# ---- block 1 ----
### Selected gate families, block 1

Bar = 20 um.
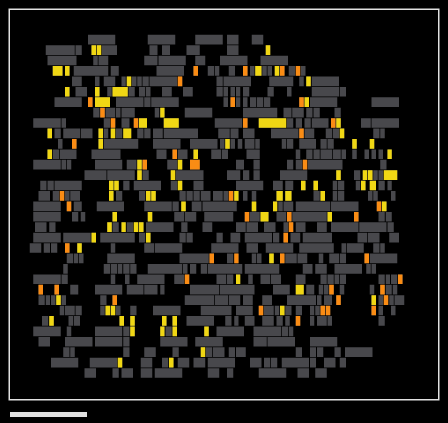

--- src/rtl/pm_serial_loader.sv ---
// Serial program-memory loader: 8N1 UART receiver feeding a packet FSM
// (SYNC, COUNT, data..., CHECKSUM) that writes the MPU341 program memory
// and holds the core in reset until a complete, checksum-clean image lands.
module pm_serial_loader #(
  parameter int       CLKS_PER_BIT = 16,
  parameter bit [7:0] SYNC_BYTE    = 8'hA5
) (
  input  logic       clk,
  input  logic       reset,
  input  logic       rx,
  output logic       pm_wr_en,
  output logic [7:0] pm_wr_addr,
  output logic [7:0] pm_wr_data,
  output logic       mpu_hold,
  output logic       load_done,
  output logic       load_error
);

  localparam int CW   = (CLKS_PER_BIT > 2) ? $clog2(CLKS_PER_BIT) : 1;
  localparam int HALF = CLKS_PER_BIT / 2;

  typedef enum logic [1:0] {U_IDLE, U_START, U_DATA, U_STOP} ustate_t;
  typedef enum logic [2:0] {S_IDLE, S_LEN, S_DATA, S_CHK, S_ERR} pstate_t;

  logic          rx_s1, rx_s2, rx_d;
  ustate_t       ustate;
  logic [CW-1:0] cnt;
  logic [2:0]    bit_idx;
  logic [7:0]    shreg;
  logic          byte_valid, frame_err;
  logic [7:0]    rx_byte;

  pstate_t       state;
  logic [8:0]    remaining;
  logic [7:0]    addr, sum;

  // Two-flop synchronizer plus one delay flop for falling-edge detection;
  // all idle high so reset never looks like a start bit.
  always_ff @(posedge clk) begin
    if (reset) begin
      rx_s1 <= 1'b1;
      rx_s2 <= 1'b1;
      rx_d  <= 1'b1;
    end else begin
      rx_s1 <= rx;
      rx_s2 <= rx_s1;
      rx_d  <= rx_s2;
    end
  end

  // UART receiver: mid-bit sampling timed from the start-bit falling edge.
  always_ff @(posedge clk) begin
    if (reset) begin
      ustate     <= U_IDLE;
      cnt        <= '0;
      bit_idx    <= '0;
      shreg      <= '0;
      byte_valid <= 1'b0;
      frame_err  <= 1'b0;
      rx_byte    <= '0;
    end else begin
      byte_valid <= 1'b0;
      frame_err  <= 1'b0;
      case (ustate)
        U_IDLE: begin
          cnt <= '0;
          if (rx_d && !rx_s2) ustate <= U_START;
        end
        U_START: begin
          if (cnt == CW'(HALF - 1)) begin
            cnt     <= '0;
            bit_idx <= '0;
            // Line back high at mid start bit: a glitch, not a frame.
            ustate  <= rx_s2 ? U_IDLE : U_DATA;
          end else cnt <= cnt + 1'b1;
        end
        U_DATA: begin
          if (cnt == CW'(CLKS_PER_BIT - 1)) begin
            cnt   <= '0;
            shreg <= {rx_s2, shreg[7:1]};
            if (bit_idx == 3'd7) ustate <= U_STOP;
            else bit_idx <= bit_idx + 1'b1;
          end else cnt <= cnt + 1'b1;
        end
        U_STOP: begin
          if (cnt == CW'(CLKS_PER_BIT - 1)) begin
            cnt    <= '0;
            ustate <= U_IDLE;
            if (rx_s2) begin
              byte_valid <= 1'b1;
              rx_byte    <= shreg;
            end else frame_err <= 1'b1;
          end else cnt <= cnt + 1'b1;
        end
        default: ustate <= U_IDLE;
      endcase
    end
  end

  // Packet FSM: frames bytes into a load, drives the write port and status.
  always_ff @(posedge clk) begin
    if (reset) begin
      state      <= S_IDLE;
      remaining  <= '0;
      addr       <= '0;
      sum        <= '0;
      pm_wr_en   <= 1'b0;
      pm_wr_addr <= '0;
      pm_wr_data <= '0;
      mpu_hold   <= 1'b0;
      load_done  <= 1'b0;
      load_error <= 1'b0;
    end else begin
      pm_wr_en <= 1'b0;
      if (byte_valid) begin
        case (state)
          S_IDLE, S_ERR: begin
            if (rx_byte == SYNC_BYTE) begin
              state      <= S_LEN;
              mpu_hold   <= 1'b1;
              load_done  <= 1'b0;
              load_error <= 1'b0;
            end
          end
          S_LEN: begin
            remaining <= (rx_byte == 8'h00) ? 9'd256 : {1'b0, rx_byte};
            addr      <= '0;
            sum       <= '0;
            state     <= S_DATA;
          end
          S_DATA: begin
            pm_wr_en   <= 1'b1;
            pm_wr_addr <= addr;
            pm_wr_data <= rx_byte;
            addr       <= addr + 8'd1;
            sum        <= sum + rx_byte;
            remaining  <= remaining - 9'd1;
            if (remaining == 9'd1) state <= S_CHK;
          end
          S_CHK: begin
            if (rx_byte == sum) begin
              state     <= S_IDLE;
              load_done <= 1'b1;
              mpu_hold  <= 1'b0;
            end else begin
              state      <= S_ERR;
              load_error <= 1'b1;
            end
          end
          default: state <= S_IDLE;
        endcase
      end else if (frame_err && (state == S_LEN || state == S_DATA || state == S_CHK)) begin
        // Keep the core held: a partial image must never run.
        state      <= S_ERR;
        load_error <= 1'b1;
      end
    end
  end

endmodule

--- config.mk ---
export PLATFORM = sky130hd
export DESIGN_NAME = pm_serial_loader
export DESIGN_NICKNAME = d
export VERILOG_FILES = /design/src/rtl/pm_serial_loader.sv
export SDC_FILE = /design/constraint.sdc
export NUM_CORES = 1
export LEC_CHECK = 0
export ABC_AREA = 1
export CAP_MARGIN = 20
export CELL_PAD_IN_SITES_DETAIL_PLACEMENT = 0
export CELL_PAD_IN_SITES_GLOBAL_PLACEMENT = 1
export CORE_ASPECT_RATIO = 0.9
export CORE_MARGIN = 5
export CORE_UTILIZATION = 39
export CTS_BUF_LIST = sky130_fd_sc_hd__clkbuf_16
export DETAILED_ROUTE_END_ITERATION = 7
export PLACE_DENSITY_LB_ADDON = 0.15
export SYNTH_ARGS = -nofsm -noshare
export SYNTH_HDL_FRONTEND = slang
export SYNTH_SLANG_ARGS = --single-unit
--- constraint.sdc ---
create_clock -name clk -period 1.57 [get_ports clk]
set_input_delay 0.314 -clock clk [delete_from_list [all_inputs] [get_ports clk]]
set_output_delay 0.314 -clock clk [all_outputs]
set_load 0.02 [all_outputs]
# ---- block 2 ----
<file path="config.mk">
export PLATFORM = sky130hd
export DESIGN_NAME = hazard_ctrl_flat
export DESIGN_NICKNAME = d
export VERILOG_FILES = /design/src/rtl/hazard_ctrl_if.sv /design/src/rtl/hazard_ctrl.sv /design/src/flat_wrapper.sv
export SDC_FILE = /design/constraint.sdc
export NUM_CORES = 1
export LEC_CHECK = 0
export CAP_MARGIN = 20
export CORE_ASPECT_RATIO = 0.8
export CORE_MARGIN = 1
export CORE_UTILIZATION = 50
export DETAILED_ROUTE_END_ITERATION = 10
export PLACE_DENSITY = 0.88
export SETUP_SLACK_MARGIN = 0.3
export SLEW_MARGIN = 20
export SYNTH_ARGS = -nofsm -noshare
export SYNTH_HDL_FRONTEND = slang
export SYNTH_SLANG_ARGS = --single-unit
</file>
<file path="constraint.sdc">
create_clock -name clk -period 3.5 [get_ports clk]
set_clock_uncertainty 0.05 [all_clocks]
set_input_delay 1.05 -clock clk [delete_from_list [all_inputs] [get_ports clk]]
set_output_delay 1.05 -clock clk [all_outputs]
set_load 0.05 [all_outputs]
</file>
<file path="src/rtl/hazard_ctrl_if.sv">
// hazard_ctrl_if: bundles the decode-stage hazard inputs and the pipeline
// control outputs of the hazard controller.
//   master : pipeline side. Drives the id_* fields, br_taken and mem_wait.
//            Receives the buffer enables/flushes, the forwarding selects and
//            the performance counters.
//   slave  : hazard_ctrl side (directions reversed).
interface hazard_ctrl_if #(
  parameter int RA = 4,
  parameter int CW = 8
);
  logic          id_valid;
  logic [RA-1:0] id_ra;
  logic [RA-1:0] id_rb;
  logic [RA-1:0] id_rc;
  logic          id_regwrite;
  logic          id_memtoreg;
  logic          br_taken;
  logic          mem_wait;

  logic          en_if_id;
  logic          en_id_ex;
  logic          en_ex_mem;
  logic          en_mem_wb;
  logic          flush_if_id;
  logic          flush_id_ex;
  logic          flush_ex_mem;
  logic [1:0]    fwd_a;
  logic [1:0]    fwd_b;
  logic [CW-1:0] stall_cnt;
  logic [CW-1:0] flush_cnt;

  modport master (
    output id_valid, id_ra, id_rb, id_rc, id_regwrite, id_memtoreg,
           br_taken, mem_wait,
    input  en_if_id, en_id_ex, en_ex_mem, en_mem_wb,
           flush_if_id, flush_id_ex, flush_ex_mem,
           fwd_a, fwd_b, stall_cnt, flush_cnt
  );

  modport slave (
    input  id_valid, id_ra, id_rb, id_rc, id_regwrite, id_memtoreg,
           br_taken, mem_wait,
    output en_if_id, en_id_ex, en_ex_mem, en_mem_wb,
           flush_if_id, flush_id_ex, flush_ex_mem,
           fwd_a, fwd_b, stall_cnt, flush_cnt
  );
endinterface

</file>
<file path="src/rtl/hazard_ctrl.sv">
// hazard_ctrl: pipeline hazard controller for the 5-stage core.
// Tracks the destination registers of the instructions in EX, MEM and WB in
// shadow slots. From these it derives the ALU forwarding selects, detects
// load-use hazards (one-cycle stall), flushes younger instructions on a
// taken branch and freezes everything while data memory is busy.
// Ports:
//   clk  : pipeline clock, all state on the rising edge
//   rst  : synchronous active-high reset
//   bus  : hazard_ctrl_if.slave, carrying the id_* / br_taken / mem_wait
//          inputs and the en_* / flush_* / fwd_* / counter outputs
module hazard_ctrl #(
  parameter int RA = 4,
  parameter int CW = 8
) (
  input  logic         clk,
  input  logic         rst,
  hazard_ctrl_if.slave bus
);

  typedef struct packed {
    logic          valid;
    logic [RA-1:0] rc;
    logic          regwrite;
    logic          memtoreg;
  } slot_t;

  // WB results are final whether or not they came from a load, so the WB
  // slot does not need the load flag.
  typedef struct packed {
    logic          valid;
    logic [RA-1:0] rc;
    logic          regwrite;
  } wb_slot_t;

  localparam logic [CW-1:0] CNT_MAX = '1;

  slot_t         ex_q, ex_d, mem_q, mem_d;
  wb_slot_t      wb_q, wb_d;
  logic [RA-1:0] ex_ra_q, ex_ra_d, ex_rb_q, ex_rb_d;
  logic [CW-1:0] stall_cnt_q, stall_cnt_d, flush_cnt_q, flush_cnt_d;

  logic          load_use;
  logic [1:0]    fwd_a_sel, fwd_b_sel;

  // MEM forwards only ALU results (a load's data is not ready yet there);
  // MEM takes priority over WB as it is the younger producer.
  function automatic logic [1:0] fwd_sel(input logic [RA-1:0] src,
                                         input slot_t m, input wb_slot_t w);
    if (m.valid && m.regwrite && !m.memtoreg && m.rc == src) return 2'b01;
    else if (w.valid && w.regwrite && w.rc == src)           return 2'b10;
    else                                                     return 2'b00;
  endfunction

  assign load_use = bus.id_valid && ex_q.valid && ex_q.memtoreg && ex_q.regwrite &&
                    (ex_q.rc == bus.id_ra || ex_q.rc == bus.id_rb);

  always_comb begin
    fwd_a_sel = 2'b00;
    fwd_b_sel = 2'b00;
    if (ex_q.valid && !rst) begin
      fwd_a_sel = fwd_sel(ex_ra_q, mem_q, wb_q);
      fwd_b_sel = fwd_sel(ex_rb_q, mem_q, wb_q);
    end
  end

  // Control outputs, highest priority first: reset, freeze, branch, stall.
  always_comb begin
    bus.en_if_id     = 1'b1;
    bus.en_id_ex     = 1'b1;
    bus.en_ex_mem    = 1'b1;
    bus.en_mem_wb    = 1'b1;
    bus.flush_if_id  = 1'b0;
    bus.flush_id_ex  = 1'b0;
    bus.flush_ex_mem = 1'b0;
    if (rst) begin
      bus.flush_if_id  = 1'b1;
      bus.flush_id_ex  = 1'b1;
      bus.flush_ex_mem = 1'b1;
    end else if (bus.mem_wait) begin
      bus.en_if_id  = 1'b0;
      bus.en_id_ex  = 1'b0;
      bus.en_ex_mem = 1'b0;
      bus.en_mem_wb = 1'b0;
    end else if (bus.br_taken) begin
      bus.flush_if_id  = 1'b1;
      bus.flush_id_ex  = 1'b1;
      bus.flush_ex_mem = 1'b1;
    end else if (load_use) begin
      bus.en_if_id    = 1'b0;
      bus.flush_id_ex = 1'b1;
    end
  end

  assign bus.fwd_a     = fwd_a_sel;
  assign bus.fwd_b     = fwd_b_sel;
  assign bus.stall_cnt = stall_cnt_q;
  assign bus.flush_cnt = flush_cnt_q;

  always_comb begin
    ex_d        = ex_q;
    ex_ra_d     = ex_ra_q;
    ex_rb_d     = ex_rb_q;
    mem_d       = mem_q;
    wb_d        = wb_q;
    stall_cnt_d = stall_cnt_q;
    flush_cnt_d = flush_cnt_q;
    if (!bus.mem_wait) begin
      wb_d           = '{valid: mem_q.valid, rc: mem_q.rc, regwrite: mem_q.regwrite};
      mem_d          = ex_q;
      mem_d.valid    = ex_q.valid && !bus.br_taken;
      ex_d.valid     = bus.id_valid && !load_use && !bus.br_taken;
      ex_d.rc        = bus.id_rc;
      ex_d.regwrite  = bus.id_regwrite;
      ex_d.memtoreg  = bus.id_memtoreg;
      ex_ra_d        = bus.id_ra;
      ex_rb_d        = bus.id_rb;
      // A branch in the same cycle supersedes the stall, so it is not counted.
      if (load_use && !bus.br_taken && stall_cnt_q != CNT_MAX)
        stall_cnt_d = stall_cnt_q + 1'b1;
      if (bus.br_taken && flush_cnt_q != CNT_MAX)
        flush_cnt_d = flush_cnt_q + 1'b1;
    end
  end

  always_ff @(posedge clk) begin
    if (rst) begin
      ex_q        <= '0;
      ex_ra_q     <= '0;
      ex_rb_q     <= '0;
      mem_q       <= '0;
      wb_q        <= '0;
      stall_cnt_q <= '0;
      flush_cnt_q <= '0;
    end else begin
      ex_q        <= ex_d;
      ex_ra_q     <= ex_ra_d;
      ex_rb_q     <= ex_rb_d;
      mem_q       <= mem_d;
      wb_q        <= wb_d;
      stall_cnt_q <= stall_cnt_d;
      flush_cnt_q <= flush_cnt_d;
    end
  end

endmodule

</file>
<file path="src/flat_wrapper.sv">
// flat-port wrapper written by rule: the top's interface ports become plain ports
module hazard_ctrl_flat 
#(
  parameter int RA = 4,
  parameter int CW = 8
)
  (clk, rst, bus_id_valid, bus_id_ra, bus_id_rb, bus_id_rc, bus_id_regwrite, bus_id_memtoreg, bus_br_taken, bus_mem_wait, bus_en_if_id, bus_en_id_ex, bus_en_ex_mem, bus_en_mem_wb, bus_flush_if_id, bus_flush_id_ex, bus_flush_ex_mem, bus_fwd_a, bus_fwd_b, bus_stall_cnt, bus_flush_cnt);
  hazard_ctrl_if #(.RA(RA), .CW(CW)) bus_i ();
  input  logic clk;
  input  logic rst;
  input wire logic [$bits(bus_i.id_valid)-1:0] bus_id_valid;
  input wire logic [$bits(bus_i.id_ra)-1:0] bus_id_ra;
  input wire logic [$bits(bus_i.id_rb)-1:0] bus_id_rb;
  input wire logic [$bits(bus_i.id_rc)-1:0] bus_id_rc;
  input wire logic [$bits(bus_i.id_regwrite)-1:0] bus_id_regwrite;
  input wire logic [$bits(bus_i.id_memtoreg)-1:0] bus_id_memtoreg;
  input wire logic [$bits(bus_i.br_taken)-1:0] bus_br_taken;
  input wire logic [$bits(bus_i.mem_wait)-1:0] bus_mem_wait;
  output wire logic [$bits(bus_i.en_if_id)-1:0] bus_en_if_id;
  output wire logic [$bits(bus_i.en_id_ex)-1:0] bus_en_id_ex;
  output wire logic [$bits(bus_i.en_ex_mem)-1:0] bus_en_ex_mem;
  output wire logic [$bits(bus_i.en_mem_wb)-1:0] bus_en_mem_wb;
  output wire logic [$bits(bus_i.flush_if_id)-1:0] bus_flush_if_id;
  output wire logic [$bits(bus_i.flush_id_ex)-1:0] bus_flush_id_ex;
  output wire logic [$bits(bus_i.flush_ex_mem)-1:0] bus_flush_ex_mem;
  output wire logic [$bits(bus_i.fwd_a)-1:0] bus_fwd_a;
  output wire logic [$bits(bus_i.fwd_b)-1:0] bus_fwd_b;
  output wire logic [$bits(bus_i.stall_cnt)-1:0] bus_stall_cnt;
  output wire logic [$bits(bus_i.flush_cnt)-1:0] bus_flush_cnt;
  assign bus_i.id_valid = bus_id_valid;
  assign bus_i.id_ra = bus_id_ra;
  assign bus_i.id_rb = bus_id_rb;
  assign bus_i.id_rc = bus_id_rc;
  assign bus_i.id_regwrite = bus_id_regwrite;
  assign bus_i.id_memtoreg = bus_id_memtoreg;
  assign bus_i.br_taken = bus_br_taken;
  assign bus_i.mem_wait = bus_mem_wait;
  assign bus_en_if_id = bus_i.en_if_id;
  assign bus_en_id_ex = bus_i.en_id_ex;
  assign bus_en_ex_mem = bus_i.en_ex_mem;
  assign bus_en_mem_wb = bus_i.en_mem_wb;
  assign bus_flush_if_id = bus_i.flush_if_id;
  assign bus_flush_id_ex = bus_i.flush_id_ex;
  assign bus_flush_ex_mem = bus_i.flush_ex_mem;
  assign bus_fwd_a = bus_i.fwd_a;
  assign bus_fwd_b = bus_i.fwd_b;
  assign bus_stall_cnt = bus_i.stall_cnt;
  assign bus_flush_cnt = bus_i.flush_cnt;
  hazard_ctrl #(.RA(RA), .CW(CW)) u_core (.clk(clk), .rst(rst), .bus(bus_i));
endmodule
</file>
# ---- block 3 ----
`src/rtl/mux_seq.sv`:
```
// Registered N-channel multiplexer with manual select and round-robin scan sequencer.
// Optional per-channel enable mask is compiled in with `define MUXSEQ_MASK_EN.
module mux_seq #(
  parameter  int N     = 4,
  parameter  int W     = 1,
  parameter  int DWELL = 10,
  localparam int SEL_W = (N > 1) ? $clog2(N) : 1
) (
  input  logic             clk,
  input  logic             rst_n,
  input  logic [N*W-1:0]   d,
  input  logic             mode,
  input  logic [SEL_W-1:0] sel,
  input  logic             run,
`ifdef MUXSEQ_MASK_EN
  input  logic [N-1:0]     en_mask,
`endif
  output logic [W-1:0]     y,
  output logic [SEL_W-1:0] ch,
  output logic             strobe,
  output logic             wrap,
  output logic             busy
);

  localparam int CNT_W = (DWELL > 1) ? $clog2(DWELL) : 1;

  typedef enum logic [1:0] {
    IDLE,
    MANUAL,
    SCAN
  } state_e;

  state_e           state_q, state_d;
  logic [W-1:0]     y_q, y_d;
  logic [SEL_W-1:0] ch_q, ch_d;
  logic [CNT_W-1:0] cnt_q, cnt_d;
  logic             strobe_q, strobe_d;
  logic             wrap_q, wrap_d;
  logic [N-1:0]     en;
  logic             any_en;

`ifdef MUXSEQ_MASK_EN
  assign en = en_mask;
`else
  assign en = '1;
`endif
  assign any_en = |en;

  // Data of channel idx, forced to zero when that channel is disabled.
  function automatic logic [W-1:0] pick(input logic [N*W-1:0] dv,
                                        input logic [N-1:0]   m,
                                        input logic [SEL_W-1:0] idx);
    logic [W-1:0] r;
    r = '0;
    for (int k = 0; k < N; k++) begin
      if (int'(idx) == k && m[k]) r = dv[k*W +: W];
    end
    return r;
  endfunction

  function automatic logic [SEL_W-1:0] first_en(input logic [N-1:0] m);
    logic [SEL_W-1:0] r;
    r = '0;
    for (int k = N - 1; k >= 0; k--) begin
      if (m[k]) r = SEL_W'(k);
    end
    return r;
  endfunction

  // Descending offset scan so the nearest enabled successor wins; a lone channel returns itself.
  function automatic logic [SEL_W-1:0] next_en(input logic [SEL_W-1:0] cur,
                                               input logic [N-1:0]     m);
    logic [SEL_W-1:0] r;
    r = cur;
    for (int i = N - 1; i >= 1; i--) begin
      if (m[(int'(cur) + i) % N]) r = SEL_W'((int'(cur) + i) % N);
    end
    return r;
  endfunction

  always_comb begin
    // NOTE: every always_comb output gets a default first so no path leaves it unassigned (no latch).
    state_d  = state_q;
    ch_d     = ch_q;
    y_d      = y_q;
    cnt_d    = cnt_q;
    strobe_d = 1'b0;
    wrap_d   = 1'b0;

    if (!run) begin
      state_d = IDLE;
      cnt_d   = '0;
    end else if (!mode) begin
      state_d = MANUAL;
      cnt_d   = '0;
      if (int'(sel) < N) ch_d = sel;
      y_d      = pick(d, en, ch_d);
      strobe_d = (ch_d != ch_q);
    end else if (state_q != SCAN) begin
      state_d = SCAN;
      cnt_d   = '0;
      if (any_en) begin
        ch_d     = first_en(en);
        strobe_d = 1'b1;
      end
      y_d = pick(d, en, ch_d);
    end else begin
      if (int'(cnt_q) == DWELL - 1) begin
        cnt_d = '0;
        if (any_en) begin
          ch_d     = next_en(ch_q, en);
          strobe_d = 1'b1;
          wrap_d   = (ch_d <= ch_q);
        end
      end else begin
        cnt_d = cnt_q + CNT_W'(1);
      end
      y_d = pick(d, en, ch_d);
    end
  end

  // NOTE: sequential state uses non-blocking assignments so all registers update from pre-edge values.
  always_ff @(posedge clk or negedge rst_n) begin
    if (!rst_n) begin
      state_q  <= IDLE;
      y_q      <= '0;
      ch_q     <= '0;
      cnt_q    <= '0;
      strobe_q <= 1'b0;
      wrap_q   <= 1'b0;
    end else begin
      state_q  <= state_d;
      y_q      <= y_d;
      ch_q     <= ch_d;
      cnt_q    <= cnt_d;
      strobe_q <= strobe_d;
      wrap_q   <= wrap_d;
    end
  end

  assign y      = y_q;
  assign ch     = ch_q;
  assign strobe = strobe_q;
  assign wrap   = wrap_q;
  assign busy   = (state_q != IDLE);

endmodule

```
`config.mk`:
```
export PLATFORM = sky130hd
export DESIGN_NAME = mux_seq
export DESIGN_NICKNAME = d
export VERILOG_FILES = /design/src/rtl/mux_seq.sv
export SDC_FILE = /design/constraint.sdc
export NUM_CORES = 1
export LEC_CHECK = 0
export ABC_AREA = 1
export CELL_PAD_IN_SITES_DETAIL_PLACEMENT = 1
export CELL_PAD_IN_SITES_GLOBAL_PLACEMENT = 2
export CORE_UTILIZATION = 26
export CTS_CLUSTER_DIAMETER = 50
export DETAILED_ROUTE_END_ITERATION = 10
export PLACE_DENSITY_LB_ADDON = 0.15
export SYNTH_ARGS = -nofsm -noshare
export SYNTH_HDL_FRONTEND = slang
export SYNTH_SLANG_ARGS = --single-unit
```
`constraint.sdc`:
```
create_clock -name clk -period 1.8 [get_ports clk]
set_input_delay 0.27 -clock clk [delete_from_list [all_inputs] [get_ports clk]]
set_output_delay 0.27 -clock clk [all_outputs]
set_load 0.01 [all_outputs]
```
### Wiring by layer, block 2

Bar = 20 um.
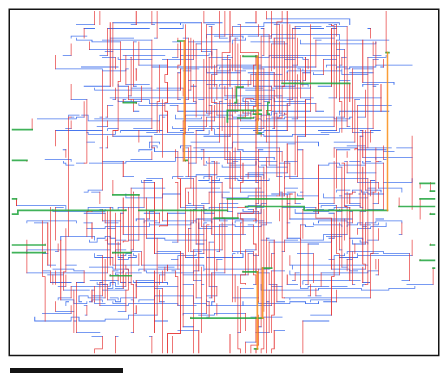
M2: drawn in red, wire length 2500 um. M1: drawn in blue, wire length 2350 um. M3: drawn in green, wire length 180 um. M4: drawn in orange, wire length 85.0 um.
GRT Overall Usage: 22.72%
routed vias: 1858
average routed wire per standard cell: 14.74 um
wire length reported by the detailed router: 5116 um

==> impl_report.txt, block 2 <==
IMPLEMENTATION SUMMARY REPORT
----------------------------------------------------
[Synth]
  Most common library cells after synthesis ........................ sky130_fd_sc_hd__dfxtp_1, sky130_fd_sc_hd__nor2_1, sky130_fd_sc_hd__mux2i_1, sky130_fd_sc_hd__xor2_1, sky130_fd_sc_hd__xnor2_1

[Pwr]
  Group drawing the most power ........................ registers
  Final Power ........................ 1072 uW

[Global routing]
  Global-route wire length before repair ........................ 7769 um
  Antenna violations before repair ........................ 0

[Finish]
  Top cell excl fill/tap ........................ sky130_fd_sc_hd__dfxtp_1
  Number of logic gates ........................ 174
  Number of non-clock buffers in the layout ........................ 62
  Proportion of cell area occupied by registers ........................ 29.10%
  Non-filler cells in the finished layout ........................ 347

[CTS]
  Buffers inserted by post-CTS timing repair ........................ 4
  Count of instances resized after the clock tree is built ........................ 43

[Hold path]
  Cell depth of the worst hold path ........................ 2

[Floorplanning]
  Total die area ........................ 4606 um^2
  I/O pin cnt ........................ 46

[Setup path]
  Worst setup path class ........................ in2out
  Count of cells along the worst register-to-register path ........................ 7

[Status]
  Outcome ........................ complete, no violations

[Timing]
  Final total negative setup slack ........................ 0 ns

----------------------------------------------------
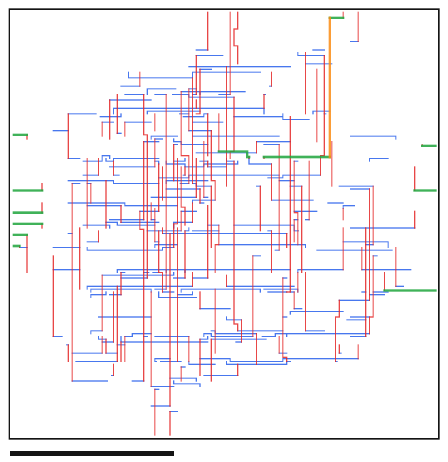
*Wiring by layer, block 3*
Bar = 20 um.
M2: drawn in red, wire length 767 um. M4: drawn in orange, wire length 17.0 um. M3: drawn in green, wire length 38.6 um. M1: drawn in blue, wire length 737 um.
average routed wire per standard cell: 11.55 um
GRT Overall Usage: 13.20%

==> impl_report.txt, block 3 <==
IMPLEMENTATION SUMMARY REPORT
----------------------------------------------------
[Timing]
  Worst slew margin relative to its limit ........................ 68.02%
  Max-slew violation count ........................ 0

[Setup path]
  Slowest-stage cell, CP ........................ sky130_fd_sc_hd__clkdlybuf4s50_1
  Count of buffer and inverter cells on the critical path ........................ 1

[Synth]
  Library cell with the highest instance count after synthesis ........................ sky130_fd_sc_hd__nand2_1
  Fraction of synthesized area in multiplexers ........................ 0%

[Global routing]
  Number of global-route vias before repair ........................ 596

[CTS]
  H-tree level count ........................ 1

[Finish]
  Layout cell share with drive strength beyond 1 ........................ 9.346%
  Clock network contribution to total cell area ........................ 3.022%
  Area growth syn-to-layout ........................ 32.13%

[Floorplanning]
  Total die area ........................ 2736 um^2
  I/O pin cnt ........................ 16
  Core Density at Floorplan ........................ 28.65%

[Pwr]
  Net Switching ........................ 151.7 uW

[Route]
  Post-route antenna net violation count ........................ 0

[Placed design]
  Number of instances in the placed design ........................ 131
  Number of buffers added on ports ........................ 15

[Hold path]
  Class of the tightest hold or removal check ........................ in2async

[Status]
  Outcome ........................ complete, no violations

----------------------------------------------------
### Sequential cells grouped by signal name, block 1

Bar = 20 um.
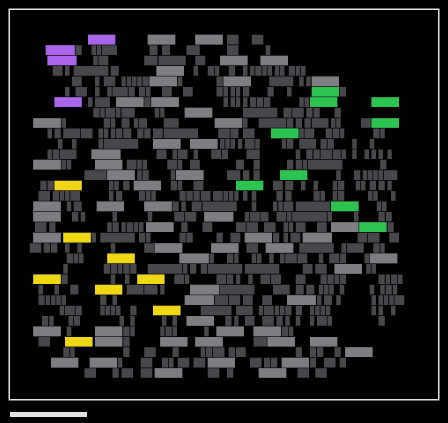
`addr`: drawn in yellow, placed flops 8. `remaining`: drawn in green, placed flops 9. `cnt`: drawn in purple, placed flops 4, where north-west.
Another 57 sequential cells are not coloured.

About 'Selected gate families' of block 1:
nor cells: drawn in yellow, cells 88. inv cells: drawn in orange, cells 47.
non-filler cells in the finished layout: 695
Top cell excl fill/tap: sky130_fd_sc_hd__nand2_1

==> impl_report.txt, block 1 <==
IMPLEMENTATION SUMMARY REPORT
----------------------------------------------------
[CTS]
  Number of buffers inserted during clock tree synthesis ........................ 9
  CTS tree ........................ yes
  Clock-pin transition on the worst setup and hold timing paths ........................ 0.06 ns

[Synth]
  Post-synthesis share of cell area spent on and-or and or-and gates ........................ 16.94%
  Most common library cells after synthesis ........................ sky130_fd_sc_hd__nand2_1, sky130_fd_sc_hd__dfxtp_1, sky130_fd_sc_hd__nor2_1, sky130_fd_sc_hd__o21ai_0, sky130_fd_sc_hd__a21oi_1
  Number of distinct library cells after synthesis ........................ 33

[Global routing]
  Total congestion overflow after global routing ........................ 0
  Met2 routing resource usage after global routing ........................ 26.82%

[Placed design]
  Number of buffers added on ports ........................ 22
  HPWL Detailed ........................ 6582 um

[Pwr]
  Power Density ........................ 879.9 nW/um^2
  Final Power ........................ 4131 uW
  Switching share of total power ........................ 23.80%

[Finish]
  Total inserted antenna cells ........................ 0
  Register with the highest flop count ........................ remaining

[Status]
  Failing checks ........................ setup timing
  Outcome ........................ complete, but fails checks

[Setup path]
  Stages on worst setup path ........................ 8
  Reg-to-reg critical path startpoint ........................ sum[0]
  Count of cells along the worst register-to-register path ........................ 8

[Timing]
  Post-route setup slack ........................ -0.007192 ns
  Final hold violation count ........................ 0
  Final setup violating endpoints ........................ 1

----------------------------------------------------

==> layout pictures side by side <==
Cell classes on the final placement.
Bar = 20 um. Fill, decap, tap and diode cells in grey.
panel A
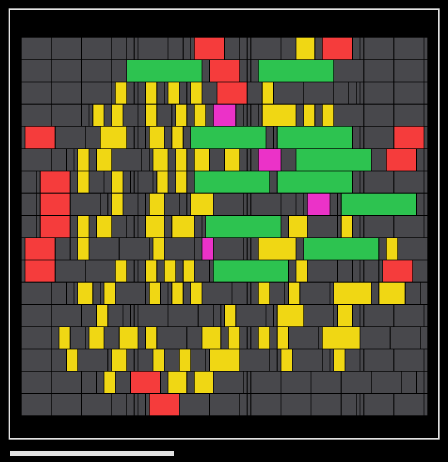
panel B
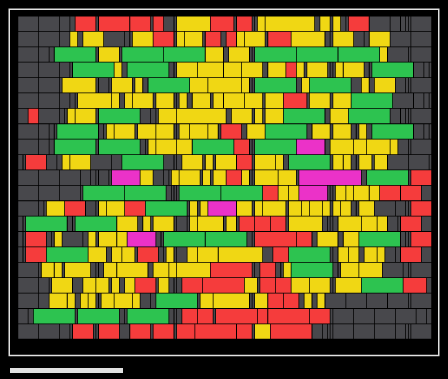
panel C
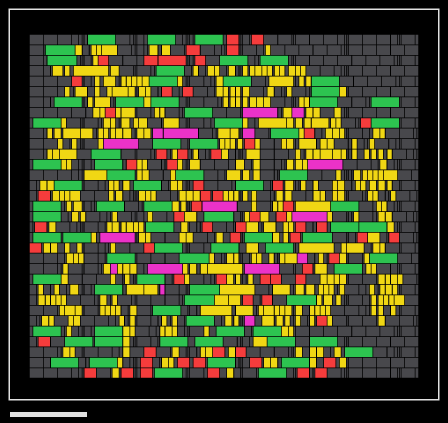
| from | picture |
|---|---|
| block 3 | panel A |
| block 1 | panel C |
| block 2 | panel B |
- lowest utilization: panel A
- smallest die: panel A


# ---- block 4 ----
### Signal wires on met4, block 4

Bar = 50 um.
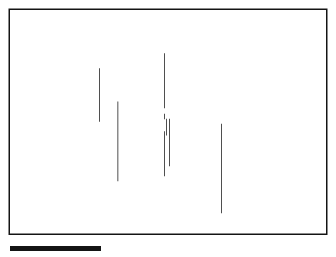

## src/rtl/line_rasterizer.sv

```systemverilog
// ---------------------------------------------------------------------------
// line_rasterizer
//
// Bresenham line rasterizer. Accepts one segment (x1,y1)->(x2,y2) per start
// pulse while idle and streams every pixel of the segment, endpoints
// inclusive, over a valid/ready handshake towards the framebuffer writer.
// Sequence per segment: IDLE -> SETUP (1 cycle) -> DRAW -> IDLE.
//
// Ports:
//   clk          system clock, all logic on posedge
//   rst_n        synchronous active-low reset
//   x1, y1       segment start, sampled when start is accepted
//   x2, y2       segment end, sampled when start is accepted
//   start        begin a segment; honoured only while ready=1
//   ready        idle and able to accept start
//   pixel_x/y    current pixel coordinate
//   pixel_valid  pixel_x/pixel_y hold a pixel to write
//   pixel_ready  downstream accepts the pixel this cycle
//
// Optional feature (compile-time macro LINE_RASTERIZER_CLIP_EN):
//   defined   - pixels outside HOR_ACTIVE_PIXELS x VER_ACTIVE_PIXELS are not
//               presented; the walker steps past them one per cycle.
//   undefined - every pixel of the segment is presented.
// ---------------------------------------------------------------------------
module line_rasterizer #(
    parameter int HOR_ACTIVE_PIXELS = 640,
    parameter int VER_ACTIVE_PIXELS = 480,
    parameter int X_WIDTH           = $clog2(HOR_ACTIVE_PIXELS),
    parameter int Y_WIDTH           = $clog2(VER_ACTIVE_PIXELS)
) (
    input  logic               clk,
    input  logic               rst_n,
    input  logic [X_WIDTH-1:0] x1,
    input  logic [Y_WIDTH-1:0] y1,
    input  logic [X_WIDTH-1:0] x2,
    input  logic [Y_WIDTH-1:0] y2,
    input  logic               start,
    output logic               ready,
    output logic [X_WIDTH-1:0] pixel_x,
    output logic [Y_WIDTH-1:0] pixel_y,
    output logic               pixel_valid,
    input  logic               pixel_ready
);

    // err carries max(X_WIDTH,Y_WIDTH)+2 signed bits; e2, dx and dy live one
    // bit wider so that 2*err and the comparisons against -dy/dx never wrap.
    localparam int MW = (X_WIDTH > Y_WIDTH) ? X_WIDTH : Y_WIDTH;
    localparam int EW = MW + 2;

    localparam logic [X_WIDTH-1:0] X_ONE = X_WIDTH'(1);
    localparam logic [Y_WIDTH-1:0] Y_ONE = Y_WIDTH'(1);
    localparam logic [EW-X_WIDTH:0] X_PAD = '0;
    localparam logic [EW-Y_WIDTH:0] Y_PAD = '0;

    typedef enum logic [1:0] {
        IDLE,
        SETUP,
        DRAW
    } state_t;

    state_t state, state_n;

    // Latched segment and walker state
    logic [X_WIDTH-1:0]  x1_r, x2_r, cur_x;
    logic [Y_WIDTH-1:0]  y1_r, y2_r, cur_y;
    logic signed [EW:0]  dx, dy;
    logic                sx_neg, sy_neg;
    logic signed [EW-1:0] err;

    // Combinational helpers
    logic                on_screen;
    logic                advance;
    logic                at_end;
    logic signed [EW:0]  dx_init, dy_init, diff_init;
    logic signed [EW:0]  e2, err_ext, err_sum;
    logic                step_x, step_y;

    assign pixel_x = cur_x;
    assign pixel_y = cur_y;
    assign at_end  = (cur_x == x2_r) && (cur_y == y2_r);

`ifdef LINE_RASTERIZER_CLIP_EN
    localparam logic [X_WIDTH:0] X_LIMIT = (X_WIDTH + 1)'(HOR_ACTIVE_PIXELS);
    localparam logic [Y_WIDTH:0] Y_LIMIT = (Y_WIDTH + 1)'(VER_ACTIVE_PIXELS);
    assign on_screen = ({1'b0, cur_x} < X_LIMIT) && ({1'b0, cur_y} < Y_LIMIT);
`else
    assign on_screen = 1'b1;
`endif

    // ------------------------------------------------------------------
    // FSM state register
    // ------------------------------------------------------------------
    // NOTE: clocked state uses non-blocking assignments so every register
    // samples the pre-edge values, independent of statement order.
    always_ff @(posedge clk) begin
        if (!rst_n) state <= IDLE;
        else        state <= state_n;
    end

    // ------------------------------------------------------------------
    // FSM next state and outputs
    // ------------------------------------------------------------------
    // NOTE: every signal driven here gets a default first; a path that
    // leaves one unassigned would infer a latch.
    always_comb begin
        state_n     = state;
        ready       = 1'b0;
        pixel_valid = 1'b0;
        advance     = 1'b0;
        case (state)
            IDLE: begin
                ready = 1'b1;
                if (start) state_n = SETUP;
            end
            SETUP: begin
                state_n = DRAW;
            end
            DRAW: begin
                pixel_valid = on_screen;
                // Off-screen pixels (clip build only) step without a handshake.
                advance     = on_screen ? pixel_ready : 1'b1;
                if (advance && at_end) state_n = IDLE;
            end
            default: state_n = IDLE;
        endcase
    end

    // ------------------------------------------------------------------
    // Bresenham arithmetic
    // ------------------------------------------------------------------
    always_comb begin
        dx_init   = (x2_r >= x1_r) ? $signed({X_PAD, x2_r - x1_r})
                                   : $signed({X_PAD, x1_r - x2_r});
        dy_init   = (y2_r >= y1_r) ? $signed({Y_PAD, y2_r - y1_r})
                                   : $signed({Y_PAD, y1_r - y2_r});
        diff_init = dx_init - dy_init;

        e2      = $signed({err, 1'b0});
        err_ext = $signed({err[EW-1], err});
        // Both decisions use the pre-update err.
        step_x  = e2 > -dy;
        step_y  = e2 < dx;
        err_sum = err_ext;
        if (step_x) err_sum = err_sum - dy;
        if (step_y) err_sum = err_sum + dx;
    end

    // ------------------------------------------------------------------
    // Datapath registers
    // ------------------------------------------------------------------
    // NOTE: the datapath is reset too: pixel_x/pixel_y must read 0 after
    // reset and the registers are few, so there is no reason to skip it.
    always_ff @(posedge clk) begin
        if (!rst_n) begin
            x1_r   <= '0;
            y1_r   <= '0;
            x2_r   <= '0;
            y2_r   <= '0;
            cur_x  <= '0;
            cur_y  <= '0;
            dx     <= '0;
            dy     <= '0;
            sx_neg <= 1'b0;
            sy_neg <= 1'b0;
            err    <= '0;
        end else begin
            case (state)
                IDLE: begin
                    if (start) begin
                        x1_r <= x1;
                        y1_r <= y1;
                        x2_r <= x2;
                        y2_r <= y2;
                    end
                end
                SETUP: begin
                    dx     <= dx_init;
                    dy     <= dy_init;
                    sx_neg <= x2_r < x1_r;
                    sy_neg <= y2_r < y1_r;
                    err    <= diff_init[EW-1:0];
                    cur_x  <= x1_r;
                    cur_y  <= y1_r;
                end
                DRAW: begin
                    if (advance && !at_end) begin
                        if (step_x) cur_x <= sx_neg ? cur_x - X_ONE : cur_x + X_ONE;
                        if (step_y) cur_y <= sy_neg ? cur_y - Y_ONE : cur_y + Y_ONE;
                        err <= err_sum[EW-1:0];
                    end
                end
                default: ;
            endcase
        end
    end

endmodule

```

## config.mk

```make
export PLATFORM = sky130hd
export DESIGN_NAME = line_rasterizer
export DESIGN_NICKNAME = d
export VERILOG_FILES = /design/src/rtl/line_rasterizer.sv
export SDC_FILE = /design/constraint.sdc
export NUM_CORES = 1
export LEC_CHECK = 0
export ABC_AREA = 0
export CORE_ASPECT_RATIO = 0.7
export CORE_MARGIN = 2
export CORE_UTILIZATION = 40
export DETAILED_ROUTE_END_ITERATION = 12
export GPL_ROUTABILITY_DRIVEN = 0
export HOLD_SLACK_MARGIN = 0.05
export PLACE_DENSITY = 0.59
export SKIP_CTS_REPAIR_TIMING = 1
export SLEW_MARGIN = 20
export SYNTH_ARGS = -nofsm -noshare
export SYNTH_HDL_FRONTEND = slang
export SYNTH_SLANG_ARGS = --single-unit
export TNS_END_PERCENT = 1
```

## constraint.sdc

```tcl
create_clock -name clk -period 5.4 [get_ports clk]
set_clock_uncertainty 0.05 [all_clocks]
set_input_delay 1.08 -clock clk [delete_from_list [all_inputs] [get_ports clk]]
set_output_delay 1.08 -clock clk [all_outputs]
set_load 0.02 [all_outputs]
```

# ---- block 5 ----
**config.mk**
```make
export PLATFORM = sky130hd
export DESIGN_NAME = conv_window_sched_flat
export DESIGN_NICKNAME = d
export VERILOG_FILES = /design/src/rtl/conv_window_sched_if.sv /design/src/rtl/conv_window_sched.sv /design/src/flat_wrapper.sv
export SDC_FILE = /design/constraint.sdc
export NUM_CORES = 1
export LEC_CHECK = 0
export CORE_UTILIZATION = 32
export CTS_CLUSTER_SIZE = 40
export DETAILED_ROUTE_END_ITERATION = 16
export SYNTH_ARGS = -nofsm -noshare
export SYNTH_HDL_FRONTEND = slang
export SYNTH_SLANG_ARGS = --single-unit
```
**constraint.sdc**
```tcl
create_clock -name clock -period 3 [get_ports clock]
set_clock_uncertainty 0.2 [all_clocks]
set_input_delay 0.6 -clock clock [delete_from_list [all_inputs] [get_ports clock]]
set_output_delay 0.6 -clock clock [all_outputs]
set_load 0.005 [all_outputs]
```
**src/rtl/conv_window_sched_if.sv**
```systemverilog
// Handshake bundle between conv_window_sched, the layer controller, window mux, conv engine and output store.
// The master modport is the scheduler's view; the slave modport is the surrounding datapath's view.
interface conv_window_sched_if #(
  parameter int SIZE      = 7,
  parameter int SIZEKer   = 3,
  parameter int WIDTH_BIT = 8
);
  localparam int OUT_N = SIZE - SIZEKer + 1;
  localparam int IDX_W = (OUT_N > 1) ? $clog2(OUT_N) : 1;

  logic                        start;
  logic                        abort;
  logic                        busy;
  logic                        done;
  logic        [IDX_W-1:0]     win_row;
  logic        [IDX_W-1:0]     win_col;
  logic                        win_load;
  logic                        eng_start;
  logic                        eng_done;
  logic signed [WIDTH_BIT-1:0] eng_result;
  logic                        out_we;
  logic                        out_ready;
  logic        [IDX_W-1:0]     out_row;
  logic        [IDX_W-1:0]     out_col;
  logic signed [WIDTH_BIT-1:0] out_data;

  modport master (
    input  start, abort, eng_done, eng_result, out_ready,
    output busy, done, win_row, win_col, win_load, eng_start,
           out_we, out_row, out_col, out_data
  );

  modport slave (
    output start, abort, eng_done, eng_result, out_ready,
    input  busy, done, win_row, win_col, win_load, eng_start,
           out_we, out_row, out_col, out_data
  );
endinterface

```
**src/rtl/conv_window_sched.sv**
```systemverilog
// Window-origin sequencer for the shared convolution engine: LOAD, RUN, WAIT, WRITE per output, row-major.
// Define CONV_WINDOW_SCHED_RELU_EN to apply ReLU plus arithmetic halving to every engine result.
module conv_window_sched #(
  parameter int SIZE      = 7,
  parameter int SIZEKer   = 3,
  parameter int WIDTH_BIT = 8
) (
  input logic                 clock,
  input logic                 reset,
  conv_window_sched_if.master bus
);
  localparam int OUT_N = SIZE - SIZEKer + 1;
  localparam int IDX_W = (OUT_N > 1) ? $clog2(OUT_N) : 1;
  localparam logic [IDX_W-1:0] LAST = IDX_W'(OUT_N - 1);

  typedef enum logic [2:0] {
    S_IDLE,
    S_LOAD,
    S_RUN,
    S_WAIT,
    S_WRITE,
    S_DONE
  } state_e;

  state_e                      state_q, state_d;
  logic        [IDX_W-1:0]     row_q, row_d;
  logic        [IDX_W-1:0]     col_q, col_d;
  logic signed [WIDTH_BIT-1:0] res_q, res_d;

  function automatic logic signed [WIDTH_BIT-1:0] post_proc(input logic signed [WIDTH_BIT-1:0] r);
`ifdef CONV_WINDOW_SCHED_RELU_EN
    post_proc = (r >= 0) ? (r >>> 1) : '0;
`else
    post_proc = r;
`endif
  endfunction

  always_ff @(posedge clock or posedge reset) begin
    if (reset) begin
      state_q <= S_IDLE;
      row_q   <= '0;
      col_q   <= '0;
      res_q   <= '0;
    end else begin
      state_q <= state_d;
      row_q   <= row_d;
      col_q   <= col_d;
      res_q   <= res_d;
    end
  end

  always_comb begin
    state_d = state_q;
    row_d   = row_q;
    col_d   = col_q;
    res_d   = res_q;
    // abort beats everything, including a write being accepted in the same cycle
    if (bus.abort && (state_q != S_IDLE)) begin
      state_d = S_IDLE;
      row_d   = '0;
      col_d   = '0;
    end else begin
      case (state_q)
        S_IDLE: begin
          row_d = '0;
          col_d = '0;
          if (bus.start) state_d = S_LOAD;
        end
        S_LOAD: state_d = S_RUN;
        S_RUN:  state_d = S_WAIT;
        S_WAIT: begin
          if (bus.eng_done) begin
            res_d   = post_proc(bus.eng_result);
            state_d = S_WRITE;
          end
        end
        S_WRITE: begin
          if (bus.out_ready) begin
            if ((row_q == LAST) && (col_q == LAST)) begin
              state_d = S_DONE;
            end else if (col_q == LAST) begin
              col_d   = '0;
              row_d   = row_q + IDX_W'(1);
              state_d = S_LOAD;
            end else begin
              col_d   = col_q + IDX_W'(1);
              state_d = S_LOAD;
            end
          end
        end
        S_DONE: begin
          row_d   = '0;
          col_d   = '0;
          state_d = S_IDLE;
        end
        default: begin
          row_d   = '0;
          col_d   = '0;
          state_d = S_IDLE;
        end
      endcase
    end
  end

  assign bus.busy      = (state_q != S_IDLE);
  assign bus.done      = (state_q == S_DONE);
  assign bus.win_load  = (state_q == S_LOAD);
  assign bus.eng_start = (state_q == S_RUN);
  assign bus.out_we    = (state_q == S_WRITE);
  assign bus.win_row   = row_q;
  assign bus.win_col   = col_q;
  assign bus.out_row   = row_q;
  assign bus.out_col   = col_q;
  assign bus.out_data  = res_q;
endmodule

```
**src/flat_wrapper.sv**
```systemverilog
// flat-port wrapper written by rule: the top's interface ports become plain ports
module conv_window_sched_flat 
#(
  parameter int SIZE      = 7,
  parameter int SIZEKer   = 3,
  parameter int WIDTH_BIT = 8
)
  (clock, reset, bus_start, bus_abort, bus_eng_done, bus_eng_result, bus_out_ready, bus_busy, bus_done, bus_win_row, bus_win_col, bus_win_load, bus_eng_start, bus_out_we, bus_out_row, bus_out_col, bus_out_data);
  conv_window_sched_if #(.SIZE(SIZE), .SIZEKer(SIZEKer), .WIDTH_BIT(WIDTH_BIT)) bus_i ();
  input logic clock;
  input logic reset;
  input wire logic [$bits(bus_i.start)-1:0] bus_start;
  input wire logic [$bits(bus_i.abort)-1:0] bus_abort;
  input wire logic [$bits(bus_i.eng_done)-1:0] bus_eng_done;
  input wire logic [$bits(bus_i.eng_result)-1:0] bus_eng_result;
  input wire logic [$bits(bus_i.out_ready)-1:0] bus_out_ready;
  output wire logic [$bits(bus_i.busy)-1:0] bus_busy;
  output wire logic [$bits(bus_i.done)-1:0] bus_done;
  output wire logic [$bits(bus_i.win_row)-1:0] bus_win_row;
  output wire logic [$bits(bus_i.win_col)-1:0] bus_win_col;
  output wire logic [$bits(bus_i.win_load)-1:0] bus_win_load;
  output wire logic [$bits(bus_i.eng_start)-1:0] bus_eng_start;
  output wire logic [$bits(bus_i.out_we)-1:0] bus_out_we;
  output wire logic [$bits(bus_i.out_row)-1:0] bus_out_row;
  output wire logic [$bits(bus_i.out_col)-1:0] bus_out_col;
  output wire logic [$bits(bus_i.out_data)-1:0] bus_out_data;
  assign bus_i.start = bus_start;
  assign bus_i.abort = bus_abort;
  assign bus_i.eng_done = bus_eng_done;
  assign bus_i.eng_result = bus_eng_result;
  assign bus_i.out_ready = bus_out_ready;
  assign bus_busy = bus_i.busy;
  assign bus_done = bus_i.done;
  assign bus_win_row = bus_i.win_row;
  assign bus_win_col = bus_i.win_col;
  assign bus_win_load = bus_i.win_load;
  assign bus_eng_start = bus_i.eng_start;
  assign bus_out_we = bus_i.out_we;
  assign bus_out_row = bus_i.out_row;
  assign bus_out_col = bus_i.out_col;
  assign bus_out_data = bus_i.out_data;
  conv_window_sched #(.SIZE(SIZE), .SIZEKer(SIZEKer), .WIDTH_BIT(WIDTH_BIT)) u_core (.clock(clock), .reset(reset), .bus(bus_i));
endmodule
```
### Cell placement, block 4

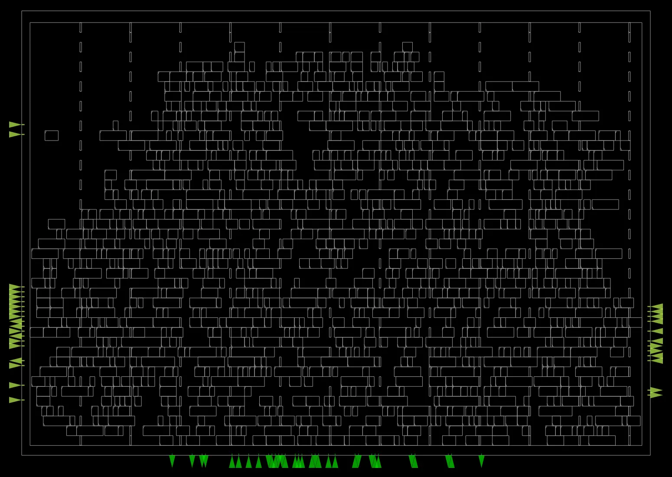
count of standard-cell rows: 43
Flop Count: 92

### Selected gate families, block 4

Bar = 50 um.
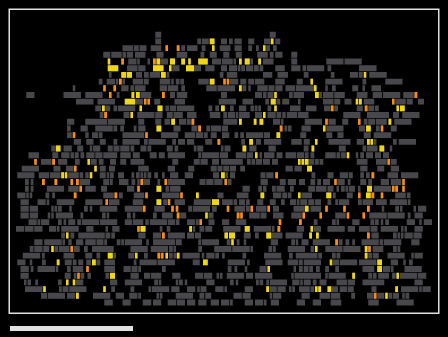
inv cells: drawn in orange, cells 87. nor cells: drawn in yellow, cells 122, where spread over the die.
logic gate fraction of the total cell area: 61.25%
Top cell excl fill/tap: sky130_fd_sc_hd__nand2_1

Notes on 'Signal wires on met4' of block 4 above:
7 nets have wire on it. The layer holds 0.90% of the routed length. The wires run mostly vertical. The longest straight run is 49.0 um.

==> impl_report.txt, block 4 <==
IMPLEMENTATION SUMMARY REPORT
----------------------------------------------------
[Status]
  Outcome ........................ complete, no violations

[Finish]
  Max reg flops ........................ 12
  Register with the highest flop count ........................ err

[CTS]
  CTS tree ........................ yes

[Hold path]
  Start point of the worst hold path ........................ x1_r[9]

[Pwr]
  Proportion of power drawn by flip-flops and latches ........................ 21.2%
  Portion of total power attributed to combinational logic ........................ 60.5%

[Global routing]
  Met2 routing resource usage after global routing ........................ 32.99%
  Number of global-route vias before repair ........................ 7062

[Timing]
  Achievable clock frequency ........................ 0.1951 GHz

[Synth]
  Post-synth net total ........................ 1202
  Synth warnings ........................ 0
  Yosys simple share ........................ 18.18%

[Route]
  Wire length the detailed router placed on met1 ........................ 12380 um
  Via count normalized by instance count ........................ 5.468

[Flow run]
  OpenROAD warning count ........................ 44

[Setup path]
  Slowest-stage cell, CP ........................ sky130_fd_sc_hd__or4b_1

----------------------------------------------------
### Cell classes on the final placement, block 5

Bar = 20 um. Fill, decap, tap and diode cells in grey.
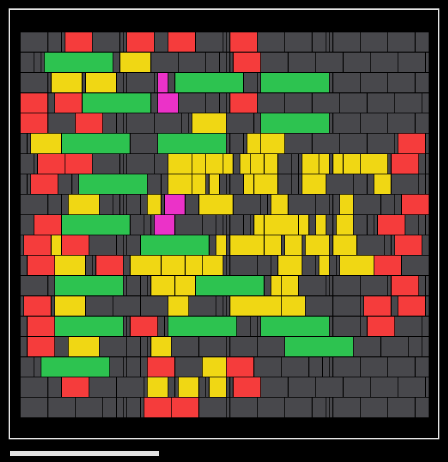
remaining buffers and delay cells: drawn in red, cells 38, share of their area 29%. clock drivers and dummy loads: drawn in magenta, cells 4, share of their area 2.0%. remaining logic cells: drawn in yellow, cells 65, share of their area 37%. registers: drawn in green, cells 17, share of their area 32%.

### Sequential cells grouped by signal name, block 5

Bar = 20 um.
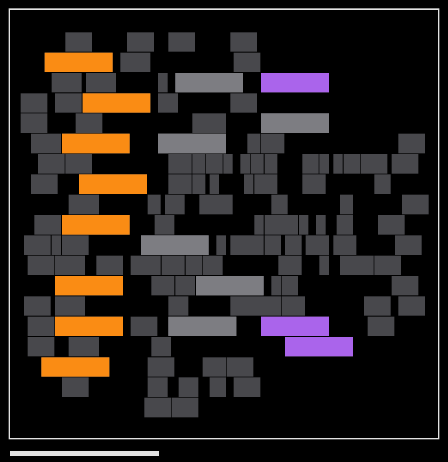
`u_core.bus.out_row`: drawn in purple, placed flops 3. `u_core.bus.out_data`: drawn in orange, placed flops 8.

==> impl_report.txt, block 5 <==
IMPLEMENTATION SUMMARY REPORT
----------------------------------------------------
[Status]
  Outcome ........................ complete, but fails checks
  Failing checks ........................ DRC

[CTS]
  Clock latency of the later-clocked register in the worst-skew pair ........................ 0.28 ns
  Number of sinks driven by the clock tree ........................ 17

[Setup path]
  Reg2reg setup slack ........................ 1.24 ns
  Slowest-stage cell, CP ........................ sky130_fd_sc_hd__clkdlybuf4s50_1
  Largest delay share family, worst path ........................ buffers and inverters

[Finish]
  Number of clock buffer instances in the layout ........................ 4
  Seq. cell area ........................ 425.4 um^2

[Floorplanning]
  Tap cells ........................ 31
  DIE HEIGHT ........................ 57.33 um

[Global routing]
  Maximum number of pins on one net before global-route repair ........................ 18

[Route]
  Drt drc ........................ 6
  Routed vias ........................ 791
  Top layer in use ........................ met3

[Pwr]
  Power in sequential cells ........................ 352 uW
  Power in combinational cells ........................ 286 uW

[Synth]
  Post-synth ARST share ........................ 100.0%
  Synthesized instance count ........................ 91
  Avg Cell Area, Syn ........................ 10.77 um^2
  Area figure in the yosys stat output ........................ 979.7 um^2
  Synth Seq Share ........................ 43.42%
  Most common library cells after synthesis ........................ sky130_fd_sc_hd__dfrtp_1, sky130_fd_sc_hd__inv_1, sky130_fd_sc_hd__buf_4, sky130_fd_sc_hd__mux2_2, sky130_fd_sc_hd__nand2_1
  Largest non-sequential cell family by area ........................ simple AND/OR/NAND/NOR gates

[Timing]
  Final hold violation count ........................ 0
  Achievable clock frequency ........................ 0.3909 GHz

[Hold path]
  Start point of the worst hold path ........................ u_core.bus.out_data[2]

[Placed design]
  Number of instances in the placed design ........................ 151

----------------------------------------------------

# ---- block 6 ----
### Cell placement, block 6

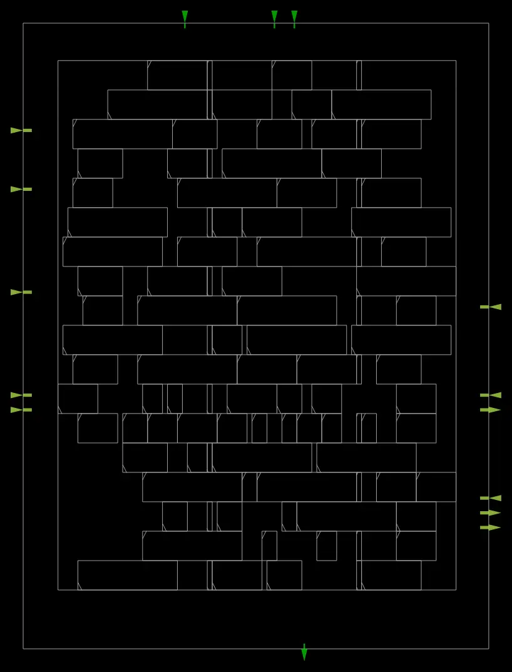

<file path="src/rtl/seq_bit_serializer.sv">
// seq_bit_serializer: parallel word to serial bit stream for the sequence detector.
// One holding word plus a shift register lets back-to-back words stream gap-free.
module seq_bit_serializer #(
    parameter int   WIDTH     = 8,
    parameter bit   MSB_FIRST = 1'b1,
    parameter logic IDLE_BIT  = 1'b0
) (
    input  logic             clk,
    input  logic             reset,
    input  logic [WIDTH-1:0] din,
    input  logic             din_valid,
    output logic             din_ready,
    output logic             serial_out,
    output logic             serial_active,
    output logic             frame_start
);
    localparam int CW = $clog2(WIDTH);

    typedef enum logic {IDLE, SHIFT} state_t;

    state_t           state_q, state_d;
    logic [WIDTH-1:0] hold_q, hold_d, shift_q, shift_d;
    logic             hold_full_q, hold_full_d;
    logic [CW-1:0]    bit_cnt_q, bit_cnt_d;
    logic             out_q, out_d, act_q, act_d, fs_q, fs_d;
    logic             accept, last, load, busy;
    logic [WIDTH-1:0] src, rest;
    logic             head;

    always_comb begin
        accept      = din_valid && !hold_full_q;
        last        = (state_q == SHIFT) && (bit_cnt_q == CW'(WIDTH - 1));
        load        = hold_full_q && ((state_q == IDLE) || last);
        busy        = (state_q == SHIFT) && !last;
        // head is the bit to put on the line next; rest is what remains to shift
        src         = load ? hold_q : shift_q;
        head        = MSB_FIRST ? src[WIDTH-1] : src[0];
        rest        = MSB_FIRST ? {src[WIDTH-2:0], 1'b0} : {1'b0, src[WIDTH-1:1]};
        hold_d      = accept ? din : hold_q;
        hold_full_d = load ? 1'b0 : (accept || hold_full_q);
        state_d     = load ? SHIFT : (last ? IDLE : state_q);
        bit_cnt_d   = load ? '0 : (busy ? bit_cnt_q + CW'(1) : '0);
        shift_d     = (load || busy) ? rest : shift_q;
        out_d       = (load || busy) ? head : IDLE_BIT;
        act_d       = load || busy;
        fs_d        = load;
    end

    always_ff @(posedge clk or negedge reset) begin
        if (!reset) begin
            state_q     <= IDLE;
            hold_q      <= '0;
            hold_full_q <= 1'b0;
            shift_q     <= '0;
            bit_cnt_q   <= '0;
            out_q       <= IDLE_BIT;
            act_q       <= 1'b0;
            fs_q        <= 1'b0;
        end else begin
            state_q     <= state_d;
            hold_q      <= hold_d;
            hold_full_q <= hold_full_d;
            shift_q     <= shift_d;
            bit_cnt_q   <= bit_cnt_d;
            out_q       <= out_d;
            act_q       <= act_d;
            fs_q        <= fs_d;
        end
    end

    assign din_ready     = !hold_full_q;
    assign serial_out    = out_q;
    assign serial_active = act_q;
    assign frame_start   = fs_q;
endmodule

</file>
<file path="config.mk">
export PLATFORM = sky130hd
export DESIGN_NAME = seq_bit_serializer
export DESIGN_NICKNAME = d
export VERILOG_FILES = /design/src/rtl/seq_bit_serializer.sv
export SDC_FILE = /design/constraint.sdc
export NUM_CORES = 1
export LEC_CHECK = 0
export CAP_MARGIN = 25
export CORE_ASPECT_RATIO = 1.4
export CORE_MARGIN = 3
export CORE_UTILIZATION = 51
export DETAILED_ROUTE_END_ITERATION = 10
export GPL_TIMING_DRIVEN = 0
export HOLD_SLACK_MARGIN = 0.15
export PLACE_DENSITY = 0.78
export SYNTH_ARGS = -nofsm -noshare
export SYNTH_HDL_FRONTEND = slang
export SYNTH_SLANG_ARGS = --single-unit
</file>
<file path="constraint.sdc">
create_clock -name clk -period 1.71 [get_ports clk]
set_input_delay 0.171 -clock clk [delete_from_list [all_inputs] [get_ports clk]]
set_output_delay 0.171 -clock clk [all_outputs]
set_load 0.01 [all_outputs]
</file>
# ---- block 7 ----
[config.mk]
export PLATFORM = sky130hd
export DESIGN_NAME = csu
export DESIGN_NICKNAME = d
export VERILOG_FILES = /design/src/rtl/csu.sv
export SDC_FILE = /design/constraint.sdc
export NUM_CORES = 1
export LEC_CHECK = 0
export CAP_MARGIN = 25
export CORE_MARGIN = 4
export CORE_UTILIZATION = 45
export CTS_CLUSTER_SIZE = 40
export DETAILED_ROUTE_END_ITERATION = 10
export PLACE_DENSITY = 0.78
export SETUP_SLACK_MARGIN = 0.3
export SLEW_MARGIN = 20
export SYNTH_ARGS = -nofsm -noshare
export SYNTH_HDL_FRONTEND = slang
export SYNTH_SLANG_ARGS = --single-unit
[constraint.sdc]
create_clock -name clock -period 2.2 [get_ports clock]
set_input_delay 0.55 -clock clock [delete_from_list [all_inputs] [get_ports clock]]
set_output_delay 0.55 -clock clock [all_outputs]
set_load 0.05 [all_outputs]
[src/rtl/csu.sv]
// Control/status unit: sequences pipeline flushes, icache/TLB maintenance and
// fetch-PC redirects between the writeback/execute stages and the IFU.
module csu #(
  parameter logic [31:0] RESET_PC = 32'h8000_0000
) (
  input  logic        clock,
  input  logic        reset,
  input  logic        cs_flush,
  input  logic [31:0] cs_dnpc,
  input  logic        flush_icache,
  input  logic        flush_tlb,
  input  logic        br_valid,
  input  logic [31:0] br_target,
  output logic        pipe_flush,
  output logic        redirect_valid,
  output logic [31:0] redirect_pc,
  input  logic        redirect_ready,
  output logic        fetch_hold,
  output logic        icache_inv_req,
  input  logic        icache_inv_done,
  output logic        tlb_inv_req,
  input  logic        tlb_inv_done
);

  // state    | meaning
  // BOOT     | just out of reset, loading RESET_PC as the redirect target
  // IDLE     | normal fetch, watching for commit flushes and branch redirects
  // INV_IC   | waiting for the icache invalidate to complete
  // INV_TLB  | waiting for the TLB invalidate to complete
  // REDIRECT | offering the captured target PC to the IFU
  typedef enum logic [2:0] {
    S_BOOT,
    S_IDLE,
    S_INV_IC,
    S_INV_TLB,
    S_REDIRECT
  } state_t;

  state_t      state_q, state_d;
  logic [31:0] tgt_q, tgt_d;
  logic        fic_q, fic_d;
  logic        ftlb_q, ftlb_d;
  logic        rv_q, ic_req_q, tlb_req_q, hold_q;
  logic [31:0] rpc_q;

  always_comb begin
    state_d    = state_q;
    tgt_d      = tgt_q;
    fic_d      = fic_q;
    ftlb_d     = ftlb_q;
    pipe_flush = 1'b0;
    case (state_q)
      S_BOOT: begin
        tgt_d   = RESET_PC;
        state_d = S_REDIRECT;
      end
      S_IDLE: begin
        // Commit-side flush wins over a same-cycle branch redirect.
        if (cs_flush) begin
          pipe_flush = 1'b1;
          tgt_d      = cs_dnpc;
          fic_d      = flush_icache;
          ftlb_d     = flush_tlb;
          if (flush_icache)   state_d = S_INV_IC;
          else if (flush_tlb) state_d = S_INV_TLB;
          else                state_d = S_REDIRECT;
        end else if (br_valid) begin
          pipe_flush = 1'b1;
          tgt_d      = br_target;
          fic_d      = 1'b0;
          ftlb_d     = 1'b0;
          state_d    = S_REDIRECT;
        end
      end
      S_INV_IC: begin
        if (icache_inv_done) state_d = ftlb_q ? S_INV_TLB : S_REDIRECT;
      end
      S_INV_TLB: begin
        if (tlb_inv_done) state_d = S_REDIRECT;
      end
      S_REDIRECT: begin
        if (redirect_ready) state_d = S_IDLE;
      end
      default: state_d = S_BOOT;
    endcase
  end

  // Outputs are registered from the next state so they line up with state_q.
  always_ff @(posedge clock) begin
    if (!reset) begin
      state_q   <= S_BOOT;
      tgt_q     <= 32'h0;
      fic_q     <= 1'b0;
      ftlb_q    <= 1'b0;
      rv_q      <= 1'b0;
      rpc_q     <= 32'h0;
      ic_req_q  <= 1'b0;
      tlb_req_q <= 1'b0;
      hold_q    <= 1'b1;
    end else begin
      state_q   <= state_d;
      tgt_q     <= tgt_d;
      fic_q     <= fic_d;
      ftlb_q    <= ftlb_d;
      rv_q      <= (state_d == S_REDIRECT);
      rpc_q     <= (state_d == S_REDIRECT) ? tgt_d : 32'h0;
      ic_req_q  <= (state_d == S_INV_IC);
      tlb_req_q <= (state_d == S_INV_TLB);
      hold_q    <= (state_d != S_IDLE);
    end
  end

  assign redirect_valid = rv_q;
  assign redirect_pc    = rpc_q;
  assign icache_inv_req = ic_req_q;
  assign tlb_inv_req    = tlb_req_q;
  assign fetch_hold     = hold_q;

endmodule

# ---- block 8 ----
### src/rtl/capture_sender_pkg.sv
// Shared capture-memory geometry and sender state encoding.
// Imported by the monitor and the sender so memory layout always agrees.
package capture_sender_pkg;

    localparam int MEM_ADDRESS_BITS = 8;
    localparam int MEM_WORDLEN_BITS = 16;
    localparam int MEM_LAST_ADDR    = 255;

    typedef enum logic [3:0] {
        S_IDLE      = 4'd0,
        S_ACK       = 4'd1,
        S_READ      = 4'd2,
        S_RD_WAIT   = 4'd3,
        S_LOAD      = 4'd4,
        S_SEND      = 4'd5,
        S_TX_SETTLE = 4'd6,
        S_TX_WAIT   = 4'd7,
        S_NEXT      = 4'd8,
        S_DONE      = 4'd9
    } state_t;

    // Width of a byte-index counter; never narrower than one bit.
    function automatic int idx_bits(input int bytes);
        return (bytes > 1) ? $clog2(bytes) : 1;
    endfunction

endpackage

### src/rtl/capture_sender_shifter.sv
// word_byte_shifter: holds one memory word and presents its top byte.
// Ports: clk, rst_l, load/word (capture), advance (shift left 8), byte_out.
module word_byte_shifter #(
    parameter int WIDTH = capture_sender_pkg::MEM_WORDLEN_BITS
) (
    input  logic             clk,
    input  logic             rst_l,
    input  logic             load,
    input  logic             advance,
    input  logic [WIDTH-1:0] word,
    output logic [7:0]       byte_out
);

    logic [WIDTH-1:0] sr;

    always_ff @(posedge clk or negedge rst_l) begin
        if (!rst_l) begin
            sr <= '0;
        end else if (load) begin
            sr <= word;
        end else if (advance) begin
            sr <= sr << 8;
        end
    end

    assign byte_out = sr[WIDTH-1 -: 8];

endmodule

### src/rtl/capture_sender.sv
// capture_sender: after sc_run, sweeps capture memory from the last address
// down to 0 and streams each word MSB byte first to the UART.
// Ports: clk, rst_l, sc_run/ack_sc_run/sc_done (monitor handshake),
//        mem_port_B_address/mem_port_B_dout (RAM read, 1-cycle latency),
//        tx_data/tx_start/tx_busy (UART transmitter).
module capture_sender #(
    parameter int MEM_ADDRESS_BITS = capture_sender_pkg::MEM_ADDRESS_BITS,
    parameter int MEM_WORDLEN_BITS = capture_sender_pkg::MEM_WORDLEN_BITS,
    parameter int MEM_LAST_ADDR    = capture_sender_pkg::MEM_LAST_ADDR
) (
    input  logic                        clk,
    input  logic                        rst_l,
    input  logic                        sc_run,
    output logic                        ack_sc_run,
    output logic                        sc_done,
    output logic [MEM_ADDRESS_BITS-1:0] mem_port_B_address,
    input  logic [MEM_WORDLEN_BITS-1:0] mem_port_B_dout,
    output logic [7:0]                  tx_data,
    output logic                        tx_start,
    input  logic                        tx_busy
);

    import capture_sender_pkg::*;

    localparam int BYTES = MEM_WORDLEN_BITS / 8;
    localparam int IW    = idx_bits(BYTES);

    localparam logic [IW-1:0] LAST_IDX = IW'(BYTES - 1);
    localparam logic [MEM_ADDRESS_BITS-1:0] LAST_ADDR =
        MEM_ADDRESS_BITS'(MEM_LAST_ADDR);

    state_t                      state;
    state_t                      state_nxt;
    logic [MEM_ADDRESS_BITS-1:0] addr;
    logic [MEM_ADDRESS_BITS-1:0] mem_addr;
    logic [IW-1:0]               idx;
    logic [7:0]                  tx_hold;
    logic [7:0]                  cur_byte;
    logic                        done_q;
    logic                        load;
    logic                        advance;
    logic                        more_bytes;
    logic                        at_zero;

    assign more_bytes = idx < LAST_IDX;
    assign at_zero    = addr == '0;

    word_byte_shifter #(
        .WIDTH(MEM_WORDLEN_BITS)
    ) u_shift (
        .clk     (clk),
        .rst_l   (rst_l),
        .load    (load),
        .advance (advance),
        .word    (mem_port_B_dout),
        .byte_out(cur_byte)
    );

    always_ff @(posedge clk or negedge rst_l) begin
        if (!rst_l) begin
            state <= S_IDLE;
        end else begin
            state <= state_nxt;
        end
    end

    // TX_SETTLE absorbs the UART's busy latency; a UART that is already
    // busy there is waited out in TX_WAIT, otherwise we move straight on.
    always_comb begin
        state_nxt = state;
        unique case (state)
            S_IDLE:      if (sc_run) state_nxt = S_ACK;
            S_ACK:       state_nxt = S_READ;
            S_READ:      state_nxt = S_RD_WAIT;
            S_RD_WAIT:   state_nxt = S_LOAD;
            S_LOAD:      state_nxt = S_SEND;
            S_SEND:      if (!tx_busy) state_nxt = S_TX_SETTLE;
            S_TX_SETTLE: state_nxt = tx_busy ? S_TX_WAIT : S_NEXT;
            S_TX_WAIT:   if (!tx_busy) state_nxt = S_NEXT;
            S_NEXT: begin
                if (more_bytes)   state_nxt = S_SEND;
                else if (at_zero) state_nxt = S_DONE;
                else              state_nxt = S_READ;
            end
            S_DONE:      state_nxt = S_IDLE;
            default:     state_nxt = S_IDLE;
        endcase
    end

    // tx_data shows the live byte during the start pulse and the
    // captured copy afterwards, so it holds until the next start.
    always_comb begin
        ack_sc_run = state == S_ACK;
        tx_start   = (state == S_SEND) && !tx_busy;
        load       = state == S_LOAD;
        advance    = (state == S_NEXT) && more_bytes;
        tx_data    = tx_start ? cur_byte : tx_hold;
    end

    always_ff @(posedge clk or negedge rst_l) begin
        if (!rst_l) begin
            addr     <= LAST_ADDR;
            mem_addr <= '0;
            idx      <= '0;
            tx_hold  <= '0;
            done_q   <= 1'b0;
        end else begin
            if (state == S_ACK) begin
                addr   <= LAST_ADDR;
                done_q <= 1'b0;
            end
            if (state == S_READ) mem_addr <= addr;
            if (load)            idx <= '0;
            if (advance)         idx <= idx + 1'b1;
            if (tx_start)        tx_hold <= cur_byte;
            if (state == S_NEXT && !more_bytes) begin
                if (at_zero) done_q <= 1'b1;
                else         addr <= addr - 1'b1;
            end
        end
    end

    assign sc_done            = done_q;
    assign mem_port_B_address = mem_addr;

endmodule
### config.mk
export PLATFORM = sky130hd
export DESIGN_NAME = capture_sender
export DESIGN_NICKNAME = d
export VERILOG_FILES = /design/src/rtl/capture_sender_pkg.sv /design/src/rtl/capture_sender_shifter.sv /design/src/rtl/capture_sender.sv
export SDC_FILE = /design/constraint.sdc
export NUM_CORES = 1
export LEC_CHECK = 0
export CAP_MARGIN = 5
export CORE_ASPECT_RATIO = 1.75
export CORE_UTILIZATION = 43
export DETAILED_ROUTE_END_ITERATION = 7
export HOLD_SLACK_MARGIN = 0.12
export PLACE_DENSITY = 0.74
export SYNTH_ARGS = -nofsm -noshare
export SYNTH_HDL_FRONTEND = slang
export SYNTH_SLANG_ARGS = --single-unit
### constraint.sdc
create_clock -name clk -period 2.9 [get_ports clk]
set_clock_uncertainty 0.1 [all_clocks]
set_input_delay 0.58 -clock clk [delete_from_list [all_inputs] [get_ports clk]]
set_output_delay 0.58 -clock clk [all_outputs]
set_load 0.02 [all_outputs]
# ---- block 9 ----
==> src/rtl/switch_pkg.sv <==
// rtl/switch_pkg.sv - shared switch word/port definitions
package switch_pkg;

  localparam int WORD_W = 32;

  typedef logic [1:0] port_id_t;

  localparam port_id_t PORT_DEFAULT = 2'b00;
  localparam port_id_t PORT1        = 2'b01;
  localparam port_id_t PORT2        = 2'b10;
  localparam port_id_t PORT3        = 2'b11;
  // Words tagged PORT_DEFAULT are steered to this port by the scheduler.
  localparam port_id_t DEFAULT_ROUTE = PORT2;

  localparam logic [WORD_W-1:0] IDLE_WORD = '0;

endpackage

==> src/rtl/ingress_ram.sv <==
// rtl/ingress_ram.sv - queue storage, one write port, asynchronous read
module ingress_ram #(
  parameter int WIDTH = 32,
  parameter int DEPTH = 4,
  parameter int AW    = $clog2(DEPTH)
) (
  input  logic             clk,
  input  logic             we,
  input  logic [AW-1:0]    waddr,
  input  logic [WIDTH-1:0] wdata,
  input  logic [AW-1:0]    raddr,
  output logic [WIDTH-1:0] rdata
);

  logic [WIDTH-1:0] mem [DEPTH];

  always_ff @(posedge clk) begin
    if (we) mem[waddr] <= wdata;
  end

  assign rdata = mem[raddr];

endmodule

==> src/rtl/ingress_queue.sv <==
// rtl/ingress_queue.sv - per-port ingress queue, show-ahead head word to scheduler
// Idle (all-zero) line words are dropped and counted instead of queued.
module ingress_queue
  import switch_pkg::*;
#(
  parameter int WIDTH = WORD_W,
  parameter int DEPTH = 4,
  parameter int AW    = $clog2(DEPTH)
) (
  input  logic             clk,
  input  logic             rst_n,
  input  logic [WIDTH-1:0] in_data,
  input  logic             in_valid,
  output logic             in_ready,
  input  logic             rdreq,
  output logic [WIDTH-1:0] data,
  output logic [AW-1:0]    usedw,
  output logic             full,
  output logic             empty,
  output logic [15:0]      idle_cnt,
  output logic             underflow
);

  localparam logic [AW:0] FULL_CNT = (AW+1)'(DEPTH);

  logic [AW-1:0]    wptr;
  logic [AW-1:0]    rptr;
  logic [AW:0]      count;
  logic [WIDTH-1:0] head;
  logic             accept;
  logic             wr;
  logic             idle;
  logic             pop;

  assign full     = (count == FULL_CNT);
  assign empty    = (count == '0);
  assign in_ready = !full;

  assign accept = in_valid && in_ready;
  assign wr     = accept && (in_data != WIDTH'(IDLE_WORD));
  assign idle   = accept && (in_data == WIDTH'(IDLE_WORD));
  assign pop    = rdreq && !empty;

  // count only exceeds 2^AW-1 when it equals DEPTH, so the top bit flags saturation.
  assign usedw = count[AW] ? '1 : count[AW-1:0];
  assign data  = empty ? '0 : head;

  ingress_ram #(
    .WIDTH (WIDTH),
    .DEPTH (DEPTH),
    .AW    (AW)
  ) u_ram (
    .clk   (clk),
    .we    (wr),
    .waddr (wptr),
    .wdata (in_data),
    .raddr (rptr),
    .rdata (head)
  );

  always_ff @(posedge clk or negedge rst_n) begin
    if (!rst_n) begin
      wptr      <= '0;
      rptr      <= '0;
      count     <= '0;
      idle_cnt  <= '0;
      underflow <= 1'b0;
    end else begin
      if (wr)  wptr <= wptr + AW'(1);
      if (pop) rptr <= rptr + AW'(1);
      case ({wr, pop})
        2'b10:   count <= count + (AW+1)'(1);
        2'b01:   count <= count - (AW+1)'(1);
        default: count <= count;
      endcase
      if (idle && idle_cnt != 16'hFFFF) idle_cnt <= idle_cnt + 16'd1;
      if (rdreq && empty) underflow <= 1'b1;
    end
  end

endmodule

==> config.mk <==
export PLATFORM = sky130hd
export DESIGN_NAME = ingress_queue
export DESIGN_NICKNAME = d
export VERILOG_FILES = /design/src/rtl/switch_pkg.sv /design/src/rtl/ingress_ram.sv /design/src/rtl/ingress_queue.sv
export SDC_FILE = /design/constraint.sdc
export NUM_CORES = 1
export LEC_CHECK = 0
export CAP_MARGIN = 20
export CORE_MARGIN = 5
export CORE_UTILIZATION = 25
export DETAILED_ROUTE_END_ITERATION = 10
export DONT_BUFFER_PORTS = 1
export PLACE_DENSITY_LB_ADDON = 0.05
export RECOVER_POWER = 25
export SKIP_LAST_GASP = 1
export SYNTH_ARGS = -nofsm -noshare
export SYNTH_HDL_FRONTEND = slang
export SYNTH_SLANG_ARGS = --single-unit
==> constraint.sdc <==
create_clock -name clk -period 4.72 [get_ports clk]
set_clock_uncertainty 0.05 [all_clocks]
set_input_delay 0.472 -clock clk [delete_from_list [all_inputs] [get_ports clk]]
set_output_delay 0.472 -clock clk [all_outputs]
set_load 0.02 [all_outputs]
# ---- block 10 ----
File: src/rtl/hazard_ctrl.sv
// hazard_ctrl: decode-stage forwarding selects and interlock for the
// five-stage integer pipeline, plus a scoreboard for the single
// non-pipelined multi-cycle (mul/div) unit.
//
// Decode handshake: decode presents an instruction with id_valid; ~stall
// is the ready side. The instruction leaves decode on a cycle where
// id_valid & ~stall. A multi-cycle op is accepted (mc_issue) on exactly
// such a cycle. While stall=1 the decode inputs must be held stable.
module hazard_ctrl #(
  parameter int REG_AW   = 5,
  parameter int MC_LAT   = 4,
  parameter int ZERO_REG = 1,
  parameter int STALL_CW = 16
) (
  input  logic                clk,
  input  logic                rst,
  input  logic                id_valid,
  input  logic [REG_AW-1:0]   id_rs_addr,
  input  logic                id_rs_read,
  input  logic [REG_AW-1:0]   id_rt_addr,
  input  logic                id_rt_read,
  input  logic                id_wr_en,
  input  logic [REG_AW-1:0]   id_wr_addr,
  input  logic                id_mc,
  input  logic                ex_wr_en,
  input  logic [REG_AW-1:0]   ex_wr_addr,
  input  logic                ex_is_load,
  input  logic                mem_wr_en,
  input  logic [REG_AW-1:0]   mem_wr_addr,
  input  logic                mem_is_load,
  output logic [1:0]          fwd_a,
  output logic [1:0]          fwd_b,
  output logic                stall,
  output logic                mc_issue,
  output logic                mc_busy,
  output logic [REG_AW-1:0]   mc_dst,
  output logic                mc_done,
  output logic [STALL_CW-1:0] stall_cnt
);

  // Forward select encoding
  localparam logic [1:0] FWD_RF    = 2'b00;
  localparam logic [1:0] FWD_EX    = 2'b01;
  localparam logic [1:0] FWD_MEM   = 2'b10;
  localparam logic [1:0] FWD_MEMLD = 2'b11;

  // Latency as loaded into the 4-bit countdown
  localparam logic [3:0] LAT = 4'(MC_LAT);

  // Scoreboard state
  logic                busy_q, busy_d;
  logic [REG_AW-1:0]   dst_q, dst_d;
  logic [3:0]          cnt_q, cnt_d;
  logic [STALL_CW-1:0] stall_cnt_q, stall_cnt_d;

  // Per-source match terms
  logic rs_ex_m, rs_mem_m, rs_mc_m;
  logic rt_ex_m, rt_mem_m, rt_mc_m;

  // Hazard terms
  logic load_use, raw_mc, waw_mc, struct_mc;
  logic stall_int, issue_int, done_int;
  logic [1:0] fwd_a_int, fwd_b_int;

  // A source matches a producer when both sides are live, addresses are
  // equal, and the address is not the hardwired zero register.
  function automatic logic src_match(
    input logic              rd,
    input logic              we,
    input logic [REG_AW-1:0] src,
    input logic [REG_AW-1:0] dst
  );
    logic is_zero;
    is_zero   = (ZERO_REG != 0) && (src == '0);
    src_match = rd && we && (src == dst) && !is_zero;
  endfunction

  // EX is the youngest producer and wins over MEM. A load in EX has no
  // data yet, so it yields no forward (the load-use stall covers it).
  function automatic logic [1:0] fwd_sel(
    input logic ex_m,
    input logic ex_ld,
    input logic mem_m,
    input logic mem_ld
  );
    logic [1:0] sel;
    sel = FWD_RF;
    if (ex_m && !ex_ld) begin
      sel = FWD_EX;
    end else if (ex_m && ex_ld) begin
      sel = FWD_RF;
    end else if (mem_m) begin
      sel = mem_ld ? FWD_MEMLD : FWD_MEM;
    end
    return sel;
  endfunction

  // Source-versus-producer comparisons for EX, MEM and the in-flight op
  always_comb begin
    rs_ex_m  = src_match(id_rs_read, ex_wr_en,  id_rs_addr, ex_wr_addr);
    rs_mem_m = src_match(id_rs_read, mem_wr_en, id_rs_addr, mem_wr_addr);
    rs_mc_m  = src_match(id_rs_read, busy_q,    id_rs_addr, dst_q);
    rt_ex_m  = src_match(id_rt_read, ex_wr_en,  id_rt_addr, ex_wr_addr);
    rt_mem_m = src_match(id_rt_read, mem_wr_en, id_rt_addr, mem_wr_addr);
    rt_mc_m  = src_match(id_rt_read, busy_q,    id_rt_addr, dst_q);
  end

  // Forward selects, stall and issue decisions
  always_comb begin
    fwd_a_int = fwd_sel(rs_ex_m, ex_is_load, rs_mem_m, mem_is_load);
    fwd_b_int = fwd_sel(rt_ex_m, ex_is_load, rt_mem_m, mem_is_load);

    load_use  = ex_is_load && (rs_ex_m || rt_ex_m);
    raw_mc    = busy_q && (rs_mc_m || rt_mc_m);
    waw_mc    = busy_q && id_wr_en && (id_wr_addr == dst_q);
    struct_mc = busy_q && id_mc;

    stall_int = id_valid && (load_use || raw_mc || waw_mc || struct_mc);
    issue_int = id_valid && id_mc && !stall_int;
    done_int  = busy_q && (cnt_q == 4'd1);
  end

  // Outputs; everything combinational is forced quiet during reset
  always_comb begin
    fwd_a     = rst ? FWD_RF : fwd_a_int;
    fwd_b     = rst ? FWD_RF : fwd_b_int;
    stall     = stall_int && !rst;
    mc_issue  = issue_int && !rst;
    mc_done   = done_int && !rst;
    mc_busy   = busy_q;
    mc_dst    = dst_q;
    stall_cnt = stall_cnt_q;
  end

  // Scoreboard next state: load on issue, count down while busy, and
  // release at the edge that ends the mc_done cycle. dst is kept after
  // release; it is only meaningful while busy.
  always_comb begin
    busy_d = busy_q;
    dst_d  = dst_q;
    cnt_d  = cnt_q;
    if (issue_int) begin
      busy_d = 1'b1;
      dst_d  = id_wr_addr;
      cnt_d  = LAT;
    end else if (busy_q) begin
      if (done_int) begin
        busy_d = 1'b0;
        cnt_d  = 4'd0;
      end else begin
        cnt_d  = cnt_q - 4'd1;
      end
    end
  end

  // Stall performance counter, saturating at all-ones
  always_comb begin
    stall_cnt_d = stall_cnt_q;
    if (stall_int && (stall_cnt_q != '1)) begin
      stall_cnt_d = stall_cnt_q + STALL_CW'(1);
    end
  end

  // State registers; reset abandons any in-flight op
  always_ff @(posedge clk) begin
    if (rst) begin
      busy_q      <= 1'b0;
      dst_q       <= '0;
      cnt_q       <= 4'd0;
      stall_cnt_q <= '0;
    end else begin
      busy_q      <= busy_d;
      dst_q       <= dst_d;
      cnt_q       <= cnt_d;
      stall_cnt_q <= stall_cnt_d;
    end
  end

endmodule
File: config.mk
export PLATFORM = sky130hd
export DESIGN_NAME = hazard_ctrl
export DESIGN_NICKNAME = d
export VERILOG_FILES = /design/src/rtl/hazard_ctrl.sv
export SDC_FILE = /design/constraint.sdc
export NUM_CORES = 1
export LEC_CHECK = 0
export CORE_MARGIN = 2
export CORE_UTILIZATION = 45
export CTS_CLUSTER_DIAMETER = 50
export DETAILED_ROUTE_END_ITERATION = 6
export GPL_ROUTABILITY_DRIVEN = 0
export PLACE_DENSITY_LB_ADDON = 0.2
export SETUP_SLACK_MARGIN = 0.3
export SLEW_MARGIN = 0
export SYNTH_ARGS = -nofsm -noshare
export SYNTH_HDL_FRONTEND = slang
export SYNTH_SLANG_ARGS = --single-unit
File: constraint.sdc
create_clock -name clk -period 4.4 [get_ports clk]
set_clock_uncertainty 0.05 [all_clocks]
set_input_delay 1.1 -clock clk [delete_from_list [all_inputs] [get_ports clk]]
set_output_delay 1.1 -clock clk [all_outputs]
set_load 0.05 [all_outputs]
### Cell classes on the final placement, block 7

Bar = 20 um. Fill, decap, tap and diode cells in grey.
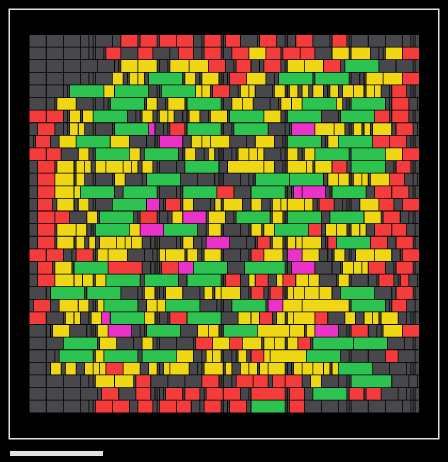
clock drivers and dummy loads: drawn in magenta, cells 16, share of their area 3.8%. remaining logic cells: drawn in yellow, cells 231, share of their area 37%. registers: drawn in green, cells 72, share of their area 32%. remaining buffers and delay cells: drawn in red, cells 124, share of their area 26%.

### Selected gate families, block 7

Bar = 20 um.
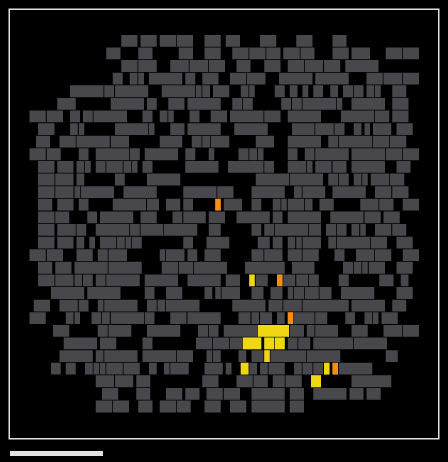
nor cells: drawn in yellow, cells 9, where south. inv cells: drawn in orange, cells 4.

==> impl_report.txt, block 7 <==
IMPLEMENTATION SUMMARY REPORT
----------------------------------------------------
[Status]
  Outcome ........................ complete, no violations

[Finish]
  Number of non-clock buffers in the layout ........................ 124
  Logic gate fraction of the total cell area ........................ 36.17%
  Area growth syn-to-layout ........................ 43.49%
  Cell area after layout ........................ 4591 um^2
  Non-clock buffer share of cell area ........................ 25.51%
  Flop Count ........................ 72
  Number of logic gates ........................ 227

[Pwr]
  Group drawing the most power ........................ registers
  Portion of total power attributed to combinational logic ........................ 18.9%

[Synth]
  Yosys top cell by area ........................ sky130_fd_sc_hd__dfxtp_1
  Xor and xnor area share after synthesis ........................ 0%
  Main synth FF type ........................ sky130_fd_sc_hd__dfxtp_1
  Synthesized instance count ........................ 327
  Number of distinct library cells after synthesis ........................ 33
  Synth Seq Share ........................ 45.05%

[Hold path]
  Start point of the worst hold path ........................ ftlb_q
  Cell depth of the worst hold path ........................ 2

[CTS]
  Number of sinks driven by the clock tree ........................ 72
  Clock latency of the later-clocked register in the worst-skew pair ........................ 0.34 ns

[Setup path]
  Count of buffer and inverter cells on the critical path ........................ 1

[Placed design]
  Final weighted congestion in routability-driven placement ........................ 0.8051

[Flow run]
  OpenROAD warning count ........................ 28

[Timing]
  Worst slew margin relative to its limit ........................ 53.07%

[Floorplanning]
  Area of the core ........................ 6869 um^2

[Route]
  Routed vias ........................ 2641

[Global routing]
  Global routing usage on met1 ........................ 22.92%

----------------------------------------------------
### Sequential cells grouped by signal name, block 8

Bar = 20 um.
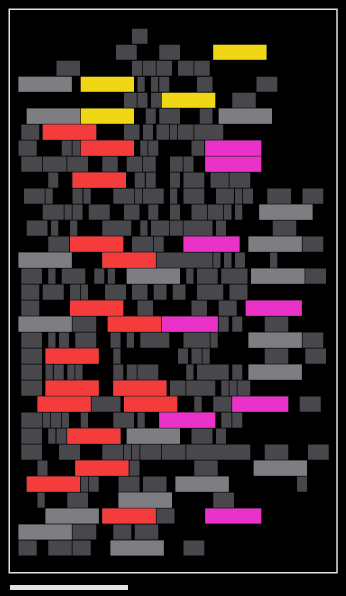
`u_shift.sr`: drawn in red, placed flops 16. `addr`: drawn in magenta, placed flops 8. `state`: drawn in yellow, placed flops 4.
Another 18 sequential cells are not coloured.
final core utilization: 57.81%
power in sequential cells: 942 uW

==> impl_report.txt, block 8 <==
IMPLEMENTATION SUMMARY REPORT
----------------------------------------------------
[Timing]
  Final hold violation count ........................ 0
  Worst slew margin relative to its limit ........................ 54.36%

[CTS]
  Buffers inserted by post-CTS timing repair ........................ 0
  Clock tree buffer depth ........................ 2
  Clock latency of the later-clocked register in the worst-skew pair ........................ 0.30 ns
  H-tree level count ........................ 2

[Setup path]
  Required time at the worst-slack endpoint ........................ 2.22 ns

[Flow run]
  # Max-Cap Violations ........................ 0

[Synth]
  Most common library cells after synthesis ........................ sky130_fd_sc_hd__dfrtp_1, sky130_fd_sc_hd__nand2_1, sky130_fd_sc_hd__o21ai_0, sky130_fd_sc_hd__mux2_2, sky130_fd_sc_hd__mux2i_1
  Main synth FF type ........................ sky130_fd_sc_hd__dfrtp_1
  Number of synthesized flops with an enable pin ........................ 0

[Finish]
  Leading cell category by total area ........................ flip-flops and latches
  Non-filler cells in the finished layout ........................ 299
  Non-clock buffer share of cell area ........................ 16.32%

[Pwr]
  Group drawing the most power ........................ registers
  Switching share of total power ........................ 35.87%

[Placed design]
  Worst setup timing slack at the placement stage ........................ -0.1143 ns

[Global routing]
  Antenna violations before repair ........................ 0

[Status]
  Outcome ........................ complete, no violations

----------------------------------------------------
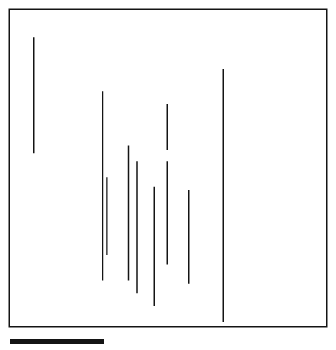
*Signal wires on met4, block 10*
Bar = 20 um.
The layer carries 267 um of wire. The layer holds 4.4% of the routed length.

### Cell classes on the final placement, block 10

Bar = 20 um. Fill, decap, tap and diode cells in grey.
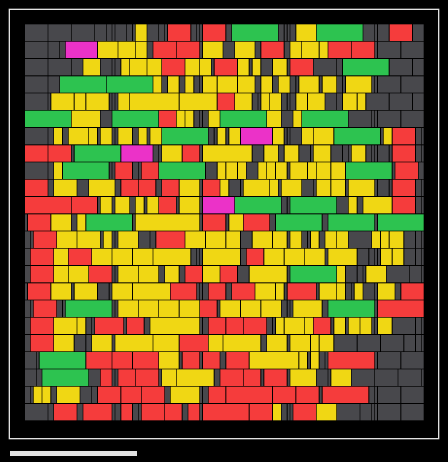
remaining buffers and delay cells: drawn in red, cells 91, share of their area 31%. remaining logic cells: drawn in yellow, cells 189, share of their area 49%. registers: drawn in green, cells 26, share of their area 18%. clock drivers and dummy loads: drawn in magenta, cells 4, share of their area 1.9%.

==> impl_report.txt, block 10 <==
IMPLEMENTATION SUMMARY REPORT
----------------------------------------------------
[Finish]
  Non-clock buffer share of cell area ........................ 30.66%
  Most used cells in the layout excluding fill and tap cells ........................ sky130_fd_sc_hd__clkdlybuf4s50_1, sky130_fd_sc_hd__dfxtp_1, sky130_fd_sc_hd__xnor2_1, sky130_fd_sc_hd__buf_4, sky130_fd_sc_hd__nor2_1
  Seq. cell area ........................ 520.5 um^2
  Area growth syn-to-layout ........................ 63.52%

[Synth]
  Yosys reg bits ........................ 26
  Area figure in the yosys stat output ........................ 1814 um^2
  Area fraction of the dominant cell type after synthesis ........................ 28.69%
  Largest cells by area ........................ sky130_fd_sc_hd__dfxtp_1, sky130_fd_sc_hd__xnor2_1, sky130_fd_sc_hd__nand3_1, sky130_fd_sc_hd__nor2_1, sky130_fd_sc_hd__a21oi_2
  Avg Cell Area, Syn ........................ 8.172 um^2
  Synthesized instance count ........................ 222

[Setup path]
  Required time at the worst-slack endpoint ........................ 3.25 ns
  Critical Path Fanout Max ........................ 3

[Floorplanning]
  Area of the core ........................ 3943 um^2
  Core Density at Floorplan ........................ 46.02%

[Pwr]
  Power in combinational cells ........................ 175 uW
  Group drawing the most power ........................ registers
  Final Power ........................ 588.2 uW
  Cell leakage power ........................ 0.001141 uW
  Portion of total power attributed to combinational logic ........................ 29.8%

[Global routing]
  Global routing usage on met1 ........................ 32.25%

[Hold path]
  Start point of the worst hold path ........................ cnt_q[1]

[Status]
  Outcome ........................ complete, no violations

[Timing]
  Achievable clock frequency ........................ 0.2388 GHz
  Worst hold slack ........................ 0.4367 ns
  Worst Tran Pin Value ........................ 0.6217 ns

[Route]
  Drt drc ........................ 0

----------------------------------------------------
### Sequential cells grouped by signal name, block 9

Bar = 50 um.
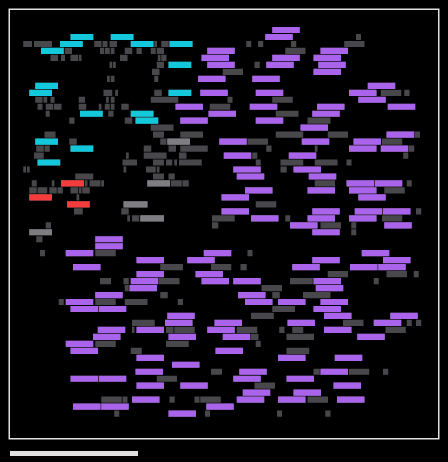
`count`: drawn in red, placed flops 3. `u_ram.mem`: drawn in purple, placed flops 128, where spread over the die. `idle_cnt`: drawn in cyan, placed flops 16, where north-west.
Another 5 sequential cells are not coloured.

==> impl_report.txt, block 9 <==
IMPLEMENTATION SUMMARY REPORT
----------------------------------------------------
[Synth]
  Synth Seq Share ........................ 72.18%
  Fraction of synthesized area in multiplexers ........................ 12.23%
  Xor and xnor area share after synthesis ........................ 2.845%
  Largest non-sequential cell family by area ........................ multiplexers

[Timing]
  Max-slew violation count ........................ 0
  Shortest period the worst path allows ........................ 2.938 ns
  Final hold violation count ........................ 0

[Pwr]
  Portion of total power attributed to combinational logic ........................ 27.2%
  Group drawing the most power ........................ registers
  Power Density ........................ 651.1 nW/um^2
  Power in sequential cells ........................ 1920 uW

[Status]
  Outcome ........................ complete, no violations

[Setup path]
  Required time at the worst-slack endpoint ........................ 4.20 ns
  CP Launch Point ........................ rptr[0]
  Kind of start point of the critical path ........................ flip-flop

[Placed design]
  HPWL Detailed ........................ 8663 um
  Final weighted congestion in routability-driven placement ........................ 0.6625

[CTS]
  Clock tree buffer depth ........................ 2

[Global routing]
  Global routing usage on met1 ........................ 13.25%
  Maximum number of pins on one net before global-route repair ........................ 34

[Route]
  Via count normalized by instance count ........................ 4.366
  Routed vias ........................ 2956
  Average routed wire per standard cell ........................ 21.24 um

[Finish]
  Seq. cell area ........................ 4447 um^2
  Total inserted antenna cells ........................ 0

----------------------------------------------------
### Cell classes on the final placement, block 6

Bar = 10 um. Fill, decap, tap and diode cells in grey.
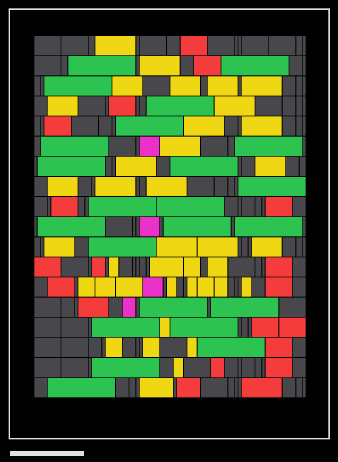
remaining buffers and delay cells: drawn in red, cells 19, share of their area 16%. remaining logic cells: drawn in yellow, cells 38, share of their area 33%. clock drivers and dummy loads: drawn in magenta, cells 4, share of their area 2.4%. registers: drawn in green, cells 23, share of their area 49%.
area of the core: 1802 um^2
count of standard-cell rows: 18
cell area after layout: 1196 um^2
final core utilization: 66.39%
proportion of cell area occupied by registers: 48.12%

Notes on 'Cell placement' of block 6 above:
tap cells: 20
Flop Count: 23
non-filler cells in the finished layout: 104

==> impl_report.txt, block 6 <==
IMPLEMENTATION SUMMARY REPORT
----------------------------------------------------
[Status]
  Outcome ........................ complete, no violations

[Synth]
  Library cell with the highest instance count after synthesis ........................ sky130_fd_sc_hd__dfrtp_1
  Yosys simple share ........................ 6.258%
  Synth warnings ........................ 0
  Largest non-sequential cell family by area ........................ multiplexers
  Yosys reg bits ........................ 23
  Synthesized instance count ........................ 64

[Setup path]
  Critical Path Max Stage Delay ........................ 0.40 ns

[Finish]
  Seq. cell area ........................ 575.6 um^2
  Biggest registers after layout ........................ hold_q (8), shift_q (7), bit_cnt_q (3)
  Net count, final ........................ 98

[Placed design]
  Worst setup timing slack at the placement stage ........................ 0.1383 ns

[Floorplanning]
  I/O pin cnt ........................ 15
  Total die area ........................ 2490 um^2

[Flow run]
  OpenROAD warning count ........................ 26

[Timing]
  Clock tree skew after final layout ........................ 0.005081 ns

[Pwr]
  Group drawing the most power ........................ registers
  Peak supply drop ........................ 989.1 uV
  Share of total power in the clock network ........................ 12.0%

[CTS]
  Buffers inserted by post-CTS timing repair ........................ 0

----------------------------------------------------

## Gallery

Cell placement.
shot_01.png
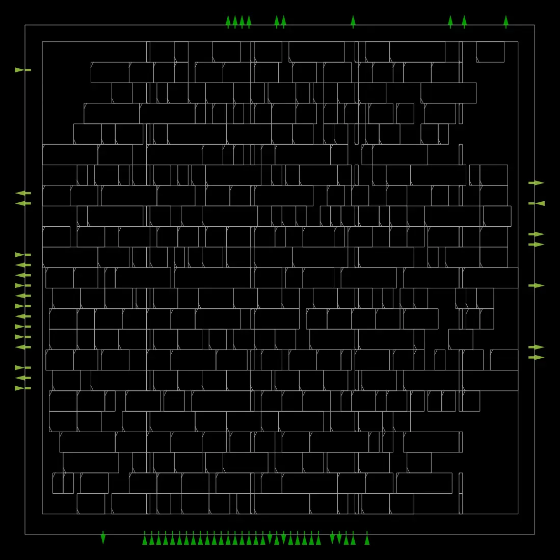
shot_02.png
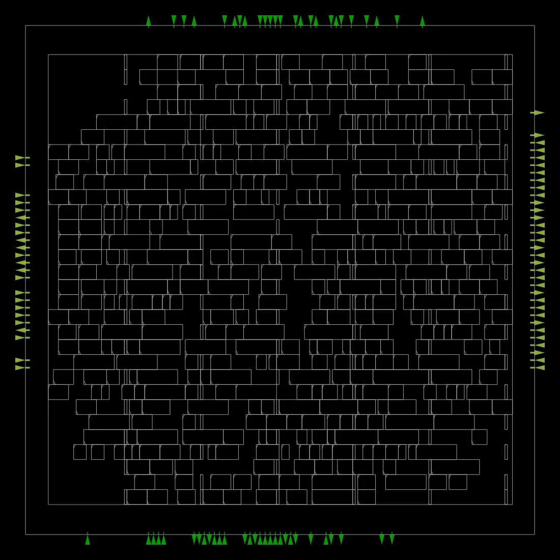
shot_03.png
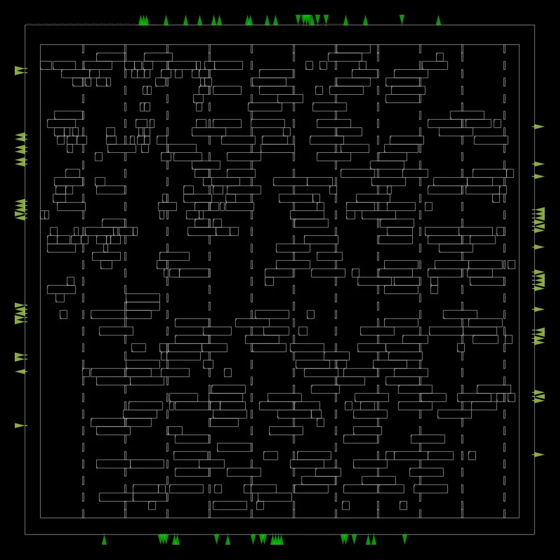
shot_04.png
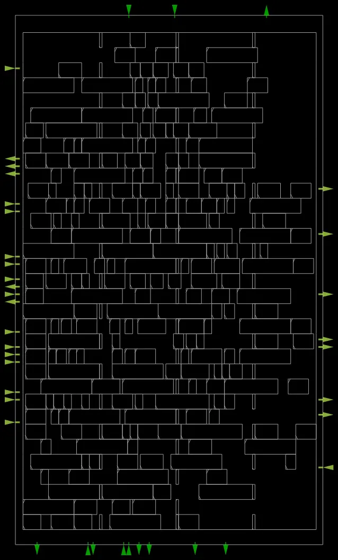
shot_02.png comes from block 7.
shot_04.png comes from block 8.
shot_03.png comes from block 9.
shot_01.png comes from block 10.


# ---- block 11 ----
### Wiring by layer, block 11

Bar = 20 um.
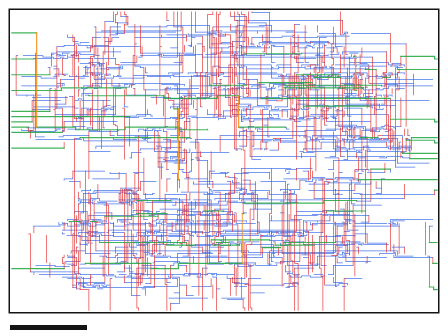

File: config.mk
export PLATFORM = sky130hd
export DESIGN_NAME = and_delay_sequencer
export DESIGN_NICKNAME = d
export VERILOG_FILES = /design/src/rtl/and_delay_sequencer.sv
export SDC_FILE = /design/constraint.sdc
export NUM_CORES = 1
export LEC_CHECK = 0
export ABC_AREA = 1
export ABC_CLOCK_PERIOD_IN_PS = 5930
export CORE_ASPECT_RATIO = 0.7
export CORE_UTILIZATION = 48
export DETAILED_ROUTE_END_ITERATION = 8
export DONT_BUFFER_PORTS = 1
export HOLD_SLACK_MARGIN = 0.12
export PLACE_DENSITY = 0.67
export SLEW_MARGIN = 30
export SYNTH_ARGS = -nofsm -noshare
export SYNTH_HDL_FRONTEND = slang
export SYNTH_SLANG_ARGS = --single-unit
File: constraint.sdc
create_clock -name clk -period 5.93 [get_ports clk]
set_clock_uncertainty 0.1 [all_clocks]
set_input_delay 0.8895 -clock clk [delete_from_list [all_inputs] [get_ports clk]]
set_output_delay 0.8895 -clock clk [all_outputs]
set_load 0.02 [all_outputs]
File: src/rtl/and_delay_sequencer.sv
// Measurement sequencer for the twelve 6-input AND gate variants: enables one ring
// oscillator, lets it settle, then counts its synchronized rising edges over a window.
module and_delay_sequencer #(
    parameter int WINDOW_W = 16,
    parameter int COUNT_W  = 16,
    parameter int SETTLE   = 8
) (
    input  logic                clk,
    input  logic                rst_n,
    input  logic                start,
    input  logic [3:0]          sel,
    input  logic [WINDOW_W-1:0] window,
    input  logic                osc_in,
    output logic [11:0]         var_sel,
    output logic                osc_en,
    output logic                busy,
    output logic                done,
    output logic                err,
    output logic [COUNT_W-1:0]  count,
    output logic                saturated
);

    localparam int SET_W = $clog2(SETTLE + 1);

    typedef enum logic [1:0] {
        ST_IDLE    = 2'd0,
        ST_SETTLE  = 2'd1,
        ST_MEASURE = 2'd2,
        ST_DONE    = 2'd3
    } state_t;

    state_t              state_r;
    state_t              state_s;
    logic                sync1_r;
    logic                sync2_r;
    logic                sync3_r;
    logic                rise_s;
    logic                req_valid_s;
    logic                accept_s;
    logic                reject_s;
    logic [SET_W-1:0]    set_cnt_r;
    logic [WINDOW_W-1:0] win_cnt_r;
    logic [COUNT_W-1:0]  edge_cnt_r;
    logic [11:0]         var_sel_r;
    logic                osc_en_r;
    logic                busy_r;
    logic                done_r;
    logic                err_r;
    logic [COUNT_W-1:0]  count_r;
    logic                saturated_r;

    // Variant index is design*3 + effort; effort 3 never reaches this decoder.
    function automatic logic [11:0] decode_variant(input logic [3:0] s);
        logic [3:0] idx;
        idx = ({2'b00, s[3:2]} * 4'd3) + {2'b00, s[1:0]};
        return 12'd1 << idx;
    endfunction

    // Two-flop synchronizer plus one delay flop for edge detection.
    always_ff @(posedge clk or negedge rst_n) begin
        if (!rst_n) begin
            sync1_r <= 1'b0;
            sync2_r <= 1'b0;
            sync3_r <= 1'b0;
        end else begin
            sync1_r <= osc_in;
            sync2_r <= sync1_r;
            sync3_r <= sync2_r;
        end
    end

    assign rise_s      = sync2_r & ~sync3_r;
    assign req_valid_s = (sel[1:0] != 2'd3) && (window != '0);
    assign accept_s    = (state_r == ST_IDLE) && start && req_valid_s;
    assign reject_s    = (state_r == ST_IDLE) && start && !req_valid_s;

    // Next-state logic; timers count down to 1 so each phase lasts its exact length.
    always_comb begin
        state_s = state_r;
        case (state_r)
            ST_IDLE: begin
                if (accept_s) begin
                    state_s = ST_SETTLE;
                end else begin
                    state_s = ST_IDLE;
                end
            end
            ST_SETTLE: begin
                if (set_cnt_r == SET_W'(1)) begin
                    state_s = ST_MEASURE;
                end else begin
                    state_s = ST_SETTLE;
                end
            end
            ST_MEASURE: begin
                if (win_cnt_r == WINDOW_W'(1)) begin
                    state_s = ST_DONE;
                end else begin
                    state_s = ST_MEASURE;
                end
            end
            ST_DONE: state_s = ST_IDLE;
            default: state_s = ST_IDLE;
        endcase
    end

    // State register.
    always_ff @(posedge clk or negedge rst_n) begin
        if (!rst_n) begin
            state_r <= ST_IDLE;
        end else begin
            state_r <= state_s;
        end
    end

    // Settle/window timers and the saturating edge counter.
    always_ff @(posedge clk or negedge rst_n) begin
        if (!rst_n) begin
            set_cnt_r  <= '0;
            win_cnt_r  <= '0;
            edge_cnt_r <= '0;
        end else if (accept_s) begin
            set_cnt_r  <= SET_W'(SETTLE);
            win_cnt_r  <= window;
            edge_cnt_r <= '0;
        end else begin
            case (state_r)
                ST_SETTLE: set_cnt_r <= set_cnt_r - SET_W'(1);
                ST_MEASURE: begin
                    win_cnt_r <= win_cnt_r - WINDOW_W'(1);
                    if (rise_s && (edge_cnt_r != '1)) begin
                        edge_cnt_r <= edge_cnt_r + COUNT_W'(1);
                    end
                end
                default: ;
            endcase
        end
    end

    // Registered outputs; busy stays up through the done cycle so a new start
    // is only accepted once the result is visible.
    always_ff @(posedge clk or negedge rst_n) begin
        if (!rst_n) begin
            var_sel_r   <= 12'd0;
            osc_en_r    <= 1'b0;
            busy_r      <= 1'b0;
            done_r      <= 1'b0;
            err_r       <= 1'b0;
            count_r     <= '0;
            saturated_r <= 1'b0;
        end else begin
            osc_en_r <= (state_s == ST_SETTLE) || (state_s == ST_MEASURE);
            busy_r   <= (state_s != ST_IDLE) || (state_r == ST_DONE);
            done_r   <= (state_r == ST_DONE) || reject_s;
            if (accept_s) begin
                var_sel_r <= decode_variant(sel);
            end else if ((state_s == ST_IDLE) || (state_s == ST_DONE)) begin
                var_sel_r <= 12'd0;
            end else begin
                var_sel_r <= var_sel_r;
            end
            if (accept_s) begin
                err_r <= 1'b0;
            end else if (reject_s) begin
                err_r <= 1'b1;
            end else begin
                err_r <= err_r;
            end
            if (state_r == ST_DONE) begin
                count_r     <= edge_cnt_r;
                saturated_r <= &edge_cnt_r;
            end else begin
                count_r     <= count_r;
                saturated_r <= saturated_r;
            end
        end
    end

    assign var_sel   = var_sel_r;
    assign osc_en    = osc_en_r;
    assign busy      = busy_r;
    assign done      = done_r;
    assign err       = err_r;
    assign count     = count_r;
    assign saturated = saturated_r;

endmodule
# ---- block 12 ----
File: src/rtl/sha_pkg.sv
// Shared SHA-2 definitions: mode/state enums, per-mode constants and the small sigma/bswap helpers.
package sha_pkg;

  typedef enum logic {
    Sha256 = 1'b0,
    Sha512 = 1'b1
  } sha_mode_e;

  typedef enum logic {
    StIdle = 1'b0,
    StRun  = 1'b1
  } sched_state_e;

  localparam int unsigned Sha256WordW  = 32;
  localparam int unsigned Sha512WordW  = 64;
  localparam int unsigned Sha256Rounds = 64;
  localparam int unsigned Sha512Rounds = 80;

  // Rotate/shift amounts: {rotr_a, rotr_b, shr} for each small sigma.
  localparam int unsigned Sha256Sig0RotA = 7;
  localparam int unsigned Sha256Sig0RotB = 18;
  localparam int unsigned Sha256Sig0Shr  = 3;
  localparam int unsigned Sha256Sig1RotA = 17;
  localparam int unsigned Sha256Sig1RotB = 19;
  localparam int unsigned Sha256Sig1Shr  = 10;
  localparam int unsigned Sha512Sig0RotA = 1;
  localparam int unsigned Sha512Sig0RotB = 8;
  localparam int unsigned Sha512Sig0Shr  = 7;
  localparam int unsigned Sha512Sig1RotA = 19;
  localparam int unsigned Sha512Sig1RotB = 61;
  localparam int unsigned Sha512Sig1Shr  = 6;

  // Words live in a 64-bit container; in SHA-256 mode only the low 32 bits are meaningful.
  function automatic logic [63:0] rotr(input logic [63:0] x, input int unsigned n,
                                       input sha_mode_e mode);
    logic [31:0] x32;
    x32 = x[31:0];
    if (mode == Sha256) begin
      return {32'h0, (x32 >> n) | (x32 << (32 - n))};
    end
    return (x >> n) | (x << (64 - n));
  endfunction

  function automatic logic [63:0] shr(input logic [63:0] x, input int unsigned n,
                                      input sha_mode_e mode);
    if (mode == Sha256) begin
      return {32'h0, x[31:0] >> n};
    end
    return x >> n;
  endfunction

  function automatic logic [63:0] sigma0(input logic [63:0] x, input sha_mode_e mode);
    if (mode == Sha256) begin
      return rotr(x, Sha256Sig0RotA, mode) ^ rotr(x, Sha256Sig0RotB, mode) ^
             shr(x, Sha256Sig0Shr, mode);
    end
    return rotr(x, Sha512Sig0RotA, mode) ^ rotr(x, Sha512Sig0RotB, mode) ^
           shr(x, Sha512Sig0Shr, mode);
  endfunction

  function automatic logic [63:0] sigma1(input logic [63:0] x, input sha_mode_e mode);
    if (mode == Sha256) begin
      return rotr(x, Sha256Sig1RotA, mode) ^ rotr(x, Sha256Sig1RotB, mode) ^
             shr(x, Sha256Sig1Shr, mode);
    end
    return rotr(x, Sha512Sig1RotA, mode) ^ rotr(x, Sha512Sig1RotB, mode) ^
           shr(x, Sha512Sig1Shr, mode);
  endfunction

  // Reverse the low nbytes bytes of x; bytes above nbytes come back as zero.
  function automatic logic [63:0] bswap(input logic [63:0] x, input int unsigned nbytes);
    logic [63:0] y;
    y = '0;
    for (int unsigned i = 0; i < nbytes; i++) begin
      y[8*i +: 8] = x[8*(nbytes-1-i) +: 8];
    end
    return y;
  endfunction

endpackage

File: src/rtl/sha_msg_schedule_sigma.sv
// Combinational small sigma (sigma0 when SEL=0, sigma1 when SEL=1) for the configured mode.
module sha_sigma
  import sha_pkg::*;
#(
  parameter int unsigned MODE   = 0,
  parameter int unsigned SEL    = 0,
  parameter int unsigned WORD_W = (MODE == 1) ? Sha512WordW : Sha256WordW
) (
  input  logic [WORD_W-1:0] x_i,
  output logic [WORD_W-1:0] y_o
);

  localparam sha_mode_e Mode = (MODE == 1) ? Sha512 : Sha256;

  // Widen into the package's 64-bit container, evaluate, narrow back.
  always_comb begin
    if (SEL == 0) begin
      y_o = WORD_W'(sigma0(64'(x_i), Mode));
    end else begin
      y_o = WORD_W'(sigma1(64'(x_i), Mode));
    end
  end

endmodule

File: src/rtl/sha_msg_schedule.sv
// Streaming SHA-2 message schedule: loads a 16-word block, emits W[0..ROUNDS-1] over valid/ready
// using a 16-word sliding window.
module sha_msg_schedule
  import sha_pkg::*;
#(
  parameter int unsigned MODE      = 0,
  parameter int unsigned BYTE_SWAP = 1,
  localparam int unsigned WORD_W   = (MODE == 1) ? Sha512WordW : Sha256WordW,
  localparam int unsigned ROUNDS   = (MODE == 1) ? Sha512Rounds : Sha256Rounds,
  localparam int unsigned BLK_W    = 16 * WORD_W
) (
  input  logic              clk,
  input  logic              rst,
  input  logic              blk_valid,
  output logic              blk_ready,
  input  logic [BLK_W-1:0]  blk_data,
  output logic              w_valid,
  input  logic              w_ready,
  output logic [WORD_W-1:0] w_data,
  output logic [6:0]        w_idx,
  output logic              w_last,
  output logic              busy
);

  sched_state_e      state_q, state_d;
  logic [6:0]        t_q, t_d;
  logic [WORD_W-1:0] win_q [16];
  logic [WORD_W-1:0] win_d [16];
  logic [WORD_W-1:0] blk_word [16];
  logic [WORD_W-1:0] s0, s1, w_new;
  logic              accept, load;

  sha_sigma #(
    .MODE   (MODE),
    .SEL    (0),
    .WORD_W (WORD_W)
  ) u_sigma0 (
    .x_i (win_q[1]),
    .y_o (s0)
  );

  sha_sigma #(
    .MODE   (MODE),
    .SEL    (1),
    .WORD_W (WORD_W)
  ) u_sigma1 (
    .x_i (win_q[14]),
    .y_o (s1)
  );

  // Outputs come straight from registered state; w_valid never looks at w_ready.
  assign w_valid   = (state_q == StRun);
  assign busy      = (state_q == StRun);
  assign w_last    = w_valid && (t_q == 7'(ROUNDS - 1));
  assign w_data    = win_q[0];
  assign w_idx     = t_q;
  assign accept    = w_valid && w_ready;
  assign blk_ready = (state_q == StIdle) || (accept && w_last);
  assign load      = blk_valid && blk_ready;
  // Past t = ROUNDS-16 this value is never emitted, so no need to gate it.
  assign w_new     = s1 + win_q[9] + s0 + win_q[0];

  // Split the incoming block into words, optionally byte-reversing each.
  always_comb begin
    for (int j = 0; j < 16; j++) begin
      blk_word[j] = blk_data[j*WORD_W +: WORD_W];
      if (BYTE_SWAP != 0) begin
        blk_word[j] = WORD_W'(bswap(64'(blk_word[j]), WORD_W / 8));
      end
    end
  end

  // Next-state: a load beats the shift when both happen on the last accept.
  always_comb begin
    state_d = state_q;
    t_d     = t_q;
    win_d   = win_q;
    if (load) begin
      win_d   = blk_word;
      t_d     = 7'd0;
      state_d = StRun;
    end else if (accept) begin
      for (int k = 0; k < 15; k++) begin
        win_d[k] = win_q[k+1];
      end
      win_d[15] = w_new;
      if (w_last) begin
        state_d = StIdle;
        t_d     = 7'd0;
      end else begin
        t_d = t_q + 7'd1;
      end
    end
  end

  // State, round counter and window registers with synchronous reset.
  always_ff @(posedge clk) begin
    if (rst) begin
      state_q <= StIdle;
      t_q     <= 7'd0;
      for (int j = 0; j < 16; j++) begin
        win_q[j] <= '0;
      end
    end else begin
      state_q <= state_d;
      t_q     <= t_d;
      win_q   <= win_d;
    end
  end

endmodule
File: config.mk
export PLATFORM = sky130hd
export DESIGN_NAME = sha_msg_schedule
export DESIGN_NICKNAME = d
export VERILOG_FILES = /design/src/rtl/sha_pkg.sv /design/src/rtl/sha_msg_schedule_sigma.sv /design/src/rtl/sha_msg_schedule.sv
export SDC_FILE = /design/constraint.sdc
export NUM_CORES = 2
export LEC_CHECK = 0
export CAP_MARGIN = 20
export CORE_AREA = 2 2 243 245
export CTS_BUF_LIST = sky130_fd_sc_hd__clkbuf_4 sky130_fd_sc_hd__clkbuf_8 sky130_fd_sc_hd__clkbuf_16
export DETAILED_ROUTE_END_ITERATION = 6
export DIE_AREA = 0 0 245 247
export PLACE_DENSITY_LB_ADDON = 0.3
export SLEW_MARGIN = 30
export SYNTH_ARGS = -nofsm -noshare
export SYNTH_HDL_FRONTEND = slang
export SYNTH_SLANG_ARGS = --single-unit
File: constraint.sdc
create_clock -name clk -period 3.7 [get_ports clk]
set_input_delay 0.74 -clock clk [delete_from_list [all_inputs] [get_ports clk]]
set_output_delay 0.74 -clock clk [all_outputs]
set_load 0.02 [all_outputs]
### Cell placement, block 12

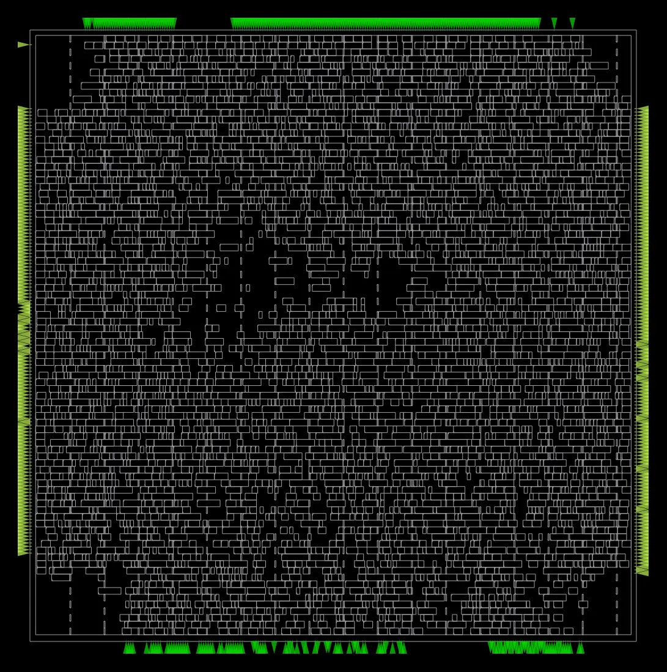
final core utilization: 63.55%
area of the core: 58240 um^2

==> impl_report.txt, block 12 <==
IMPLEMENTATION SUMMARY REPORT
----------------------------------------------------
[Status]
  Outcome ........................ complete, but fails checks
  Failing checks ........................ setup timing

[Synth]
  Main synth FF type ........................ sky130_fd_sc_hd__dfxtp_1
  Xor and xnor area share after synthesis ........................ 4.705%
  Arithmetic-cell share of the synthesized area counting full adders, half adders and majority gates ........................ 6.082%
  Most common library cells after synthesis ........................ sky130_fd_sc_hd__nand2_1, sky130_fd_sc_hd__nor2_1, sky130_fd_sc_hd__dfxtp_1, sky130_fd_sc_hd__a311oi_1, sky130_fd_sc_hd__clkbuf_1

[Global routing]
  Global routing usage on met1 ........................ 46.96%
  Number of global-route vias before repair ........................ 24880
  Most utilized layer in the global route result ........................ met2

[Setup path]
  Required time at the worst-slack endpoint ........................ 4.23 ns
  Reg2reg setup slack ........................ -0.15 ns
  Count of buffer and inverter cells on the critical path ........................ 3
  Critical Path Fanout Max ........................ 4

[Timing]
  Final setup violating endpoints ........................ 15
  Max-slew violation count ........................ 0
  Final hold violation count ........................ 0
  Worst slew margin relative to its limit ........................ 55.40%
  Worst Tran Pin Value ........................ 0.6689 ns
  Achievable clock frequency ........................ 0.2601 GHz
  Post-route setup slack ........................ -0.1453 ns

[Hold path]
  Worst Hold End ........................ win_q[119]

[Finish]
  Most used cells in the layout excluding fill and tap cells ........................ sky130_fd_sc_hd__nand2_1, sky130_fd_sc_hd__clkdlybuf4s50_1, sky130_fd_sc_hd__nor2_1
  FILL cells ........................ 5088
  Register with the highest flop count ........................ win_q

[CTS]
  CTS tree ........................ yes
  Number of buffers inserted during clock tree synthesis ........................ 55
  Count of hold-fix buffers inserted at cts ........................ 0

[Route]
  Routed vias ........................ 27280

----------------------------------------------------
### Selected gate families, block 11

Bar = 20 um.
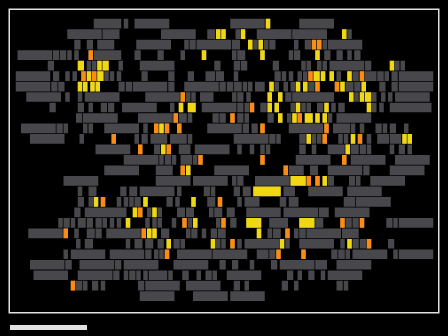
inv cells: drawn in orange, cells 47. nor cells: drawn in yellow, cells 73.
non-filler cells in the finished layout: 625
logic gate fraction of the total cell area: 42.85%

About 'Wiring by layer' of block 11:
M3: drawn in green, wire length 736 um. M4: drawn in orange, wire length 72.8 um. M1: drawn in blue, wire length 4570 um. M2: drawn in red, wire length 3870 um.
routed vias: 3390
average routed wire per standard cell: 14.80 um
wire length reported by the detailed router: 9248 um
GRT Overall Usage: 22.82%

==> impl_report.txt, block 11 <==
IMPLEMENTATION SUMMARY REPORT
----------------------------------------------------
[Route]
  Drt drc ........................ 8
  Violation count after the first detailed-route iteration ........................ 231
  Top layer in use ........................ met4
  Post-route antenna net violation count ........................ 0

[Synth]
  Synth Seq Share ........................ 46.34%
  Post-synth net total ........................ 557
  Post-synth ARST share ........................ 100.0%
  Area figure in the yosys stat output ........................ 3996 um^2
  Avg Cell Area, Syn ........................ 7.641 um^2
  Summed instance area of the synthesized netlist ........................ 3996 um^2
  Yosys simple share ........................ 36.76%
  Arithmetic-cell share of the synthesized area counting full adders, half adders and majority gates ........................ 3.507%
  Post-synthesis share of cell area spent on and-or and or-and gates ........................ 4.884%

[Finish]
  Final core utilization ........................ 55.19%
  Cell area after layout ........................ 4400 um^2
  Number of non-clock buffers in the layout ........................ 1
  Non-clock buffer share of cell area ........................ 0.1706%
  Combinational Area ........................ 1886 um^2
  Number of logic gates ........................ 386

[Setup path]
  Reg-to-reg critical path startpoint ........................ state_r[0]
  Critical Path Max Stage Delay ........................ 0.57 ns
  Worst path cell trace ........................ inv_2 > nand2_1 > inv_2 > nand3_1 > nand3_1 > inv_1 > ha_1 > nand3_1 > o21ai_0
  Crit path arrival time ........................ 2.69 ns

[Timing]
  Setup repair after global routing missed its margin ........................ no

[Placed design]
  Worst setup timing slack at the placement stage ........................ 3.159 ns
  Number of instances in the placed design ........................ 609

[Status]
  Outcome ........................ complete, but fails checks
  Failing checks ........................ DRC

[Floorplanning]
  Width of the chip ........................ 111.1 um

[Pwr]
  Power in the clock group ........................ 641 uW

----------------------------------------------------

==> notes/layouts.md <==
Pictures saved along the way, in no particular order.

Cell classes on the final placement.
picture 1
Bar = 20 um. Fill, decap, tap and diode cells in grey.
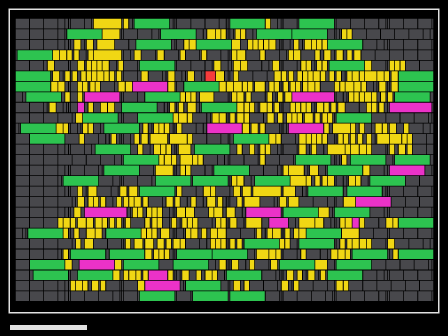
picture 2
Bar = 50 um. Fill, decap, tap and diode cells in grey.
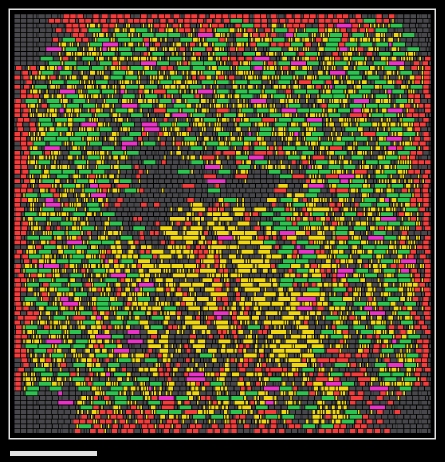
block 12 -> picture 2
block 11 -> picture 1
Of these, largest die: picture 2
Of these, highest utilization: picture 2

Key to picture 2:
registers: drawn in green, cells 520, share of their area 29%. remaining buffers and delay cells: drawn in red, cells 833, share of their area 23%. clock drivers and dummy loads: drawn in magenta, cells 99, share of their area 5.2%. remaining logic cells: drawn in yellow, cells 2612, share of their area 43%.



==> screenshots <==
Sequential cells grouped by signal name.
(a)
Bar = 20 um.
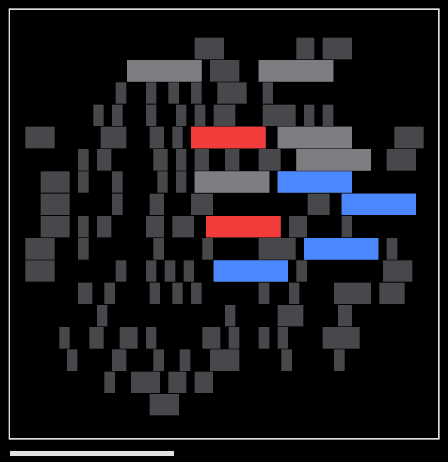
(b)
Bar = 20 um.
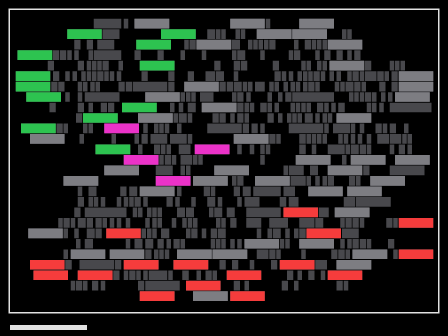
(c)
Bar = 10 um.
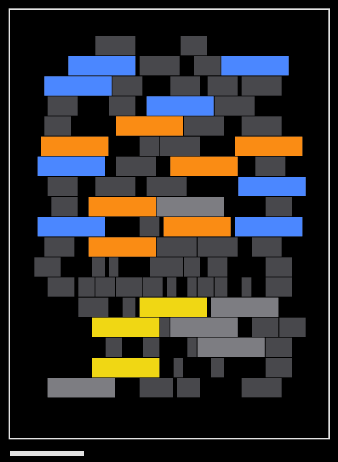
(d)
Bar = 20 um.
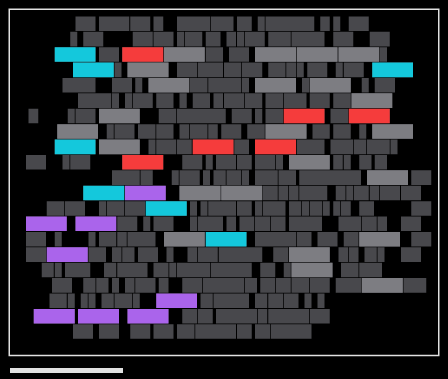
(b): block 11
(a): block 3
(c): block 6
(d): block 2

Key to (b):
`var_sel`: drawn in green, placed flops 12, where north-west. `set_cnt_r`: drawn in magenta, placed flops 4. `count`: drawn in red, placed flops 16.
Another 42 sequential cells are not coloured.


==> notes/layouts.md <==
Pictures saved along the way, in no particular order.

Cell placement.
image #1
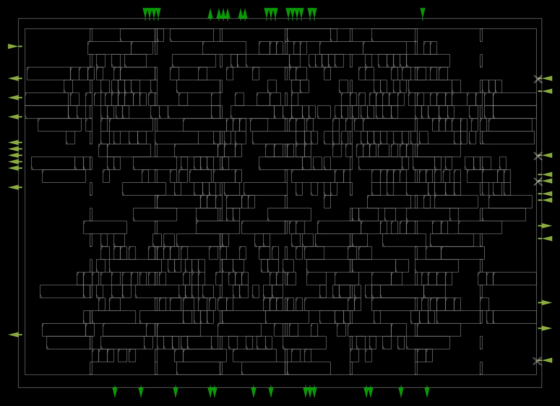
image #2
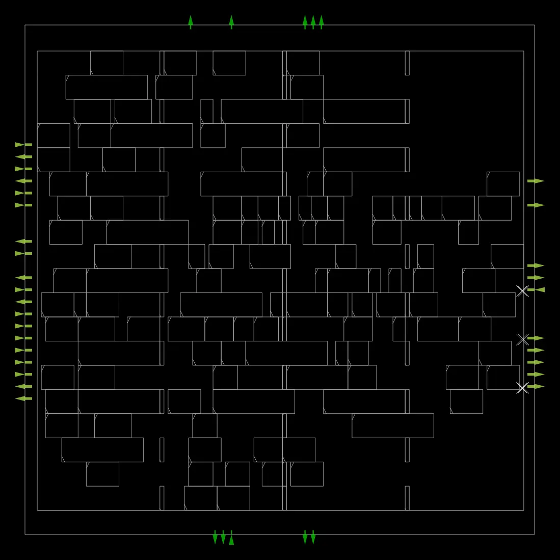
image #3
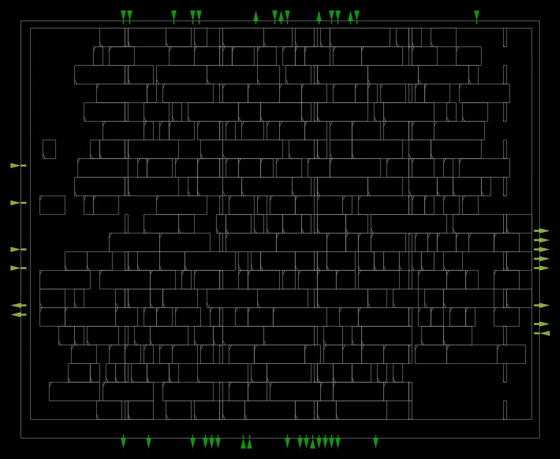
image #4
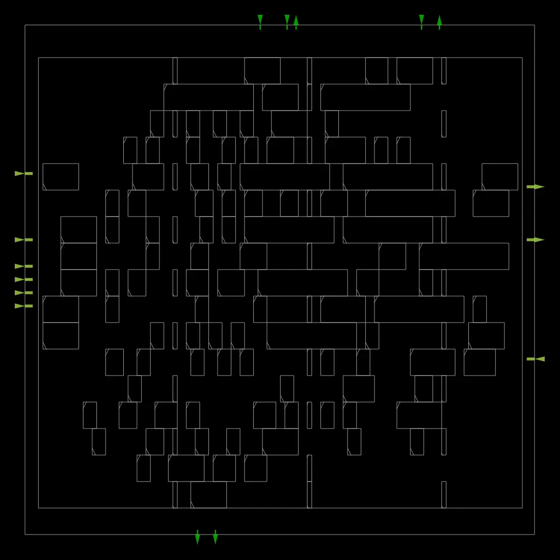
block 2: image #3
block 3: image #4
block 5: image #2
block 11: image #1
Of these, most sequential cells: image #1

Power and IR drop assume default switching activity.
